######## block 1 ########
Figure 1. Sizing map (block 1).
Scale bar: 20 um.
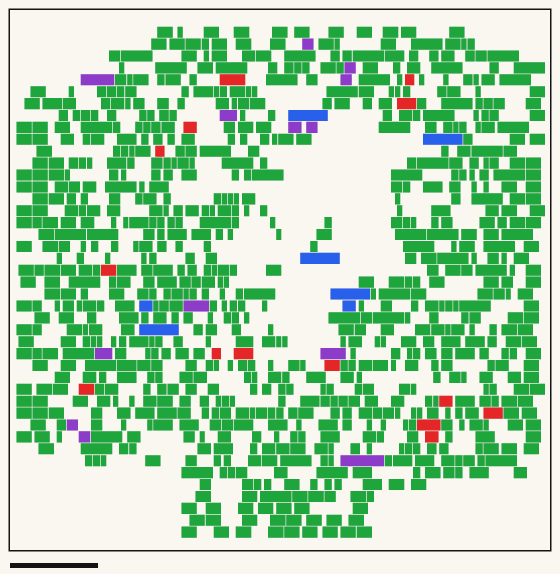

[src/rtl/pc_sequencer.sv]
// Program-counter sequencer: holds the PC, picks jr/jump/branch/sequential next PC, and drives the fetch handshake.
// Optional misaligned-jr trap enabled by PC_MISALIGN_TRAP_EN.
module pc_sequencer #(
  parameter logic [31:0] RESET_PC = 32'h0000_0000,
  parameter logic [31:0] TRAP_PC  = 32'h0000_0080
) (
  input  logic        clk,
  input  logic        rst_n,
  input  logic        fetch_ready,
  input  logic        stall,
  input  logic        halt,
  input  logic        branch,
  input  logic        zero,
  input  logic [31:0] branch_offset,
  input  logic        jump,
  input  logic [25:0] jump_index,
  input  logic        jr,
  input  logic [31:0] jr_addr,
  output logic [31:0] pc,
  output logic [31:0] pc_plus4,
  output logic        fetch_valid,
  output logic        redirect,
  output logic        trap,
  output logic [15:0] taken_count
);

`ifdef PC_MISALIGN_TRAP_EN
  typedef enum logic [1:0] {S_BOOT, S_FETCH, S_HALTED, S_TRAP} state_t;
`else
  typedef enum logic [1:0] {S_BOOT, S_FETCH, S_HALTED} state_t;
`endif

  state_t      state, state_nxt;
  logic [31:0] pc_nxt;
  logic        redirect_nxt;
  logic        accept;
  logic        misalign_jr;

`ifdef PC_MISALIGN_TRAP_EN
  logic trap_q, trap_nxt;
  assign misalign_jr = (jr_addr[1:0] != 2'b00);
  assign trap        = trap_q;
`else
  assign misalign_jr = 1'b0;
  assign trap        = 1'b0;
`endif

  assign pc_plus4    = pc + 32'd4;
  assign fetch_valid = (state == S_FETCH);
  assign accept      = (state == S_FETCH) && fetch_ready && !stall && !halt;

  always_comb begin
    state_nxt    = state;
    pc_nxt       = pc;
    redirect_nxt = 1'b0;
`ifdef PC_MISALIGN_TRAP_EN
    trap_nxt     = 1'b0;
`endif

    case (state)
      S_BOOT:   state_nxt = S_FETCH;
      S_FETCH:  if (halt) state_nxt = S_HALTED;
`ifdef PC_MISALIGN_TRAP_EN
      S_TRAP:   state_nxt = S_FETCH;
`endif
      default:  state_nxt = state;
    endcase

    // Priority: jr > jump > taken branch > sequential.
    if (accept) begin
      if (jr) begin
        if (misalign_jr) begin
          pc_nxt = TRAP_PC;
`ifdef PC_MISALIGN_TRAP_EN
          state_nxt = S_TRAP;
          trap_nxt  = 1'b1;
`endif
        end else begin
          pc_nxt       = jr_addr & 32'hFFFF_FFFC;
          redirect_nxt = 1'b1;
        end
      end else if (jump) begin
        pc_nxt       = {pc_plus4[31:28], jump_index, 2'b00};
        redirect_nxt = 1'b1;
      end else if (branch && zero) begin
        pc_nxt       = pc_plus4 + branch_offset;
        redirect_nxt = 1'b1;
      end else begin
        pc_nxt = pc_plus4;
      end
    end
  end

  always_ff @(posedge clk) begin
    if (!rst_n) begin
      state       <= S_BOOT;
      pc          <= RESET_PC;
      redirect    <= 1'b0;
      taken_count <= 16'd0;
    end else begin
      state    <= state_nxt;
      pc       <= pc_nxt;
      redirect <= redirect_nxt;
      if (redirect_nxt && (taken_count != 16'hFFFF))
        taken_count <= taken_count + 16'd1;
    end
  end

`ifdef PC_MISALIGN_TRAP_EN
  always_ff @(posedge clk) begin
    if (!rst_n) trap_q <= 1'b0;
    else        trap_q <= trap_nxt;
  end
`endif

endmodule

[config.mk]
export PLATFORM = sky130hd
export DESIGN_NAME = pc_sequencer
export DESIGN_NICKNAME = d
export VERILOG_FILES = /design/src/rtl/pc_sequencer.sv
export SDC_FILE = /design/constraint.sdc
export NUM_CORES = 1
export LEC_CHECK = 0
export ABC_AREA = 0
export CORE_UTILIZATION = 35
export CTS_CLUSTER_SIZE = 28
export DETAILED_ROUTE_END_ITERATION = 8
export PLACE_DENSITY_LB_ADDON = 0.3
export SYNTH_ARGS = -nofsm -noshare
export SYNTH_HDL_FRONTEND = slang
export SYNTH_SLANG_ARGS = --single-unit
[constraint.sdc]
create_clock -name clk -period 6.6 [get_ports clk]
set_clock_uncertainty 0.05 [all_clocks]
set_input_delay 1.32 -clock clk [delete_from_list [all_inputs] [get_ports clk]]
set_output_delay 1.32 -clock clk [all_outputs]
set_load 0.02 [all_outputs]
######## block 2 ########
$ cat config.mk
export PLATFORM = sky130hd
export DESIGN_NAME = bus_arbiter
export DESIGN_NICKNAME = d
export VERILOG_FILES = /design/src/rtl/minibit_bus_pkg.sv /design/src/rtl/rr_pick.sv /design/src/rtl/bus_arbiter.sv
export SDC_FILE = /design/constraint.sdc
export NUM_CORES = 1
export LEC_CHECK = 0
export CAP_MARGIN = 30
export CORE_MARGIN = 2
export CORE_UTILIZATION = 30
export DETAILED_ROUTE_END_ITERATION = 6
export PLACE_DENSITY = 0.53
export SLEW_MARGIN = 20
export SYNTH_ARGS = -nofsm -noshare
export SYNTH_HDL_FRONTEND = slang
export SYNTH_SLANG_ARGS = --single-unit
$ cat constraint.sdc
create_clock -name clk -period 3.1 [get_ports clk]
set_input_delay 0.465 -clock clk [delete_from_list [all_inputs] [get_ports clk]]
set_output_delay 0.465 -clock clk [all_outputs]
set_load 0.03 [all_outputs]
$ cat src/rtl/minibit_bus_pkg.sv
`default_nettype none
// ============================================================================
// Module   : minibit_bus_pkg
// Purpose  : Shared types and constants for the 8-bit register bus arbiter.
// Revision : 1.0
// ============================================================================
package minibit_bus_pkg;

  localparam int N_REQ = 4;
  localparam int N_REG = 4;

  typedef logic [1:0] reg_idx_t;

  typedef enum logic [1:0] {
    IDLE    = 2'd0,
    GRANT   = 2'd1,
    LOAD    = 2'd2,
    RELEASE = 2'd3
  } state_t;

  function automatic logic [N_REG-1:0] onehot(input reg_idx_t idx);
    return {{(N_REG-1){1'b0}}, 1'b1} << idx;
  endfunction

endpackage
`default_nettype wire

$ cat src/rtl/rr_pick.sv
`default_nettype none
// ============================================================================
// Module   : rr_pick
// Purpose  : Combinational 4-way round-robin picker; search starts at last+1.
// Revision : 1.0
// ============================================================================
module rr_pick
  import minibit_bus_pkg::*;
(
  input  logic [N_REQ-1:0] req,
  input  logic [N_REQ-1:0] mask,
  input  reg_idx_t         last,
  output logic             valid,
  output reg_idx_t         winner
);

  logic [N_REQ-1:0] w_eff;
  reg_idx_t         w_idx;

  // Walk from lowest to highest priority so the last hit is the winner.
  always_comb begin
    w_eff  = req & ~mask;
    valid  = 1'b0;
    winner = last;
    w_idx  = last;
    for (int i = N_REQ; i >= 1; i--) begin
      w_idx = last + i[1:0];
      if (w_eff[w_idx]) begin
        valid  = 1'b1;
        winner = w_idx;
      end
    end
  end

endmodule
`default_nettype wire

$ cat src/rtl/bus_arbiter.sv
`default_nettype none
// ============================================================================
// Module   : bus_arbiter
// Purpose  : Round-robin arbiter and GRANT/LOAD/RELEASE transfer sequencer.
// Revision : 1.0
// ============================================================================
module bus_arbiter
  import minibit_bus_pkg::*;
(
  input  logic                 clk,
  input  logic                 rst_n,
  input  logic [N_REQ-1:0]     req,
  input  logic [2*N_REQ-1:0]   req_src,
  input  logic [2*N_REQ-1:0]   req_dst,
  output logic [N_REQ-1:0]     gnt,
  output logic [N_REG-1:0]     oe_n,
  output logic [N_REG-1:0]     cp,
  output logic [N_REQ-1:0]     ack,
  output logic                 err,
  output logic                 busy
);

  state_t           r_state;
  reg_idx_t         r_win;
  reg_idx_t         r_last;
  reg_idx_t         r_dst;
  logic             r_same;
  logic [N_REQ-1:0] r_gnt;
  logic [N_REG-1:0] r_oe_n;
  logic [N_REG-1:0] r_cp;
  logic [N_REQ-1:0] r_ack;
  logic             r_err;
  logic             r_busy;

  logic             w_valid;
  reg_idx_t         w_pick;
  logic [N_REQ-1:0] w_mask;
  reg_idx_t         w_src;
  reg_idx_t         w_dst;
  logic             w_same;

  // The requester just served is masked so a lingering req is not re-granted.
  assign w_mask = (r_state == RELEASE) ? onehot(r_win) : '0;

  rr_pick u_rr_pick (
    .req    (req),
    .mask   (w_mask),
    .last   (r_last),
    .valid  (w_valid),
    .winner (w_pick)
  );

  assign w_src  = req_src[{w_pick, 1'b0} +: 2];
  assign w_dst  = req_dst[{w_pick, 1'b0} +: 2];
  assign w_same = (w_src == w_dst);

  always_ff @(posedge clk or negedge rst_n) begin
    if (!rst_n) begin
      r_state <= IDLE;
      r_win   <= 2'd3;
      r_last  <= 2'd3;
      r_dst   <= 2'd0;
      r_same  <= 1'b0;
      r_gnt   <= '0;
      r_oe_n  <= '1;
      r_cp    <= '0;
      r_ack   <= '0;
      r_err   <= 1'b0;
      r_busy  <= 1'b0;
    end else begin
      r_ack <= '0;
      r_err <= 1'b0;
      case (r_state)
        IDLE, RELEASE: begin
          if (w_valid) begin
            r_state <= GRANT;
            r_win   <= w_pick;
            r_last  <= w_pick;
            r_dst   <= w_dst;
            r_same  <= w_same;
            r_gnt   <= onehot(w_pick);
            r_oe_n  <= w_same ? '1 : ~onehot(w_src);
            r_busy  <= 1'b1;
          end else begin
            r_state <= IDLE;
            r_busy  <= 1'b0;
          end
        end
        GRANT: begin
          r_state <= LOAD;
          r_cp    <= r_same ? '0 : onehot(r_dst);
          r_err   <= r_same;
        end
        LOAD: begin
          r_state <= RELEASE;
          r_gnt   <= '0;
          r_oe_n  <= '1;
          r_cp    <= '0;
          r_ack   <= onehot(r_win);
        end
        default: r_state <= IDLE;
      endcase
    end
  end

  assign gnt  = r_gnt;
  assign oe_n = r_oe_n;
  assign cp   = r_cp;
  assign ack  = r_ack;
  assign err  = r_err;
  assign busy = r_busy;

endmodule
`default_nettype wire

######## block 3 ########
**src/rtl/intensity_to_rgb.sv**
```systemverilog
// intensity_to_rgb: rebuilds colour from an equalised intensity.
// Each channel computes C' = min(MAXV, C*Ieq/I) with a serial restoring
// divider (one quotient bit per cycle). I==0 falls back to grey (C'=Ieq).
// Handshake: valid/ready on the input side and on the output side.

// Per-channel multiply + serial restoring divider.
// The channel loads P=C*Ieq in the MUL cycle, then steps once per DIV cycle.
// The low half of P and the growing quotient share one shift register: a
// dividend bit leaves at the top while a quotient bit enters at the bottom.
module intensity_to_rgb_chan #(
    parameter int WIDTH = 10
) (
    input  logic             gclk_i,
    input  logic             grst_n_i,
    input  logic             load_i,
    input  logic             step_i,
    input  logic [WIDTH-1:0] c_i,
    input  logic [WIDTH-1:0] ieq_i,
    input  logic [WIDTH-1:0] i_i,
    output logic [WIDTH-1:0] quo_nxt_o,
    output logic             sat_o
);
    logic [2*WIDTH-1:0] prod;
    logic [WIDTH-1:0]   rem_q, rem_d;
    logic [WIDTH-1:0]   sh_q;
    logic               sat_q;
    logic [WIDTH:0]     shifted;
    logic               ge;

    assign prod = {{WIDTH{1'b0}}, c_i} * {{WIDTH{1'b0}}, ieq_i};

    // One restoring step: bring down the next dividend bit, subtract if it fits.
    // When it fits, the true difference is below I, so a WIDTH-bit subtract
    // is exact.
    always_comb begin
        shifted = {rem_q, sh_q[WIDTH-1]};
        ge      = (shifted >= {1'b0, i_i});
        rem_d   = ge ? (shifted[WIDTH-1:0] - i_i) : shifted[WIDTH-1:0];
    end

    assign quo_nxt_o = {sh_q[WIDTH-2:0], ge};
    assign sat_o     = sat_q;

    // Load the product in MUL, then advance one quotient bit per DIV cycle.
    // A quotient that would not fit in WIDTH bits is flagged as saturating;
    // otherwise the upper half of P is already below I and seeds the remainder.
    always_ff @(posedge gclk_i or negedge grst_n_i) begin
        if (!grst_n_i) begin
            rem_q <= '0;
            sh_q  <= '0;
            sat_q <= 1'b0;
        end else if (load_i) begin
            sat_q <= (prod >= {i_i, {WIDTH{1'b0}}});
            rem_q <= prod[2*WIDTH-1:WIDTH];
            sh_q  <= prod[WIDTH-1:0];
        end else if (step_i) begin
            rem_q <= rem_d;
            sh_q  <= {sh_q[WIDTH-2:0], ge};
        end
    end
endmodule

module intensity_to_rgb #(
    parameter int               WIDTH = 10,
    parameter logic [WIDTH-1:0] MAXV  = {WIDTH{1'b1}}
) (
    input  logic             iCLK,
    input  logic             iRST_N,
    input  logic [WIDTH-1:0] iR,
    input  logic [WIDTH-1:0] iG,
    input  logic [WIDTH-1:0] iB,
    input  logic [WIDTH-1:0] iIntensity,
    input  logic [WIDTH-1:0] iEqIntensity,
    input  logic             iValid,
    output logic             oInReady,
    output logic [WIDTH-1:0] oR,
    output logic [WIDTH-1:0] oG,
    output logic [WIDTH-1:0] oB,
    output logic             oValid,
    input  logic             iOutReady
);
    localparam int NCH = 3;
    localparam int CW  = (WIDTH > 1) ? $clog2(WIDTH) : 1;

    localparam logic [1:0] S_IDLE = 2'd0;
    localparam logic [1:0] S_MUL  = 2'd1;
    localparam logic [1:0] S_DIV  = 2'd2;
    localparam logic [1:0] S_DONE = 2'd3;

    logic [1:0]                  state_q, state_d;
    logic [CW-1:0]               cnt_q, cnt_d;
    logic [NCH-1:0][WIDTH-1:0]   col_q, col_d;
    logic [NCH-1:0][WIDTH-1:0]   res_q, res_d;
    logic [NCH-1:0][WIDTH-1:0]   quo_nxt;
    logic [NCH-1:0]              sat;
    logic [WIDTH-1:0]            i_q, i_d;
    logic [WIDTH-1:0]            ieq_q, ieq_d;
    logic                        zero_q, zero_d;
    logic                        accept, load, step;

    assign oInReady = (state_q == S_IDLE);
    assign oValid   = (state_q == S_DONE);
    assign accept   = iValid && oInReady;
    assign load     = (state_q == S_MUL);
    assign step     = (state_q == S_DIV);

    assign oR = res_q[0];
    assign oG = res_q[1];
    assign oB = res_q[2];

    // Channel 0/1/2 = R/G/B, all sharing I and Ieq.
    for (genvar c = 0; c < NCH; c++) begin : g_ch
        intensity_to_rgb_chan #(.WIDTH(WIDTH)) u_ch (
            .gclk_i    (iCLK),
            .grst_n_i  (iRST_N),
            .load_i    (load),
            .step_i    (step),
            .c_i       (col_q[c]),
            .ieq_i     (ieq_q),
            .i_i       (i_q),
            .quo_nxt_o (quo_nxt[c]),
            .sat_o     (sat[c])
        );
    end

    // Next-state logic: sequencing, input capture, and result selection.
    // The result takes the final quotient bit combinationally, so it is
    // registered on the same edge that leaves DIV.
    always_comb begin
        state_d = state_q;
        cnt_d   = cnt_q;
        col_d   = col_q;
        i_d     = i_q;
        ieq_d   = ieq_q;
        zero_d  = zero_q;
        res_d   = res_q;
        case (state_q)
            S_IDLE: begin
                if (accept) begin
                    col_d   = {iB, iG, iR};
                    i_d     = iIntensity;
                    ieq_d   = iEqIntensity;
                    state_d = S_MUL;
                end
            end
            S_MUL: begin
                zero_d  = (i_q == '0);
                cnt_d   = CW'(WIDTH - 1);
                state_d = S_DIV;
            end
            S_DIV: begin
                cnt_d = cnt_q - CW'(1);
                if (cnt_q == '0) begin
                    state_d = S_DONE;
                    for (int c = 0; c < NCH; c++) begin
                        res_d[c] = zero_q ? ieq_q : (sat[c] ? MAXV : quo_nxt[c]);
                    end
                end
            end
            S_DONE: begin
                if (iOutReady) state_d = S_IDLE;
            end
            default: state_d = S_IDLE;
        endcase
    end

    // State and datapath registers; reset abandons any transaction in flight.
    always_ff @(posedge iCLK or negedge iRST_N) begin
        if (!iRST_N) begin
            state_q <= S_IDLE;
            cnt_q   <= '0;
            col_q   <= '0;
            i_q     <= '0;
            ieq_q   <= '0;
            zero_q  <= 1'b0;
            res_q   <= '0;
        end else begin
            state_q <= state_d;
            cnt_q   <= cnt_d;
            col_q   <= col_d;
            i_q     <= i_d;
            ieq_q   <= ieq_d;
            zero_q  <= zero_d;
            res_q   <= res_d;
        end
    end
endmodule

```
**config.mk**
```make
export PLATFORM = sky130hd
export DESIGN_NAME = intensity_to_rgb
export DESIGN_NICKNAME = d
export VERILOG_FILES = /design/src/rtl/intensity_to_rgb.sv
export SDC_FILE = /design/constraint.sdc
export NUM_CORES = 1
export LEC_CHECK = 0
export ABC_AREA = 1
export CAP_MARGIN = 20
export CORE_UTILIZATION = 60
export CTS_BUF_LIST = sky130_fd_sc_hd__clkbuf_4
export CTS_CLUSTER_SIZE = 16
export DETAILED_ROUTE_END_ITERATION = 12
export GPL_TIMING_DRIVEN = 0
export PLACE_DENSITY_LB_ADDON = 0.15
export SLEW_MARGIN = 20
export SYNTH_ARGS = -nofsm -noshare
export SYNTH_HDL_FRONTEND = slang
export SYNTH_SLANG_ARGS = --single-unit
```
**constraint.sdc**
```tcl
create_clock -name iCLK -period 7.7 [get_ports iCLK]
set_input_delay 1.54 -clock iCLK [delete_from_list [all_inputs] [get_ports iCLK]]
set_output_delay 1.54 -clock iCLK [all_outputs]
set_load 0.02 [all_outputs]
```
######## block 4 ########
[config.mk]
export PLATFORM = sky130hd
export DESIGN_NAME = trace_buffer_arbiter
export DESIGN_NICKNAME = d
export VERILOG_FILES = /design/src/rtl/trace_buffer_arbiter.sv
export SDC_FILE = /design/constraint.sdc
export NUM_CORES = 1
export LEC_CHECK = 0
export ABC_AREA = 1
export CAP_MARGIN = 20
export CORE_AREA = 2 2 62 78
export DETAILED_ROUTE_END_ITERATION = 8
export DIE_AREA = 0 0 64 80
export PLACE_DENSITY = 0.71
export SLEW_MARGIN = 20
export SYNTH_ARGS = -nofsm -noshare
export SYNTH_HDL_FRONTEND = slang
export SYNTH_SLANG_ARGS = --single-unit
[constraint.sdc]
create_clock -name clk -period 2.8 [get_ports clk]
set_input_delay 0.28 -clock clk [delete_from_list [all_inputs] [get_ports clk]]
set_output_delay 0.28 -clock clk [all_outputs]
set_load 0.01 [all_outputs]
[src/rtl/trace_buffer_arbiter.sv]
// Arbitrates the single-port trace buffer between the tracer (writes) and the renderer (reads).
// Reads win every decision; writes stream one per cycle with an auto-wrapping column counter.
module trace_buffer_arbiter #(
    parameter int NUM_COLS   = 640,
    parameter int COL_W      = 10,
    parameter int TURNAROUND = 1
) (
    input  logic             clk,
    input  logic             reset_n,
    input  logic             tr_valid,
    output logic             tr_ready,
    input  logic [7:0]       tr_height,
    input  logic             tr_side,
    output logic             frame_done,
    input  logic             rd_req,
    input  logic [COL_W-1:0] rd_column,
    output logic             rd_ack,
    output logic [7:0]       rd_height,
    output logic             rd_side,
    output logic             buf_cs,
    output logic             buf_we,
    output logic             buf_oe,
    output logic [COL_W-1:0] buf_column,
    output logic             buf_drive,
    output logic [7:0]       buf_height_wr,
    output logic             buf_side_wr,
    input  logic [7:0]       buf_height_rd,
    input  logic             buf_side_rd
);

    localparam logic [COL_W-1:0] LAST_COL = COL_W'(NUM_COLS - 1);

    typedef enum logic [2:0] {IDLE, WRITE, TURN, RD_ADDR, RD_CAP} state_e;

    state_e           state_q, state_d;
    logic [COL_W-1:0] wr_col_q, wr_col_d;
    logic [7:0]       tr_height_q;
    logic             tr_side_q;
    logic             frame_done_q;
    logic             rd_ack_q;
    logic [7:0]       rd_height_q;
    logic             rd_side_q;
    logic             accept;

    always_ff @(posedge clk or negedge reset_n) begin
        if (!reset_n) begin
            state_q <= IDLE;
        end else begin
            state_q <= state_d;
        end
    end

    always_comb begin
        state_d = state_q;
        case (state_q)
            IDLE: begin
                // A request still high during its own ack cycle is the one being acknowledged.
                if (rd_req) begin
                    if (!rd_ack_q) state_d = RD_ADDR;
                end else if (tr_valid) begin
                    state_d = WRITE;
                end
            end
            WRITE: begin
                if (rd_req)        state_d = (TURNAROUND != 0) ? TURN : RD_ADDR;
                else if (tr_valid) state_d = WRITE;
                else               state_d = IDLE;
            end
            TURN:    state_d = RD_ADDR;
            RD_ADDR: state_d = RD_CAP;
            RD_CAP:  state_d = IDLE;
            default: state_d = IDLE;
        endcase
    end

    always_comb begin
        buf_cs        = 1'b0;
        buf_we        = 1'b0;
        buf_oe        = 1'b0;
        buf_column    = '0;
        buf_height_wr = '0;
        buf_side_wr   = 1'b0;
        case (state_q)
            WRITE: begin
                buf_cs        = 1'b1;
                buf_we        = 1'b1;
                buf_column    = wr_col_q;
                buf_height_wr = tr_height_q;
                buf_side_wr   = tr_side_q;
            end
            RD_ADDR, RD_CAP: begin
                buf_cs     = 1'b1;
                buf_oe     = 1'b1;
                buf_column = rd_column;
            end
            default: ;
        endcase
    end

    // The transfer is taken at the edge that enters WRITE.
    assign accept    = (state_d == WRITE);
    assign tr_ready  = reset_n & accept;
    assign buf_drive = buf_we;

    assign wr_col_d = (state_q != WRITE) ? wr_col_q :
                      (wr_col_q == LAST_COL) ? '0 : wr_col_q + 1'b1;

    always_ff @(posedge clk or negedge reset_n) begin
        if (!reset_n) begin
            wr_col_q     <= '0;
            tr_height_q  <= '0;
            tr_side_q    <= 1'b0;
            frame_done_q <= 1'b0;
            rd_ack_q     <= 1'b0;
            rd_height_q  <= '0;
            rd_side_q    <= 1'b0;
        end else begin
            wr_col_q     <= wr_col_d;
            frame_done_q <= (state_q == WRITE) && (wr_col_q == LAST_COL);
            rd_ack_q     <= (state_q == RD_CAP);
            if (accept) begin
                tr_height_q <= tr_height;
                tr_side_q   <= tr_side;
            end
            if (state_q == RD_CAP) begin
                rd_height_q <= buf_height_rd;
                rd_side_q   <= buf_side_rd;
            end
        end
    end

    assign frame_done = frame_done_q;
    assign rd_ack     = rd_ack_q;
    assign rd_height  = rd_height_q;
    assign rd_side    = rd_side_q;

endmodule

######## block 5 ########
**config.mk**
```make
export PLATFORM = sky130hd
export DESIGN_NAME = rr_req_arbiter
export DESIGN_NICKNAME = d
export VERILOG_FILES = /design/src/rtl/rr_req_arbiter_pkg.sv /design/src/rtl/rr_prio_enc4.sv /design/src/rtl/rr_req_arbiter.sv
export SDC_FILE = /design/constraint.sdc
export NUM_CORES = 1
export LEC_CHECK = 0
export ABC_CLOCK_PERIOD_IN_PS = 6950
export CAP_MARGIN = 20
export CORE_ASPECT_RATIO = 0.9
export CORE_MARGIN = 4
export CORE_UTILIZATION = 30
export CTS_CLUSTER_SIZE = 12
export DETAILED_ROUTE_END_ITERATION = 10
export SETUP_SLACK_MARGIN = 0.05
export SYNTH_ARGS = -nofsm -noshare
export SYNTH_HDL_FRONTEND = slang
export SYNTH_SLANG_ARGS = --single-unit
```
**constraint.sdc**
```tcl
create_clock -name clk -period 6.95 [get_ports clk]
set_input_delay 1.39 -clock clk [delete_from_list [all_inputs] [get_ports clk]]
set_output_delay 1.39 -clock clk [all_outputs]
set_load 0.01 [all_outputs]
```
**src/rtl/rr_req_arbiter_pkg.sv**
```systemverilog
// rtl/rr_req_arbiter_pkg.sv - shared types and constants for the round-robin request arbiter
//
// Purpose: FSM state encoding, requester count, index width and a one-hot helper,
//          shared by the priority encoder and the arbiter top.
// Ports:   none (package).

package rr_req_arbiter_pkg;

    localparam int NUM_REQ = 4;
    localparam int ID_W    = 2;

    typedef enum logic {
        IDLE  = 1'b0,
        GRANT = 1'b1
    } state_t;

    function automatic logic [NUM_REQ-1:0] id_to_onehot(input logic [ID_W-1:0] id);
        return NUM_REQ'(1) << id;
    endfunction

endpackage

```
**src/rtl/rr_prio_enc4.sv**
```systemverilog
// rtl/rr_prio_enc4.sv - rotating 4-way priority encoder
//
// Purpose: picks the first active requester at or after ptr, wrapping around.
// Ports:
//   req    in  [3:0]  request vector, bit i is requester i
//   ptr    in  [1:0]  highest-priority requester index
//   winner out [1:0]  selected requester index (meaningless when any=0)
//   any    out        at least one request is active

module rr_prio_enc4
    import rr_req_arbiter_pkg::*;
(
    input  logic [NUM_REQ-1:0] req,
    input  logic [ID_W-1:0]    ptr,
    output logic [ID_W-1:0]    winner,
    output logic               any
);

    logic [2*NUM_REQ-1:0] dbl;
    logic [NUM_REQ-1:0]   rot;
    logic [ID_W-1:0]      idx;

    // Rotating right by ptr puts requester ptr at bit 0, so the fixed table
    // below always favours the pointer position first.
    assign dbl = {req, req};
    assign rot = dbl[{1'b0, ptr} +: NUM_REQ];

    always_comb begin
        idx = '0;
        casez (rot)
            4'b???1: idx = 2'd0;
            4'b??10: idx = 2'd1;
            4'b?100: idx = 2'd2;
            4'b1000: idx = 2'd3;
            default: idx = 2'd0;
        endcase
    end

    // 2-bit addition wraps, giving (idx + ptr) mod 4.
    assign winner = idx + ptr;
    assign any    = |req;

endmodule

```
**src/rtl/rr_req_arbiter.sv**
```systemverilog
// rtl/rr_req_arbiter.sv - 4-requester round-robin arbiter with hold limit and turnaround
//
// Purpose: grants one shared resource to one of four requesters, holds the grant
//          until done, request drop or the hold limit, and idles one cycle between grants.
// Ports:
//   clk       in        rising-edge clock
//   rst       in        synchronous active-high reset
//   req       in  [3:0] request vector
//   done      in        current holder releases the resource (used only while granting)
//   gnt       out [3:0] registered one-hot grant
//   gnt_id    out [1:0] binary index of the granted requester, valid with gnt_valid
//   gnt_valid out       a grant is asserted
//   timeout   out       one-cycle pulse after a grant is revoked by the hold limit

module rr_req_arbiter
    import rr_req_arbiter_pkg::*;
#(
    parameter int MAX_HOLD = 15,
    parameter int HOLD_W   = 8
) (
    input  logic               clk,
    input  logic               rst,
    input  logic [NUM_REQ-1:0] req,
    input  logic               done,
    output logic [NUM_REQ-1:0] gnt,
    output logic [ID_W-1:0]    gnt_id,
    output logic               gnt_valid,
    output logic               timeout
);

    state_t             state;
    logic [ID_W-1:0]    ptr;
    logic [HOLD_W-1:0]  hold_cnt;

    logic [ID_W-1:0]    winner;
    logic               any;

    logic               rel_done;
    logic               rel_drop;
    logic               rel_limit;

    rr_prio_enc4 u_prio_enc (
        .req    (req),
        .ptr    (ptr),
        .winner (winner),
        .any    (any)
    );

    assign rel_done  = done;
    assign rel_drop  = ~req[gnt_id];
    assign rel_limit = (hold_cnt == HOLD_W'(MAX_HOLD));

    always_ff @(posedge clk) begin
        if (rst) begin
            state     <= IDLE;
            ptr       <= '0;
            hold_cnt  <= '0;
            gnt       <= '0;
            gnt_id    <= '0;
            gnt_valid <= 1'b0;
            timeout   <= 1'b0;
        end else begin
            timeout <= 1'b0;
            case (state)
                IDLE: begin
                    if (any) begin
                        state     <= GRANT;
                        gnt       <= id_to_onehot(winner);
                        gnt_id    <= winner;
                        gnt_valid <= 1'b1;
                        ptr       <= winner + 2'd1;
                        hold_cnt  <= HOLD_W'(1);
                    end
                end
                GRANT: begin
                    if (rel_done || rel_drop || rel_limit) begin
                        // Dropping to IDLE gives the mandatory empty turnaround
                        // cycle; gnt_id keeps its last value.
                        state     <= IDLE;
                        gnt       <= '0;
                        gnt_valid <= 1'b0;
                        hold_cnt  <= '0;
                        // A revocation only counts as a timeout when the holder
                        // had not already let go on the same edge.
                        timeout   <= rel_limit && !rel_done && !rel_drop;
                    end else begin
                        hold_cnt <= hold_cnt + HOLD_W'(1);
                    end
                end
                default: begin
                    state     <= IDLE;
                    gnt       <= '0;
                    gnt_valid <= 1'b0;
                end
            endcase
        end
    end

endmodule

```

==> notes/layouts.md <==
Pictures saved along the way, in no particular order.

Sizing map.
(a)
Scale bar: 20 um.
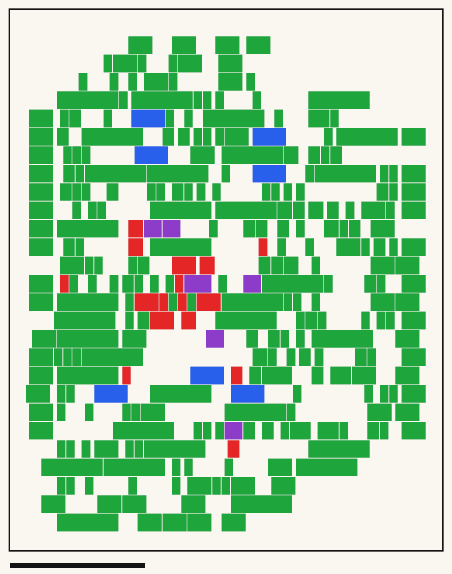
(b)
Scale bar: 20 um.
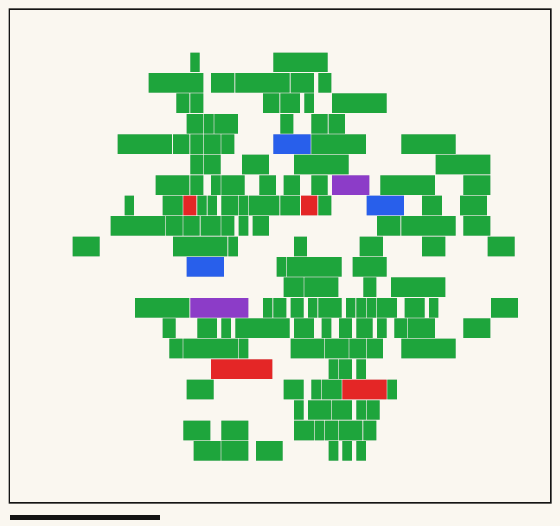
(c)
Scale bar: 50 um.
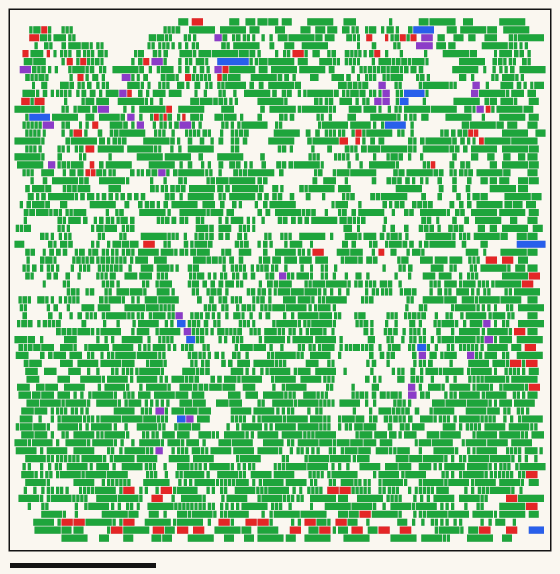
(d)
Scale bar: 20 um.
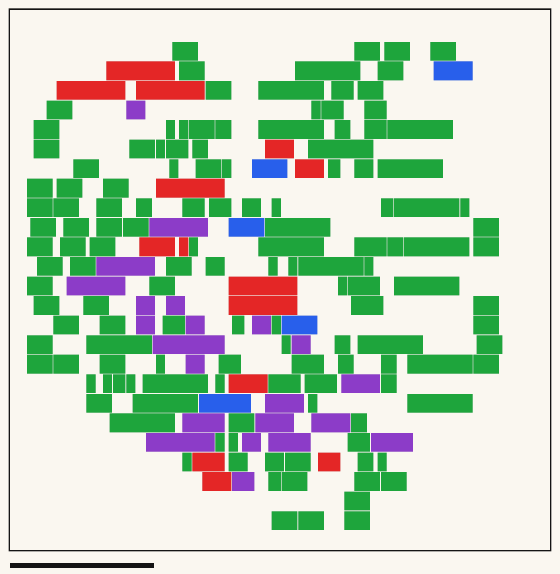
(c) comes from block 3.
(a) comes from block 4.
(d) comes from block 2.
(b) comes from block 5.
- largest die: (c)

Figure 2. Gate families picked out (block 4).
Scale bar: 20 um.
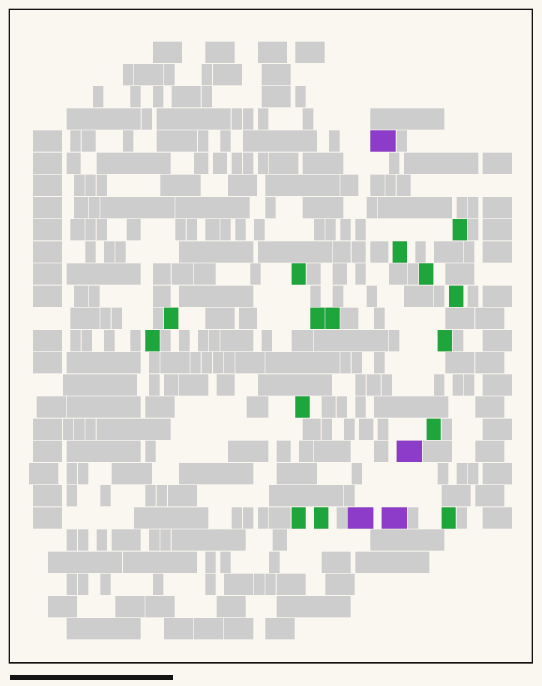
legend:
  inverting AOI/OAI gates:
    color: green
    cells: 15
  XOR/XNOR gates:
    color: purple
    cells: 4

==> results.yml, block 4 <==
# flow metrics
final_layout:
  largest_register_ffs: 10
  num-multi-input-gates: 155
  seq_cell_count: 33
  antenna_cells: 0
setup_path:
  crit_path_end: "tr_ready"
  r2r_start: "wr_col_q[0]"
  r2r_setup_slack_ns: 1.32
  critPathLaunchType: "register"
  path_buffers: 2
synth:
  ys_top_cells_by_count: "nand2_1 (78), dfrtp_1 (33), inv_1 (23)"
  synthCells: 225
  topCombFamilyByArea: "simple AND/OR/NAND/NOR gates"
  ys_sh_mux_pct: 0
global_route:
  grt_pass1_wl_um: 6970
  grt_overflow: 0
  gr-usage-met1_pct: 19.4
  grtUsageMet3_pct: 4.37
  busiest_layer: "met2"
final_timing:
  maxSlewViolCount: 0
detailed_routing:
  ant_nets: 0
  wl_met1_um: 1690
run_status:
  outcome: "finished, final reports clean"
placement:
  postPlaceCellArea_um2: 2410
clocking:
  clock_sinks: 33
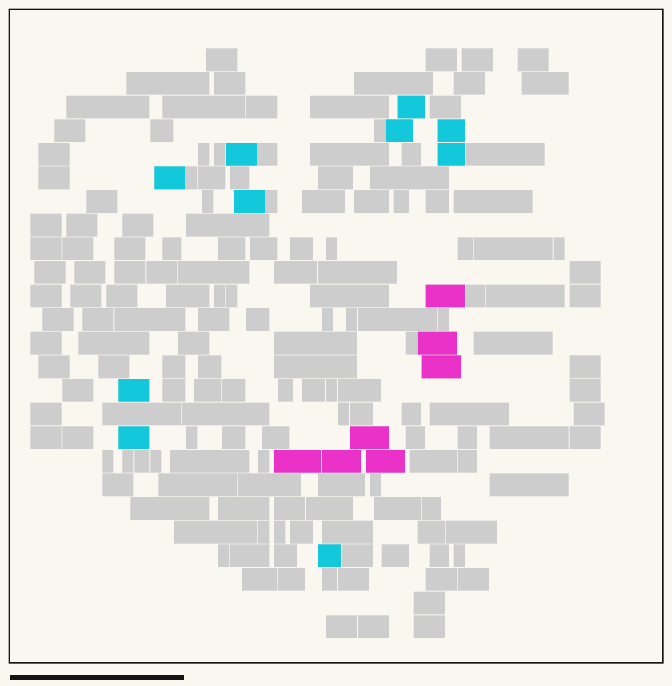
Figure 3: block 2, gate families picked out.
Scale bar: 20 um.
legend:
  AND-OR and OR-AND gates:
    color: cyan
    cells: 10
  adder and majority cells:
    color: magenta
    cells: 7

Figure 4. Routing congestion (block 2).
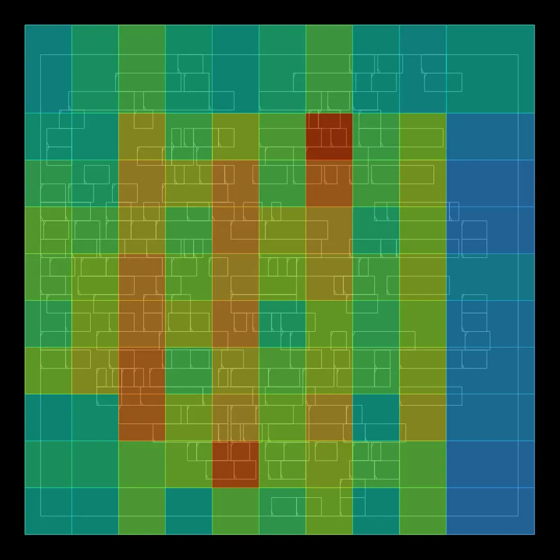
Final Core Density: 44.8%
met3 usage: 2.14%
gr busiest metal: met2
wire length per cell: 12.8 um
met2 usage: 19.9%

==> results.yml, block 2 <==
# flow metrics
run_status:
  outcome: "finished, final reports clean"
clocking:
  clkLatencyLatePin_ns: 0.26
  post_cts_buffers: 0
  cts_buffer_depth: 2
  clk_pin_slew_ns: 0.08
final_layout:
  instances_no_fill: 246
  drive_gt1_share_pct: 22.9
synth:
  ys_sh_mux_pct: 18.4
  yosys.area_share.simple_pct: 9.74
setup_path:
  rr_worst_depth: 10
placement:
  dp_cells: 236
final_timing:
  fin_skew_ns: 0.00201
  whs_ns: 0.490
  worst_pin_slew_ns: 0.476
floorplan:
  fp_util_pct: 31.7
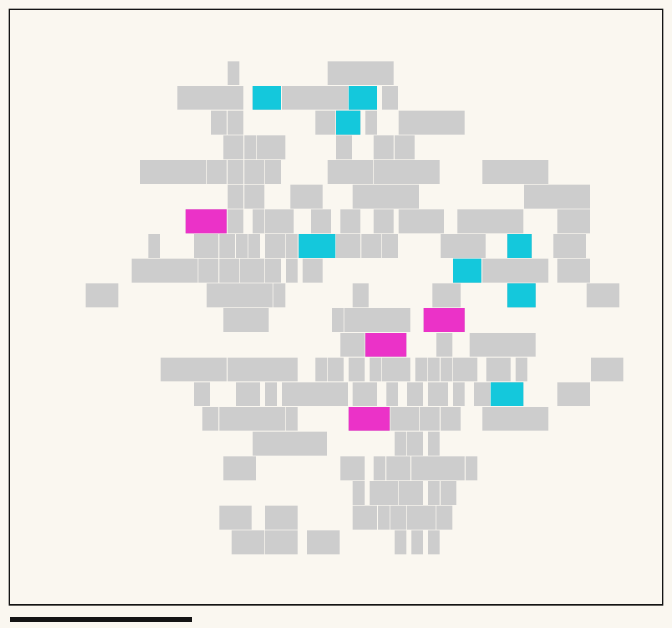
Figure 5: block 5, gate families picked out.
Scale bar: 20 um.
legend:
  AND-OR and OR-AND gates:
    color: cyan
    cells: 8
  adder and majority cells:
    color: magenta
    cells: 4
    where: center

==> results.yml, block 5 <==
# flow metrics
synth:
  xor_share_pct: 3.19
  synth_flops: 19
  ys_top_cells_by_count: "dfxtp_1 (19), nor2_1 (17), nand2_1 (9)"
  synthCells: 131
  ys_area_um2: 1100
final_layout:
  layout_top_cells: "dfxtp_1 (19), nor2_1 (17), clkdlybuf4s50_1 (14)"
  fin_nets: 155
  drive_gt1_share_pct: 6.29
  regArea_um2: 380
  clock_area_share_pct: 3.54
clocking:
  clock_sinks: 19
  clk_pin_slew_ns: 0.08
  htreeDepth: 1
detailed_routing:
  routed.top_layer: "met4"
  wl_met3_um: 146
  wl_met1_um: 1090
setup_path:
  rr_worst_depth: 10
  max_stage_delay_ns: 0.68
  r2r_end: "ptr[1]"
run_status:
  outcome: "finished, final reports clean"
final_timing:
  finalSetupViolations: 0
floorplan:
  die_h_um: 65.4
  nWellTaps: 44
placement:
  preCtsSetupSlack_ns: 2.99
flow_run:
  log.warning_count: 27
hold_path:
  holdPathStages: 1
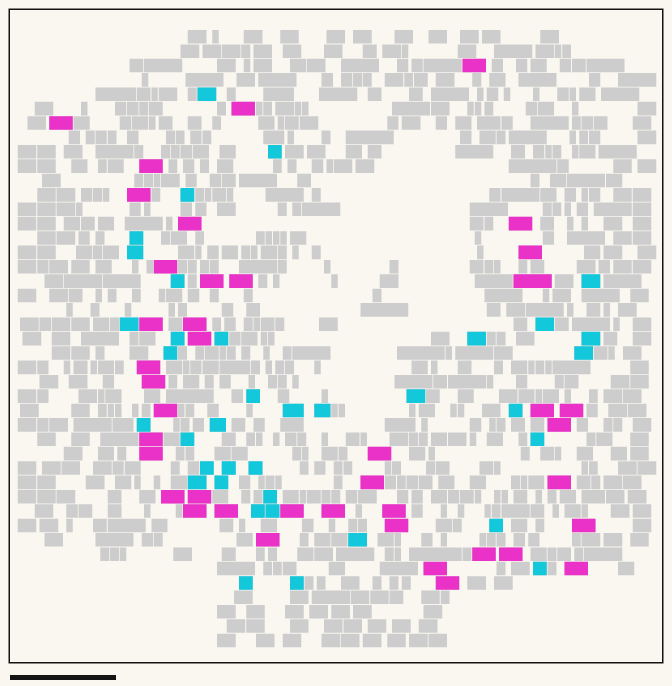
Figure 6: block 1, gate families picked out.
Scale bar: 20 um.
legend:
  AND-OR and OR-AND gates:
    color: cyan
    cells: 37
  adder and majority cells:
    color: magenta
    cells: 41

About Figure 1:
legend:
  drive 1 or less:
    color: green
    cells: 810
    share: 96%
  drive 2:
    color: red
    cells: 14
    share: 1.7%
  drive 6 and up:
    color: blue
    cells: 7
    share: 0.83%
  drive 3 to 4:
    color: purple
    cells: 13
    share: 1.5%

==> results.yml, block 1 <==
# flow metrics
final_layout:
  sh_comb_area_pct: 54.4
  seq_cell_count: 51
  final_common_cell: "clkdlybuf4s50_1"
synth:
  synth_area_um2: 5160
  floorplan.nets: 829
setup_path:
  rr_worst_depth: 16
  crit_path_end: "pc_plus4[24]"
  cpMostUsedCell: "nand2_1"
  crit_path_end_kind: "primary output"
run_status:
  outcome: "finished, final reports clean"
final_timing:
  min_period_over_period_pct: 73.1
placement:
  postPlaceCellArea_um2: 7060
floorplan:
  io_pins: 182
detailed_routing:
  wl_per_cell_um: 18.1
flow_run:
  log.warning_count: 35
Figure 7. Gate families picked out (block 3).
Scale bar: 50 um.
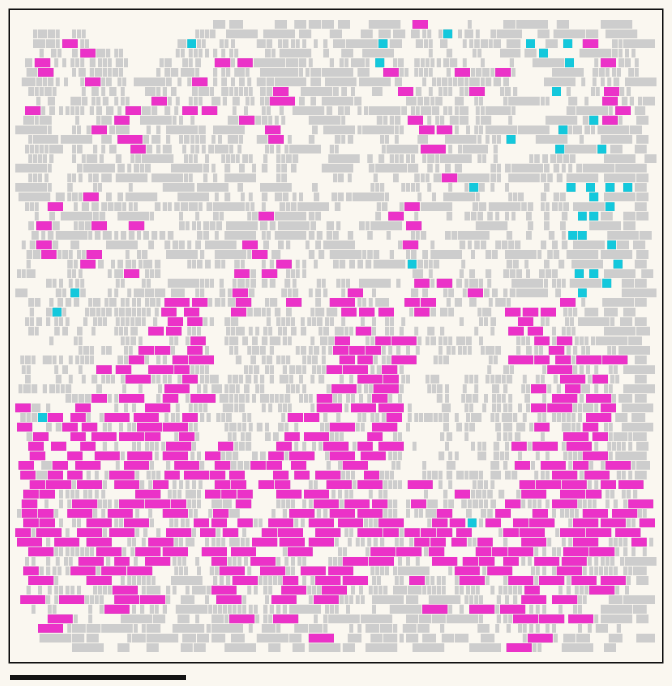
legend:
  adder and majority cells:
    color: magenta
    cells: 420
  AND-OR and OR-AND gates:
    color: cyan
    cells: 36

==> results.yml, block 3 <==
# flow metrics
final_layout:
  final_util_pct: 66.6
  n_clock_buffer: 19
  final_common_cell: "nand2_1"
  sh_comb_area_pct: 63.5
  nFillCells: 2961
detailed_routing:
  routed.top_layer: "met4"
  viasPerCell: 5.59
  wl_met1_um: 23500
final_timing:
  slew-limit-headroom_pct: 37.4
  finalSetupViolations: 0
  setup_ws_ns: 1.29
  fin_skew_ns: 0.0423
floorplan:
  nWellTaps: 442
  placementRows: 66
synth:
  synth_area_um2: 20100
  yosysMostFrequentCell: "nand2_1"
  ys_seq_share_pct: 18.7
  ys_sh_mux_pct: 2.30
  floorplan.nets: 3203
  syn_avg_cell_area_um2: 7.36
global_route:
  grt_overflow: 0
  met2_usage_pct: 61.4
clocking:
  clkLatencyLatePin_ns: 0.68
placement:
  postPlaceCellArea_um2: 21500
  preCtsSetupSlack_ns: 1.41
hold_path:
  min_path_type: "register to register"
run_status:
  outcome: "finished, final reports clean"

######## block 6 ########
Figure 8. Cells colored by class (block 6).
Scale bar: 50 um.
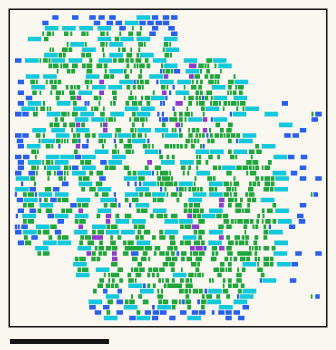

## src/rtl/prog_loader_if.sv

```systemverilog
// prog_loader_if: byte-stream source side and word write port of the boot loader.
// The loader is the master of both request/ready pairs; the host side is the slave.
interface prog_loader_if #(
    parameter int DATA_WIDTH = 32,
    parameter int ADDR_WIDTH = 32
);
    logic                  src_valid;
    logic                  src_ready;
    logic [7:0]            src_data;
    logic [ADDR_WIDTH-1:0] mem_addr;
    logic [DATA_WIDTH-1:0] mem_data;
    logic                  mem_valid;
    logic                  mem_ready;

    modport master (
        output src_valid,
        input  src_ready,
        input  src_data,
        output mem_addr,
        output mem_data,
        output mem_valid,
        input  mem_ready
    );

    modport slave (
        input  src_valid,
        output src_ready,
        output src_data,
        input  mem_addr,
        input  mem_data,
        input  mem_valid,
        output mem_ready
    );
endinterface

```

## src/rtl/prog_loader.sv

```systemverilog
// prog_loader: boot loader that reads a little-endian word-count header and then
// that many little-endian words from a byte source, writing each word to memory
// at BASE_ADDR + n*ADDR_STEP. The core/memory/uart are held in reset until done.
// Optional feature macro: PROG_LOADER_CHECKSUM_EN adds a trailing 8-bit sum byte
// that must match the modular sum of all payload bytes.
module prog_loader #(
    parameter int                    DATA_WIDTH = 32,
    parameter int                    ADDR_WIDTH = 32,
    parameter logic [ADDR_WIDTH-1:0] BASE_ADDR  = '0,
    parameter logic [ADDR_WIDTH-1:0] ADDR_STEP  = ADDR_WIDTH'(4),
    parameter int                    LEN_BYTES  = 4,
    parameter int                    MAX_WORDS  = 16384
) (
    input  logic          clk,
    input  logic          reset,
    prog_loader_if.master bus,
    output logic          load_completed,
    output logic          hold_reset,
    output logic          error,
    output logic [31:0]   words_loaded
);

    localparam int          WB       = DATA_WIDTH / 8;
    localparam logic [15:0] LAST_WB  = 16'(WB - 1);
    localparam logic [15:0] LAST_LEN = 16'(LEN_BYTES - 1);
    localparam logic [31:0] MAX_W    = 32'(MAX_WORDS);

    typedef enum logic [2:0] {
        S_LEN,
        S_DATA,
        S_WRITE,
        S_CHECK,
        S_DONE,
        S_ERROR
    } state_t;

    // State reached once the last word is accepted (or for an empty image).
`ifdef PROG_LOADER_CHECKSUM_EN
    localparam state_t END_STATE = S_CHECK;
`else
    localparam state_t END_STATE = S_DONE;
`endif

    state_t                state_reg, state_next;
    logic [15:0]           byte_cnt_reg, byte_cnt_next;
    logic [31:0]           words_loaded_reg;
    logic [ADDR_WIDTH-1:0] addr_reg;
    logic [ADDR_WIDTH-1:0] mem_addr_reg;
    logic                  src_valid_reg, src_valid_next;
    logic                  mem_valid_reg, mem_valid_next;
    logic                  load_completed_reg, load_completed_next;
    logic                  error_reg, error_next;
    logic                  byte_take;
    logic                  word_take;
    logic                  checksum_ok;
    logic [31:0]           count_w;
    logic [31:0]           count_hdr;
    logic [DATA_WIDTH-1:0] word_w;

    // A transfer only happens when our own request is up in that cycle.
    assign byte_take = src_valid_reg & bus.src_ready;
    assign word_take = mem_valid_reg & bus.mem_ready;

`ifdef PROG_LOADER_CHECKSUM_EN
    logic [7:0] sum_reg;

    // Running modular sum of payload bytes; the header is not included.
    always_ff @(posedge clk) begin
        if (!reset) begin
            sum_reg <= '0;
        end else if (state_reg == S_DATA && byte_take) begin
            sum_reg <= sum_reg + bus.src_data;
        end
    end

    assign checksum_ok = (bus.src_data == sum_reg);
`else
    assign checksum_ok = 1'b1;
`endif

    // Header byte lanes: byte k of the header lands in count[8k+:8].
    genvar gi;
    generate
        for (gi = 0; gi < 4; gi++) begin : g_count_lane
            if (gi < LEN_BYTES) begin : g_used
                logic [7:0] lane_reg;

                // Capture header byte gi when it arrives.
                always_ff @(posedge clk) begin
                    if (!reset) begin
                        lane_reg <= '0;
                    end else if (state_reg == S_LEN && byte_take && byte_cnt_reg == 16'(gi)) begin
                        lane_reg <= bus.src_data;
                    end
                end

                assign count_w[8*gi +: 8] = lane_reg;
            end else begin : g_unused
                assign count_w[8*gi +: 8] = 8'h00;
            end
        end
    endgenerate

    // Payload byte lanes: byte k of a word lands in word[8k+:8], LSB first.
    generate
        for (gi = 0; gi < WB; gi++) begin : g_word_lane
            logic [7:0] lane_reg;

            // Capture payload byte gi of the current word.
            always_ff @(posedge clk) begin
                if (!reset) begin
                    lane_reg <= '0;
                end else if (state_reg == S_DATA && byte_take && byte_cnt_reg == 16'(gi)) begin
                    lane_reg <= bus.src_data;
                end
            end

            assign word_w[8*gi +: 8] = lane_reg;
        end
    endgenerate

    // State register.
    always_ff @(posedge clk) begin
        if (!reset) begin
            state_reg <= S_LEN;
        end else begin
            state_reg <= state_next;
        end
    end

    // Next-state logic and the request/status values for the coming cycle.
    always_comb begin
        state_next    = state_reg;
        byte_cnt_next = byte_cnt_reg;
        // The final header byte is still on the bus when the length is judged.
        count_hdr     = count_w;
        count_hdr[8*(LEN_BYTES-1) +: 8] = bus.src_data;

        case (state_reg)
            S_LEN: begin
                if (byte_take) begin
                    if (byte_cnt_reg == LAST_LEN) begin
                        byte_cnt_next = '0;
                        if (count_hdr == 32'd0) begin
                            state_next = END_STATE;
                        end else if (count_hdr > MAX_W) begin
                            state_next = S_ERROR;
                        end else begin
                            state_next = S_DATA;
                        end
                    end else begin
                        byte_cnt_next = byte_cnt_reg + 16'd1;
                    end
                end
            end
            S_DATA: begin
                if (byte_take) begin
                    if (byte_cnt_reg == LAST_WB) begin
                        byte_cnt_next = '0;
                        state_next    = S_WRITE;
                    end else begin
                        byte_cnt_next = byte_cnt_reg + 16'd1;
                    end
                end
            end
            S_WRITE: begin
                if (word_take) begin
                    if (words_loaded_reg + 32'd1 == count_w) begin
                        state_next = END_STATE;
                    end else begin
                        state_next = S_DATA;
                    end
                end
            end
            S_CHECK: begin
                if (byte_take) begin
                    state_next = checksum_ok ? S_DONE : S_ERROR;
                end
            end
            S_DONE:  state_next = S_DONE;
            S_ERROR: state_next = S_ERROR;
            default: state_next = S_ERROR;
        endcase

        src_valid_next      = (state_next == S_LEN) || (state_next == S_DATA) ||
                              (state_next == S_CHECK);
        mem_valid_next      = (state_next == S_WRITE);
        load_completed_next = (state_next == S_DONE);
        error_next          = (state_next == S_ERROR);
    end

    // Registered requests/status, byte counter, word counter and write address.
    always_ff @(posedge clk) begin
        if (!reset) begin
            byte_cnt_reg       <= '0;
            words_loaded_reg   <= '0;
            addr_reg           <= BASE_ADDR;
            mem_addr_reg       <= '0;
            src_valid_reg      <= 1'b0;
            mem_valid_reg      <= 1'b0;
            load_completed_reg <= 1'b0;
            error_reg          <= 1'b0;
        end else begin
            byte_cnt_reg       <= byte_cnt_next;
            src_valid_reg      <= src_valid_next;
            mem_valid_reg      <= mem_valid_next;
            load_completed_reg <= load_completed_next;
            error_reg          <= error_next;
            // Address is frozen for the whole write so a stalled write stays stable.
            if (state_reg == S_DATA && state_next == S_WRITE) begin
                mem_addr_reg <= addr_reg;
            end
            if (word_take) begin
                words_loaded_reg <= words_loaded_reg + 32'd1;
                addr_reg         <= addr_reg + ADDR_STEP;
            end
        end
    end

    assign bus.src_valid  = src_valid_reg;
    assign bus.mem_valid  = mem_valid_reg;
    assign bus.mem_addr   = mem_addr_reg;
    assign bus.mem_data   = word_w;
    assign load_completed = load_completed_reg;
    assign hold_reset     = ~load_completed_reg;
    assign error          = error_reg;
    assign words_loaded   = words_loaded_reg;

endmodule
```

## src/flat_wrapper.sv

```systemverilog
// flat-port wrapper written by rule: the top's interface ports become plain ports
module prog_loader_flat 
#(
    parameter int                    DATA_WIDTH = 32,
    parameter int                    ADDR_WIDTH = 32,
    parameter logic [ADDR_WIDTH-1:0] BASE_ADDR  = '0,
    parameter logic [ADDR_WIDTH-1:0] ADDR_STEP  = ADDR_WIDTH'(4),
    parameter int                    LEN_BYTES  = 4,
    parameter int                    MAX_WORDS  = 16384
)
  (clk, reset, load_completed, hold_reset, error, words_loaded, bus_src_valid, bus_src_ready, bus_src_data, bus_mem_addr, bus_mem_data, bus_mem_valid, bus_mem_ready);
  prog_loader_if #(.DATA_WIDTH(DATA_WIDTH), .ADDR_WIDTH(ADDR_WIDTH)) bus_i ();
  input  logic clk;
  input  logic reset;
  output logic load_completed;
  output logic hold_reset;
  output logic error;
  output logic [31:0] words_loaded;
  output wire logic [$bits(bus_i.src_valid)-1:0] bus_src_valid;
  input wire logic [$bits(bus_i.src_ready)-1:0] bus_src_ready;
  input wire logic [$bits(bus_i.src_data)-1:0] bus_src_data;
  output wire logic [$bits(bus_i.mem_addr)-1:0] bus_mem_addr;
  output wire logic [$bits(bus_i.mem_data)-1:0] bus_mem_data;
  output wire logic [$bits(bus_i.mem_valid)-1:0] bus_mem_valid;
  input wire logic [$bits(bus_i.mem_ready)-1:0] bus_mem_ready;
  assign bus_src_valid = bus_i.src_valid;
  assign bus_i.src_ready = bus_src_ready;
  assign bus_i.src_data = bus_src_data;
  assign bus_mem_addr = bus_i.mem_addr;
  assign bus_mem_data = bus_i.mem_data;
  assign bus_mem_valid = bus_i.mem_valid;
  assign bus_i.mem_ready = bus_mem_ready;
  prog_loader #(.DATA_WIDTH(DATA_WIDTH), .ADDR_WIDTH(ADDR_WIDTH), .BASE_ADDR(BASE_ADDR), .ADDR_STEP(ADDR_STEP), .LEN_BYTES(LEN_BYTES), .MAX_WORDS(MAX_WORDS)) u_core (.clk(clk), .reset(reset), .bus(bus_i), .load_completed(load_completed), .hold_reset(hold_reset), .error(error), .words_loaded(words_loaded));
endmodule
```

## config.mk

```make
export PLATFORM = sky130hd
export DESIGN_NAME = prog_loader_flat
export DESIGN_NICKNAME = d
export VERILOG_FILES = /design/src/rtl/prog_loader_if.sv /design/src/rtl/prog_loader.sv /design/src/flat_wrapper.sv
export SDC_FILE = /design/constraint.sdc
export NUM_CORES = 1
export LEC_CHECK = 0
export CAP_MARGIN = 25
export CORE_MARGIN = 2
export CORE_UTILIZATION = 35
export CTS_BUF_LIST = sky130_fd_sc_hd__clkbuf_4
export DETAILED_ROUTE_END_ITERATION = 10
export GPL_TIMING_DRIVEN = 0
export SLEW_MARGIN = 0
export SYNTH_ARGS = -nofsm -noshare
export SYNTH_HDL_FRONTEND = slang
export SYNTH_SLANG_ARGS = --single-unit
```

## constraint.sdc

```tcl
create_clock -name clk -period 6.7 [get_ports clk]
set_input_delay 1.675 -clock clk [delete_from_list [all_inputs] [get_ports clk]]
set_output_delay 1.675 -clock clk [all_outputs]
set_load 0.01 [all_outputs]
```

######## block 7 ########
**config.mk**
```make
export PLATFORM = sky130hd
export DESIGN_NAME = waveform_sequencer
export DESIGN_NICKNAME = d
export VERILOG_FILES = /design/src/rtl/waveform_sequencer.sv
export SDC_FILE = /design/constraint.sdc
export NUM_CORES = 1
export LEC_CHECK = 0
export ABC_AREA = 1
export CAP_MARGIN = 25
export CELL_PAD_IN_SITES_DETAIL_PLACEMENT = 2
export CELL_PAD_IN_SITES_GLOBAL_PLACEMENT = 2
export CORE_ASPECT_RATIO = 0.5
export CORE_MARGIN = 5
export CORE_UTILIZATION = 38
export DETAILED_ROUTE_END_ITERATION = 10
export PLACE_DENSITY = 0.95
export SYNTH_ARGS = -nofsm -noshare
export SYNTH_HDL_FRONTEND = slang
export SYNTH_SLANG_ARGS = --single-unit
```
**constraint.sdc**
```tcl
create_clock -name clk_i -period 4.6 [get_ports clk_i]
set_clock_uncertainty 0.15 [all_clocks]
set_input_delay 0.92 -clock clk_i [delete_from_list [all_inputs] [get_ports clk_i]]
set_output_delay 0.92 -clock clk_i [all_outputs]
set_load 0.01 [all_outputs]
```
**src/rtl/waveform_sequencer.sv**
```systemverilog
// Segment-table sequencer pacing sample requests into a counter + square-pulse generator chain.
// Build option: define SEQ_LOOP_EN to replay the table continuously instead of a single pass.
module waveform_sequencer #(
    parameter int N_FRAC  = 7,
    parameter int NUM_SEG = 4,
    parameter int LEN_W   = 8,
    parameter int DIV_W   = 8,
    parameter int TIMEOUT = 64,
    localparam int SEG_W  = $clog2(NUM_SEG),
    localparam int DW     = N_FRAC + 1,
    localparam int TMR_W  = $clog2(TIMEOUT + 1)
) (
    input  logic                 clk_i,
    input  logic                 rst_i,
    input  logic                 cfg_we_i,
    input  logic [SEG_W-1:0]     cfg_addr_i,
    input  logic signed [DW-1:0] cfg_phase_i,
    input  logic signed [DW-1:0] cfg_amp_i,
    input  logic [LEN_W-1:0]     cfg_len_i,
    input  logic [DIV_W-1:0]     div_i,
    input  logic                 start_i,
    input  logic                 stop_i,
    input  logic                 gen_valid_strobe_i,
    output logic signed [DW-1:0] phase_o,
    output logic signed [DW-1:0] amplitude_o,
    output logic                 next_data_strobe_o,
    output logic [SEG_W-1:0]     seg_idx_o,
    output logic                 busy_o,
    output logic                 done_o,
    output logic                 err_o
);

    typedef enum logic [1:0] {IDLE, LOAD, ISSUE, WAIT} state_t;

    state_t                state;
    logic signed [DW-1:0]  tbl_phase [NUM_SEG];
    logic signed [DW-1:0]  tbl_amp   [NUM_SEG];
    logic [LEN_W-1:0]      tbl_len   [NUM_SEG];
    logic [LEN_W-1:0]      remain;
    logic [DIV_W-1:0]      divcnt;
    logic [TMR_W-1:0]      timer;
    logic                  issued_any;
    logic                  last_seg;
    logic                  advance;

    assign last_seg = (seg_idx_o == SEG_W'(NUM_SEG - 1));

    // Segment finished: either an empty segment in LOAD or the final accepted sample in WAIT.
    always_comb begin
        advance = 1'b0;
        if (state == LOAD && tbl_len[seg_idx_o] == '0)
            advance = 1'b1;
        if (state == WAIT && gen_valid_strobe_i && remain == LEN_W'(1))
            advance = 1'b1;
    end

    always_ff @(posedge clk_i) begin
        if (rst_i) begin
            for (int i = 0; i < NUM_SEG; i++) begin
                tbl_phase[i] <= '0;
                tbl_amp[i]   <= '0;
                tbl_len[i]   <= '0;
            end
        end else if (cfg_we_i) begin
            tbl_phase[cfg_addr_i] <= cfg_phase_i;
            tbl_amp[cfg_addr_i]   <= cfg_amp_i;
            tbl_len[cfg_addr_i]   <= cfg_len_i;
        end
    end

    always_ff @(posedge clk_i) begin
        if (rst_i) begin
            state              <= IDLE;
            phase_o            <= '0;
            amplitude_o        <= '0;
            next_data_strobe_o <= 1'b0;
            seg_idx_o          <= '0;
            busy_o             <= 1'b0;
            done_o             <= 1'b0;
            err_o              <= 1'b0;
            remain             <= '0;
            divcnt             <= '0;
            timer              <= '0;
            issued_any         <= 1'b0;
        end else begin
            next_data_strobe_o <= 1'b0;
            done_o             <= 1'b0;
            if (stop_i) begin
                state  <= IDLE;
                busy_o <= 1'b0;
            end else begin
                case (state)
                    IDLE: begin
                        if (start_i) begin
                            state      <= LOAD;
                            seg_idx_o  <= '0;
                            err_o      <= 1'b0;
                            busy_o     <= 1'b1;
                            issued_any <= 1'b0;
                        end
                    end
                    LOAD: begin
                        phase_o     <= tbl_phase[seg_idx_o];
                        amplitude_o <= tbl_amp[seg_idx_o];
                        remain      <= tbl_len[seg_idx_o];
                        divcnt      <= div_i;
                        state       <= ISSUE;
                    end
                    ISSUE: begin
                        if (divcnt != '0) begin
                            divcnt <= divcnt - 1'b1;
                        end else begin
                            next_data_strobe_o <= 1'b1;
                            issued_any         <= 1'b1;
                            timer              <= '0;
                            state              <= WAIT;
                        end
                    end
                    WAIT: begin
                        // A strobe in the final timeout cycle still counts as a response.
                        if (gen_valid_strobe_i) begin
                            remain <= remain - 1'b1;
                            divcnt <= div_i;
                            state  <= ISSUE;
                        end else if (timer == TMR_W'(TIMEOUT - 1)) begin
                            err_o  <= 1'b1;
                            busy_o <= 1'b0;
                            state  <= IDLE;
                        end else begin
                            timer <= timer + 1'b1;
                        end
                    end
                    default: begin
                        state  <= IDLE;
                        busy_o <= 1'b0;
                    end
                endcase

                if (advance) begin
                    if (!last_seg) begin
                        seg_idx_o <= seg_idx_o + 1'b1;
                        state     <= LOAD;
                    end else begin
`ifdef SEQ_LOOP_EN
                        // A pass that issued nothing would spin forever, so it ends the run.
                        if (issued_any) begin
                            seg_idx_o  <= '0;
                            issued_any <= 1'b0;
                            state      <= LOAD;
                        end else begin
                            done_o <= 1'b1;
                            busy_o <= 1'b0;
                            state  <= IDLE;
                        end
`else
                        done_o <= 1'b1;
                        busy_o <= 1'b0;
                        state  <= IDLE;
`endif
                    end
                end
            end
        end
    end

endmodule

```
######## block 8 ########
[src/rtl/fifo_pkg.sv]
// Shared asynchronous-FIFO helpers: pointer width and binary/Gray conversions.
// Used by both the write-side and read-side pointer controllers.
package fifo_pkg;

    // Conversions operate on a wide word; callers zero-extend their pointer
    // into it and truncate the result back to their pointer width.
    localparam int PTR_WORD_W = 32;
    typedef logic [PTR_WORD_W-1:0] ptr_word_t;

    // Pointers carry one extra wrap bit above the memory address.
    function automatic int ptr_width(input int addr_width);
        return addr_width + 1;
    endfunction

    function automatic ptr_word_t bin2gray(input ptr_word_t bin);
        return bin ^ (bin >> 1);
    endfunction

    // XOR prefix from the MSB down.
    function automatic ptr_word_t gray2bin(input ptr_word_t gray);
        ptr_word_t bin;
        bin[PTR_WORD_W-1] = gray[PTR_WORD_W-1];
        for (int i = PTR_WORD_W - 2; i >= 0; i--) begin
            bin[i] = bin[i+1] ^ gray[i];
        end
        return bin;
    endfunction

endpackage

[src/rtl/fifo_gray_cnt.sv]
// Binary/Gray pointer register with increment enable, reset to zero.
// Exposes both the registered pointer and its next value so the owner can
// evaluate flags on the pointer as it will be after the current edge.
module fifo_gray_cnt
    import fifo_pkg::*;
#(
    parameter int W = 4
) (
    input  logic         clk,
    input  logic         rst_n,
    input  logic         inc,
    output logic [W-1:0] bin_q,
    output logic [W-1:0] gray_q,
    output logic [W-1:0] bin_nxt,
    output logic [W-1:0] gray_nxt
);

    logic [W-1:0] bin_d;
    logic [W-1:0] gray_d;

    // Next pointer wraps naturally modulo 2^W; Gray derived from it.
    always_comb begin
        bin_d  = bin_q + W'(inc);
        gray_d = W'(bin2gray(ptr_word_t'(bin_d)));
    end

    // Pointer registers.
    always_ff @(posedge clk or negedge rst_n) begin
        if (!rst_n) begin
            bin_q  <= '0;
            gray_q <= '0;
        end else begin
            bin_q  <= bin_d;
            gray_q <= gray_d;
        end
    end

    assign bin_nxt  = bin_d;
    assign gray_nxt = gray_d;

endmodule

[src/rtl/fifo_wr_ctrl.sv]
// Write-side controller of the asynchronous FIFO (write clock domain).
// Produces the memory write strobe/address, the Gray write pointer for the
// read-domain synchronizer, a registered FULL flag and a sticky overflow flag.
// Optional macro FIFO_WR_AFULL_EN adds a registered ALMOST_FULL output.
module fifo_wr_ctrl
    import fifo_pkg::*;
#(
    parameter int ADDR_WIDTH = 3
`ifdef FIFO_WR_AFULL_EN
    ,
    parameter int AFULL_THRESH = 6
`endif
) (
    input  logic                  CLK,
    input  logic                  RST,
    input  logic                  W_INC,
    input  logic [ADDR_WIDTH:0]   RD_PTR_SYNC,
    output logic                  W_EN,
    output logic [ADDR_WIDTH-1:0] W_ADDR,
    output logic [ADDR_WIDTH:0]   WR_PTR_GRAY,
    output logic                  FULL,
    output logic                  OVF_ERR
`ifdef FIFO_WR_AFULL_EN
    ,
    output logic                  ALMOST_FULL
`endif
);

    localparam int PW = ptr_width(ADDR_WIDTH);

    // Full when the next write pointer equals the read pointer with its two
    // top Gray bits inverted (same address, opposite wrap). For a 2-bit
    // pointer this inverts both bits.
    localparam logic [PW-1:0] FULL_MASK = PW'(3) << (PW - 2);

    logic [PW-1:0] wr_bin_q;
    logic [PW-1:0] wr_gray_q;
    logic [PW-1:0] wr_bin_nxt;
    logic [PW-1:0] wr_gray_nxt;
    logic          full_d;
    logic          full_q;
    logic          ovf_d;
    logic          ovf_q;

    // A write while full is dropped, so the pointer never passes the reader.
    assign W_EN = W_INC & ~full_q;

    fifo_gray_cnt #(
        .W (PW)
    ) u_wr_ptr (
        .clk      (CLK),
        .rst_n    (RST),
        .inc      (W_EN),
        .bin_q    (wr_bin_q),
        .gray_q   (wr_gray_q),
        .bin_nxt  (wr_bin_nxt),
        .gray_nxt (wr_gray_nxt)
    );

    // Flag next-state: full on the post-write pointer vs current read pointer.
    always_comb begin
        full_d = (wr_gray_nxt == (RD_PTR_SYNC ^ FULL_MASK));
        ovf_d  = ovf_q | (W_INC & full_q);
    end

    // Flag registers.
    always_ff @(posedge CLK or negedge RST) begin
        if (!RST) begin
            full_q <= 1'b0;
            ovf_q  <= 1'b0;
        end else begin
            full_q <= full_d;
            ovf_q  <= ovf_d;
        end
    end

`ifdef FIFO_WR_AFULL_EN
    localparam logic [PW-1:0] AFULL_LVL = PW'(AFULL_THRESH);

    logic [PW-1:0] rd_bin;
    logic [PW-1:0] level_nxt;
    logic          afull_d;
    logic          afull_q;
    logic          unused_wrap_bit;

    // Fill level after this edge, measured against the synchronized reader.
    always_comb begin
        rd_bin    = PW'(gray2bin(ptr_word_t'(RD_PTR_SYNC)));
        level_nxt = wr_bin_nxt - rd_bin;
        afull_d   = (level_nxt >= AFULL_LVL);
    end

    // Almost-full register.
    always_ff @(posedge CLK or negedge RST) begin
        if (!RST) begin
            afull_q <= 1'b0;
        end else begin
            afull_q <= afull_d;
        end
    end

    assign ALMOST_FULL     = afull_q;
    assign unused_wrap_bit = wr_bin_q[ADDR_WIDTH];
`else
    logic unused_ptr_bits;
    assign unused_ptr_bits = ^{wr_bin_q[ADDR_WIDTH], wr_bin_nxt};
`endif

    assign W_ADDR      = wr_bin_q[ADDR_WIDTH-1:0];
    assign WR_PTR_GRAY = wr_gray_q;
    assign FULL        = full_q;
    assign OVF_ERR     = ovf_q;

endmodule

[config.mk]
export PLATFORM = sky130hd
export DESIGN_NAME = fifo_wr_ctrl
export DESIGN_NICKNAME = d
export VERILOG_FILES = /design/src/rtl/fifo_pkg.sv /design/src/rtl/fifo_gray_cnt.sv /design/src/rtl/fifo_wr_ctrl.sv
export SDC_FILE = /design/constraint.sdc
export NUM_CORES = 1
export LEC_CHECK = 0
export CAP_MARGIN = 10
export CORE_AREA = 4 4 41 43
export DETAILED_ROUTE_END_ITERATION = 16
export DIE_AREA = 0 0 45 47
export PLACE_DENSITY_LB_ADDON = 0.08
export SLEW_MARGIN = 20
export SYNTH_ARGS = -nofsm -noshare
export SYNTH_HDL_FRONTEND = slang
export SYNTH_SLANG_ARGS = --single-unit
export TNS_END_PERCENT = 5
[constraint.sdc]
create_clock -name CLK -period 1.7 [get_ports CLK]
set_input_delay 0.255 -clock CLK [delete_from_list [all_inputs] [get_ports CLK]]
set_output_delay 0.255 -clock CLK [all_outputs]
set_load 0.05 [all_outputs]
######## block 9 ########
===== config.mk =====
export PLATFORM = sky130hd
export DESIGN_NAME = spi_arbiter
export DESIGN_NICKNAME = d
export VERILOG_FILES = /design/src/rtl/spi_pkg.sv /design/src/rtl/rr_pick.sv /design/src/rtl/spi_arbiter.sv
export SDC_FILE = /design/constraint.sdc
export NUM_CORES = 1
export LEC_CHECK = 0
export CORE_MARGIN = 1
export CORE_UTILIZATION = 44
export CTS_CLUSTER_DIAMETER = 120
export DETAILED_ROUTE_END_ITERATION = 8
export GPL_TIMING_DRIVEN = 0
export HOLD_SLACK_MARGIN = 0.05
export PLACE_DENSITY = 0.85
export RECOVER_POWER = 100
export SETUP_SLACK_MARGIN = 0.15
export SLEW_MARGIN = 20
export SYNTH_ARGS = -nofsm -noshare
export SYNTH_HDL_FRONTEND = slang
export SYNTH_HIERARCHICAL = 1
export SYNTH_SLANG_ARGS = --single-unit

===== constraint.sdc =====
create_clock -name clk -period 2.47 [get_ports clk]
set_input_delay 0.494 -clock clk [delete_from_list [all_inputs] [get_ports clk]]
set_output_delay 0.494 -clock clk [all_outputs]
set_load 0.01 [all_outputs]

===== src/rtl/spi_pkg.sv =====
// Shared types for the SPI arbiter: sequencer state encoding and counter sizing.
package spi_pkg;

   typedef enum logic [2:0] {
      ST_IDLE,
      ST_START,
      ST_WAIT_LO,
      ST_WAIT_HI,
      ST_DONE
   } state_e;

   // Width of a counter that must be able to hold the value TIMEOUT itself.
   function automatic int cnt_width(input int timeout);
      return $clog2(timeout + 1);
   endfunction

endpackage


===== src/rtl/rr_pick.sv =====
// Combinational round-robin picker: first set request at or above ptr_i, wrapping to 0.
module rr_pick #(
   parameter int NREQ = 4,
   parameter int PW   = 2
) (
   input  logic [NREQ-1:0] req_i,
   input  logic [PW-1:0]   ptr_i,
   output logic [NREQ-1:0] win_o,
   output logic [PW-1:0]   idx_o
);

   always_comb begin
      int          j;
      logic        found;
      logic [PW-1:0] jj;
      win_o = '0;
      idx_o = '0;
      found = 1'b0;
      j     = 0;
      jj    = '0;
      for (int k = 0; k < NREQ; k++) begin
         j = int'(ptr_i) + k;
         if (j >= NREQ) j = j - NREQ;
         jj = PW'(j);
         if (!found && req_i[jj]) begin
            found     = 1'b1;
            win_o[jj] = 1'b1;
            idx_o     = jj;
         end
      end
   end

endmodule


===== src/rtl/spi_arbiter.sv =====
// Round-robin arbiter and transaction sequencer sharing one spi_master among NREQ requesters.
module spi_arbiter
   import spi_pkg::*;
#(
   parameter int NREQ    = 4,
   parameter int WIDTH   = 13,
   parameter int TIMEOUT = 16
) (
   input  logic                  clk,
   input  logic                  rst,
   input  logic [NREQ-1:0]       req,
   input  logic [NREQ*WIDTH-1:0] tx_dat,
   output logic [NREQ-1:0]       gnt,
   output logic [NREQ-1:0]       ack,
   output logic [WIDTH-1:0]      rx_dat,
   output logic                  err,
   output logic                  busy,
   output logic                  m_st,
   output logic [WIDTH-1:0]      m_din,
   input  logic                  m_load,
   input  logic [WIDTH-1:0]      m_dout,
   output state_e                dbg_state_o
);

   localparam int PW = $clog2(NREQ);
   localparam int CW = cnt_width(TIMEOUT);

   // Handshake: a requester raises req and holds it; gnt marks the requester being served from
   // selection onward; a single-cycle ack (with rx_dat, and err on timeout) ends the transaction,
   // after which the requester may drop req or keep it high to queue another transfer.

   state_e            state_q;
   logic [PW-1:0]     ptr_q, g_q, ptr_d, win_idx;
   logic [NREQ-1:0]   gnt_q, ack_q, win, req_eff;
   logic [WIDTH-1:0]  rx_q, m_din_q, tx_sel;
   logic              err_q, busy_q, m_st_q, err_flag_q;
   logic [CW-1:0]     cnt_q, cnt_d;

   // The requester being acked this cycle may not yet have dropped its level request.
   assign req_eff = req & ~ack_q;

   rr_pick #(.NREQ(NREQ), .PW(PW)) u_pick (
      .req_i (req_eff),
      .ptr_i (ptr_q),
      .win_o (win),
      .idx_o (win_idx)
   );

   always_comb begin
      tx_sel = '0;
      for (int i = 0; i < NREQ; i++) begin
         if (g_q == PW'(i)) tx_sel = tx_dat[i*WIDTH +: WIDTH];
      end
   end

   assign ptr_d = (g_q == PW'(NREQ - 1)) ? '0 : g_q + PW'(1);
   assign cnt_d = cnt_q + CW'(1);

   always_ff @(posedge clk) begin
      if (rst) begin
         state_q    <= ST_IDLE;
         ptr_q      <= '0;
         g_q        <= '0;
         gnt_q      <= '0;
         ack_q      <= '0;
         rx_q       <= '0;
         err_q      <= 1'b0;
         busy_q     <= 1'b0;
         m_st_q     <= 1'b0;
         m_din_q    <= '0;
         cnt_q      <= '0;
         err_flag_q <= 1'b0;
      end else begin
         ack_q  <= '0;
         err_q  <= 1'b0;
         m_st_q <= 1'b0;
         case (state_q)
            ST_IDLE: begin
               cnt_q <= '0;
               if (|req_eff) begin
                  gnt_q      <= win;
                  g_q        <= win_idx;
                  busy_q     <= 1'b1;
                  err_flag_q <= 1'b0;
                  state_q    <= ST_START;
               end
            end
            ST_START: begin
               m_din_q <= tx_sel;
               m_st_q  <= 1'b1;
               cnt_q   <= '0;
               state_q <= ST_WAIT_LO;
            end
            ST_WAIT_LO: begin
               cnt_q <= cnt_d;
               if (!m_load) begin
                  state_q <= ST_WAIT_HI;
               end else if (cnt_d == CW'(TIMEOUT)) begin
                  err_flag_q <= 1'b1;
                  state_q    <= ST_DONE;
               end
            end
            ST_WAIT_HI: begin
               if (m_load) state_q <= ST_DONE;
            end
            ST_DONE: begin
               if (!err_flag_q) rx_q <= m_dout;
               ack_q   <= gnt_q;
               err_q   <= err_flag_q;
               gnt_q   <= '0;
               ptr_q   <= ptr_d;
               busy_q  <= 1'b0;
               state_q <= ST_IDLE;
            end
            default: state_q <= ST_IDLE;
         endcase
      end
   end

   assign gnt         = gnt_q;
   assign ack         = ack_q;
   assign rx_dat      = rx_q;
   assign err         = err_q;
   assign busy        = busy_q;
   assign m_st        = m_st_q;
   assign m_din       = m_din_q;
   assign dbg_state_o = state_q;

endmodule


Figure 9. Sequential cells colored by netlist name (block 9).
Scale bar: 20 um. Other sequential cells in the stronger gray, the rest of the logic in the fainter gray.
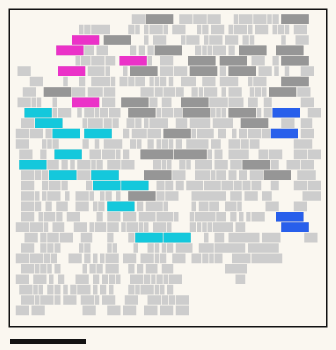
legend:
  m_din:
    color: cyan
    placed_flops: 13
  cnt_q:
    color: magenta
    placed_flops: 5
    where: north-west
  ack:
    color: blue
    placed_flops: 4
    where: east
not colored: 28

==> results.yml, block 9 <==
# flow metrics
global_route:
  grt_overflow: 0
  grt_pass1_vias: 2782
  grt_antenna_before_repair: 0
flow_run:
  maxCapViolCount: 0
setup_path:
  r2r_start: "ptr_q[0]"
floorplan:
  nWellTaps: 77
  placementRows: 29
final_layout:
  syn_to_final_growth_pct: 49.0
  instances_no_fill: 556
  final_util_pct: 67.5
  seq_cell_count: 50
  seq_share_pct: 23.7
  inverters: 19
  num-multi-input-gates: 261
final_timing:
  setup_tns_ns: 0
  post-route-min-period_ns: 2.33
clocking:
  clock_sinks: 50
  cts_tree: "done"
  ctsHoldBuffers: 0
  cts-resized-gates: 6
hold_path:
  worst_hold_path.endpoint: "rx_dat[4]"
run_status:
  outcome: "finished, final reports clean"
detailed_routing:
  drc: 0
  ant_nets: 0
synth:
  synth_flops: 50
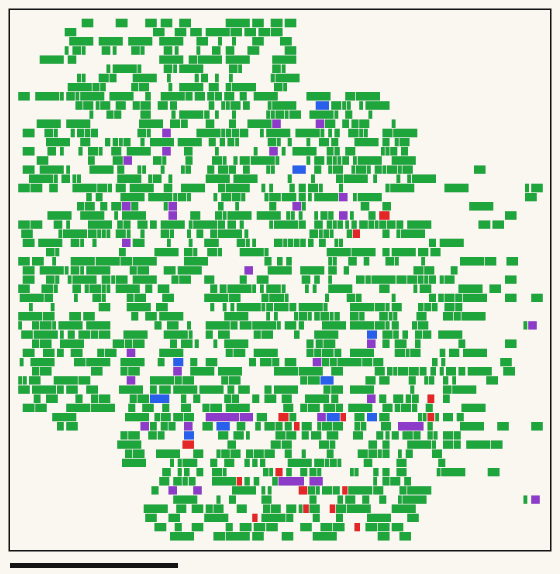
Figure 10: block 6, sizing map.
Scale bar: 50 um.
legend:
  drive 6 and up:
    color: blue
    cells: 10
    share: 0.90%
  drive 2:
    color: red
    cells: 16
    share: 1.4%
  drive 1 or less:
    color: green
    cells: 1,049
    share: 95%
  drive 3 to 4:
    color: purple
    cells: 32
    share: 2.9%

Figure 11. Gate families picked out (block 6).
Scale bar: 50 um.
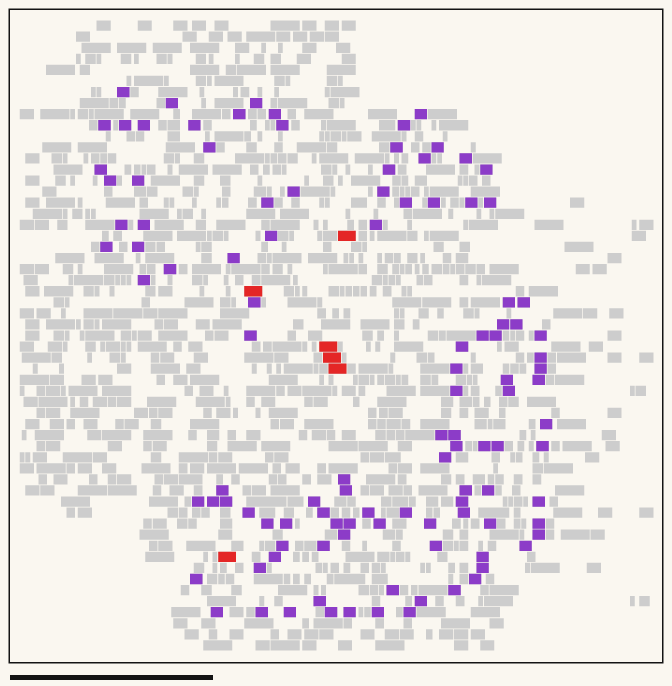
legend:
  adder and majority cells:
    color: red
    cells: 6
    where: center
  XOR/XNOR gates:
    color: purple
    cells: 110

About Figure 8:
legend:
  flops:
    color: cyan
    cells: 179
    share_of_their_area: 36%
  clock drivers and dummy loads:
    color: purple
    cells: 32
    share_of_their_area: 2.7%
  all other logic:
    color: green
    cells: 735
    share_of_their_area: 48%
  other buffers and delay cells:
    color: blue
    cells: 161
    share_of_their_area: 13%

==> results.yml, block 6 <==
# flow metrics
floorplan:
  core_um2: 24200
  die_area_um2: 25700
final_layout:
  n_clock_buffer: 17
  nFillCells: 2401
final_timing:
  rsz0062_at_grt: "no"
  hold_viol: 0
global_route:
  grt_overflow: 0
  grt_use_total_pct: 17.8
  met2_usage_pct: 26.7
clocking:
  cts-resized-gates: 0
  cts_made_buffers: 17
  ctsHoldBuffers: 0
run_status:
  outcome: "finished, final reports clean"
detailed_routing:
  wirelength_um: 22300
  num_vias: 7016
synth:
  syn_avg_cell_area_um2: 8.80
  yosysCellCount: 971
  topCombFamilyByArea: "simple AND/OR/NAND/NOR gates"
setup_path:
  rr_worst_depth: 10
Figure 12. Sizing map (block 7).
Scale bar: 50 um.
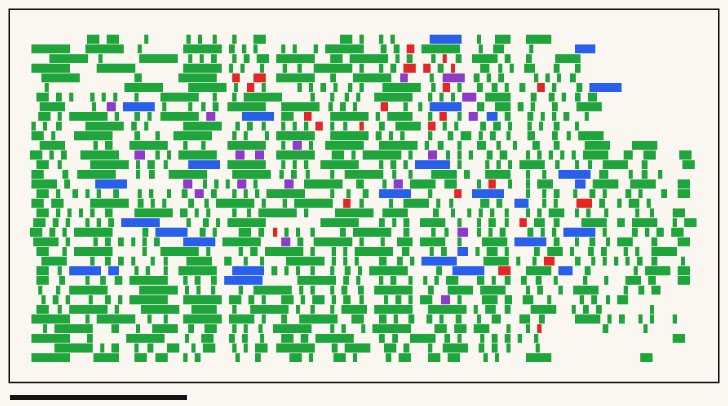
legend:
  drive 3 to 4:
    color: purple
    cells: 19
    share: 2.2%
  drive 2:
    color: red
    cells: 25
    share: 2.9%
  drive 1 or less:
    color: green
    cells: 789
    share: 92%
  drive 6 and up:
    color: blue
    cells: 28
    share: 3.3%

Figure 13. Sequential cells colored by netlist name (block 7).
Scale bar: 50 um. Other sequential cells in the stronger gray, the rest of the logic in the fainter gray.
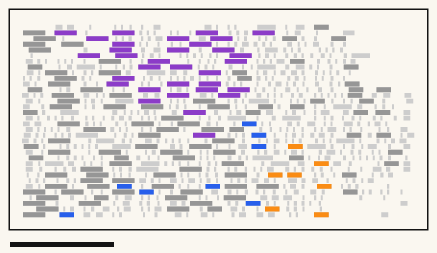
legend:
  phase_o:
    color: blue
    placed_flops: 8
    where: south
  timer:
    color: orange
    placed_flops: 7
  tbl_len:
    color: purple
    placed_flops: 32

==> results.yml, block 7 <==
# flow metrics
flow_run:
  log.warning_count: 31
run_status:
  outcome: "finished, final reports clean"
global_route:
  grtUsageMet3_pct: 6.08
  met2_usage_pct: 45.3
  grt_antenna_before_repair: 1
  grt_max_degree: 35
setup_path:
  cp_slowest_cell: "clkdlybuf4s50_1"
  critPathRequiredTime_ns: 4.59
final_timing:
  worst_pin_slew_ns: 0.758
  setup_tns_ns: 0
final_layout:
  seq_share_pct: 46.4
  n_all_buffers: 74
  layout_top_cells: "nor2_1 (177), nand2_1 (108), edfxtp_1 (96)"
  buf_share_pct: 8.99
floorplan:
  core_um2: 17500
  placementRows: 34
placement:
  dp_cells: 1061
clocking:
  post_cts_buffers: 0
synth:
  edf_count: 96
Figure 14. Sizing map (block 8).
Scale bar: 10 um.
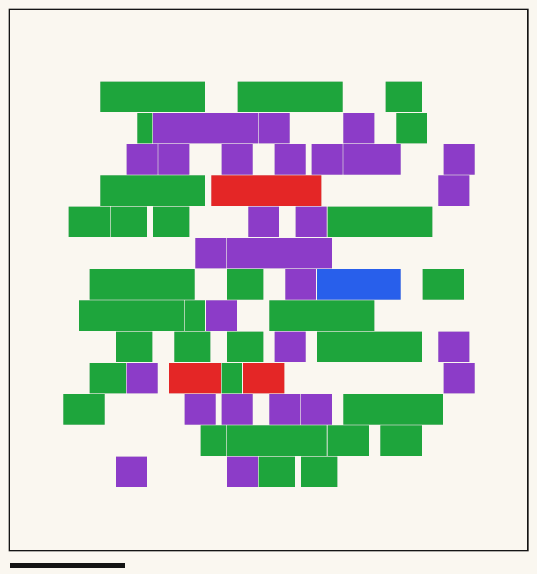
legend:
  drive 1 or less:
    color: green
    cells: 30
    share: 49%
  drive 6 and up:
    color: blue
    cells: 1
    share: 1.6%
  drive 2:
    color: red
    cells: 3
    share: 4.9%
  drive 3 to 4:
    color: purple
    cells: 27
    share: 44%

Figure 15. Cells colored by class (block 8).
Scale bar: 10 um.
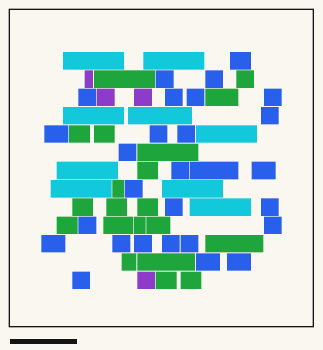
legend:
  clock drivers and dummy loads:
    color: purple
    cells: 4
    share_of_their_area: 3.6%
  flops:
    color: cyan
    cells: 9
    share_of_their_area: 31%
  other buffers and delay cells:
    color: blue
    cells: 28
    share_of_their_area: 33%
  all other logic:
    color: green
    cells: 20
    share_of_their_area: 33%

==> results.yml, block 8 <==
# flow metrics
synth:
  ys_seq_share_pct: 52.5
  yosysTopAreaCellShare_pct: 52.5
  ys_sh_mux_pct: 0
  synthArstFlopShare_pct: 100
  edf_count: 0
  floorplan.nets: 38
global_route:
  gr-usage-met1_pct: 10.3
setup_path:
  critPathRequiredTime_ns: 1.87
  rr_worst_depth: 6
final_layout:
  layout_top_cells: "buf_4 (21), dfrtp_1 (8), xor2_1 (5), clkdlybuf4s50_1 (5), xnor2_1 (4)"
  n_clock_buffer: 4
run_status:
  violations: "negative setup slack"
  outcome: "complete, but fails checks"
floorplan:
  nWellTaps: 15
final_timing:
  finalSetupViolations: 1
  setup_ws_ns: -0.0707
hold_path:
  min_path_type: "input port to async pin"
clocking:
  cts_buffer_depth: 2


==> layout pictures side by side <==
Sequential cells colored by netlist name.
image #1
Scale bar: 10 um. Other sequential cells in the stronger gray, the rest of the logic in the fainter gray.
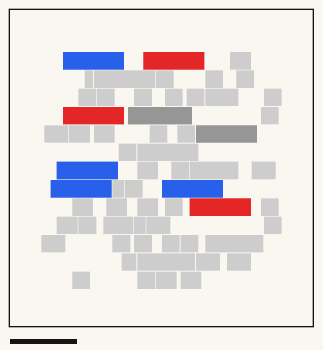
image #2
Scale bar: 50 um. Other sequential cells in the stronger gray, the rest of the logic in the fainter gray.
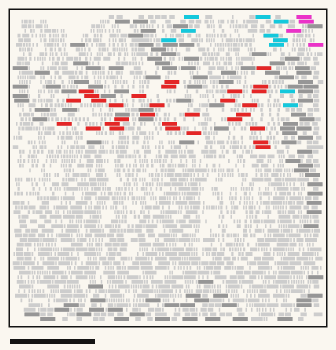
image #3
Scale bar: 20 um. Other sequential cells in the stronger gray, the rest of the logic in the fainter gray.
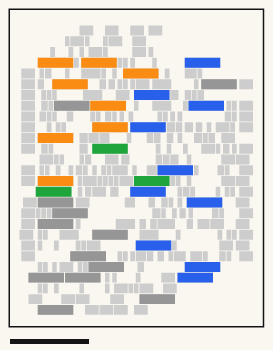
image #4
Scale bar: 20 um. Other sequential cells in the stronger gray, the rest of the logic in the fainter gray.
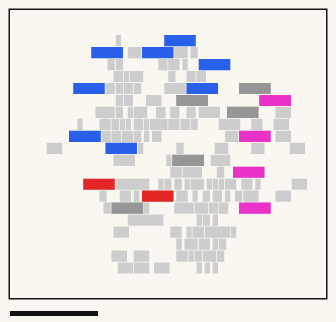
image #5
Scale bar: 20 um. Other sequential cells in the stronger gray, the rest of the logic in the fainter gray.
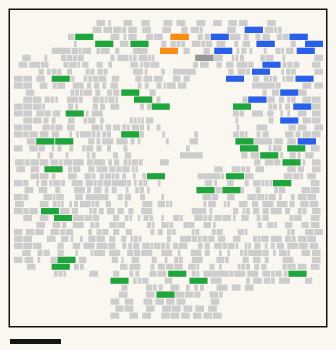
image #6
Scale bar: 50 um. Other sequential cells in the stronger gray, the rest of the logic in the fainter gray.
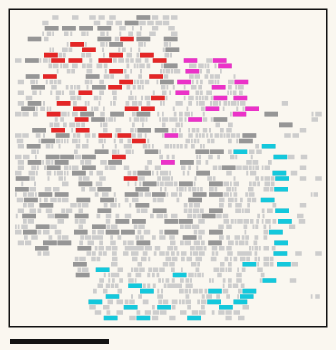
Image #1 is block 8.
Image #3 is block 4.
Image #2 is block 3.
Image #5 is block 1.
Image #6 is block 6.
Image #4 is block 5.

Key to image #1:
legend:
  u_wr_ptr.bin_q:
    color: blue
    placed_flops: 4
    where: west
  u_wr_ptr.gray_q:
    color: red
    placed_flops: 3
not colored: 2


==> screenshots <==
Cells colored by class.
shot_01.png
Scale bar: 20 um.
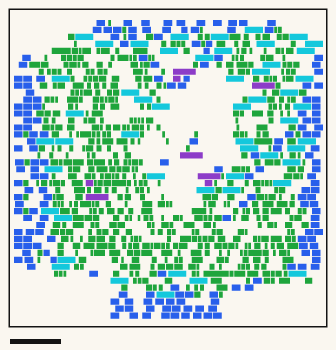
shot_02.png
Scale bar: 50 um.
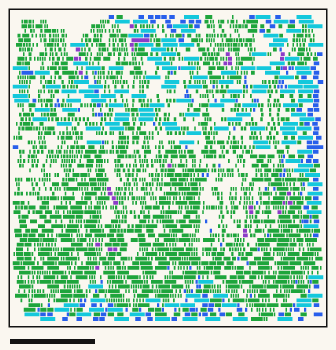
shot_03.png
Scale bar: 20 um.
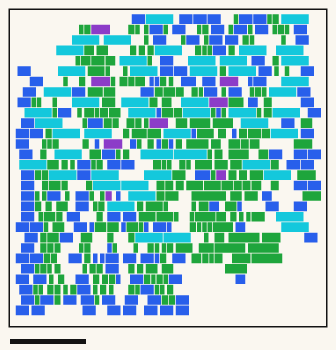
shot_04.png
Scale bar: 50 um.
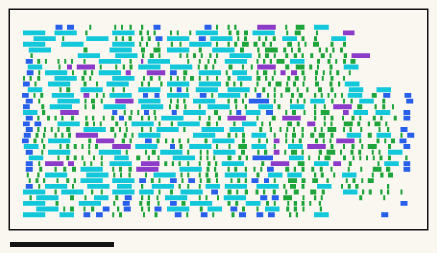
shot_05.png
Scale bar: 20 um.
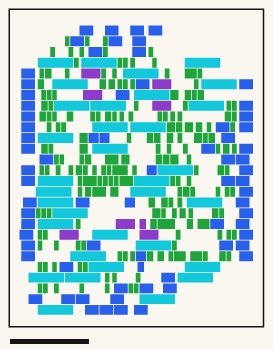
shot_06.png
Scale bar: 20 um.
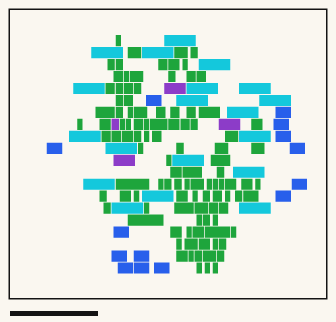
shot_02.png -> block 3
shot_01.png -> block 1
shot_03.png -> block 9
shot_05.png -> block 4
shot_04.png -> block 7
shot_06.png -> block 5
The one with the most cells is shot_02.png.
The one with the lowest utilization is shot_06.png.

Key to shot_05.png:
legend:
  clock drivers and dummy loads:
    color: purple
    cells: 8
    share_of_their_area: 4.2%
  flops:
    color: cyan
    cells: 33
    share_of_their_area: 34%
  all other logic:
    color: green
    cells: 184
    share_of_their_area: 34%
  other buffers and delay cells:
    color: blue
    cells: 71
    share_of_their_area: 28%

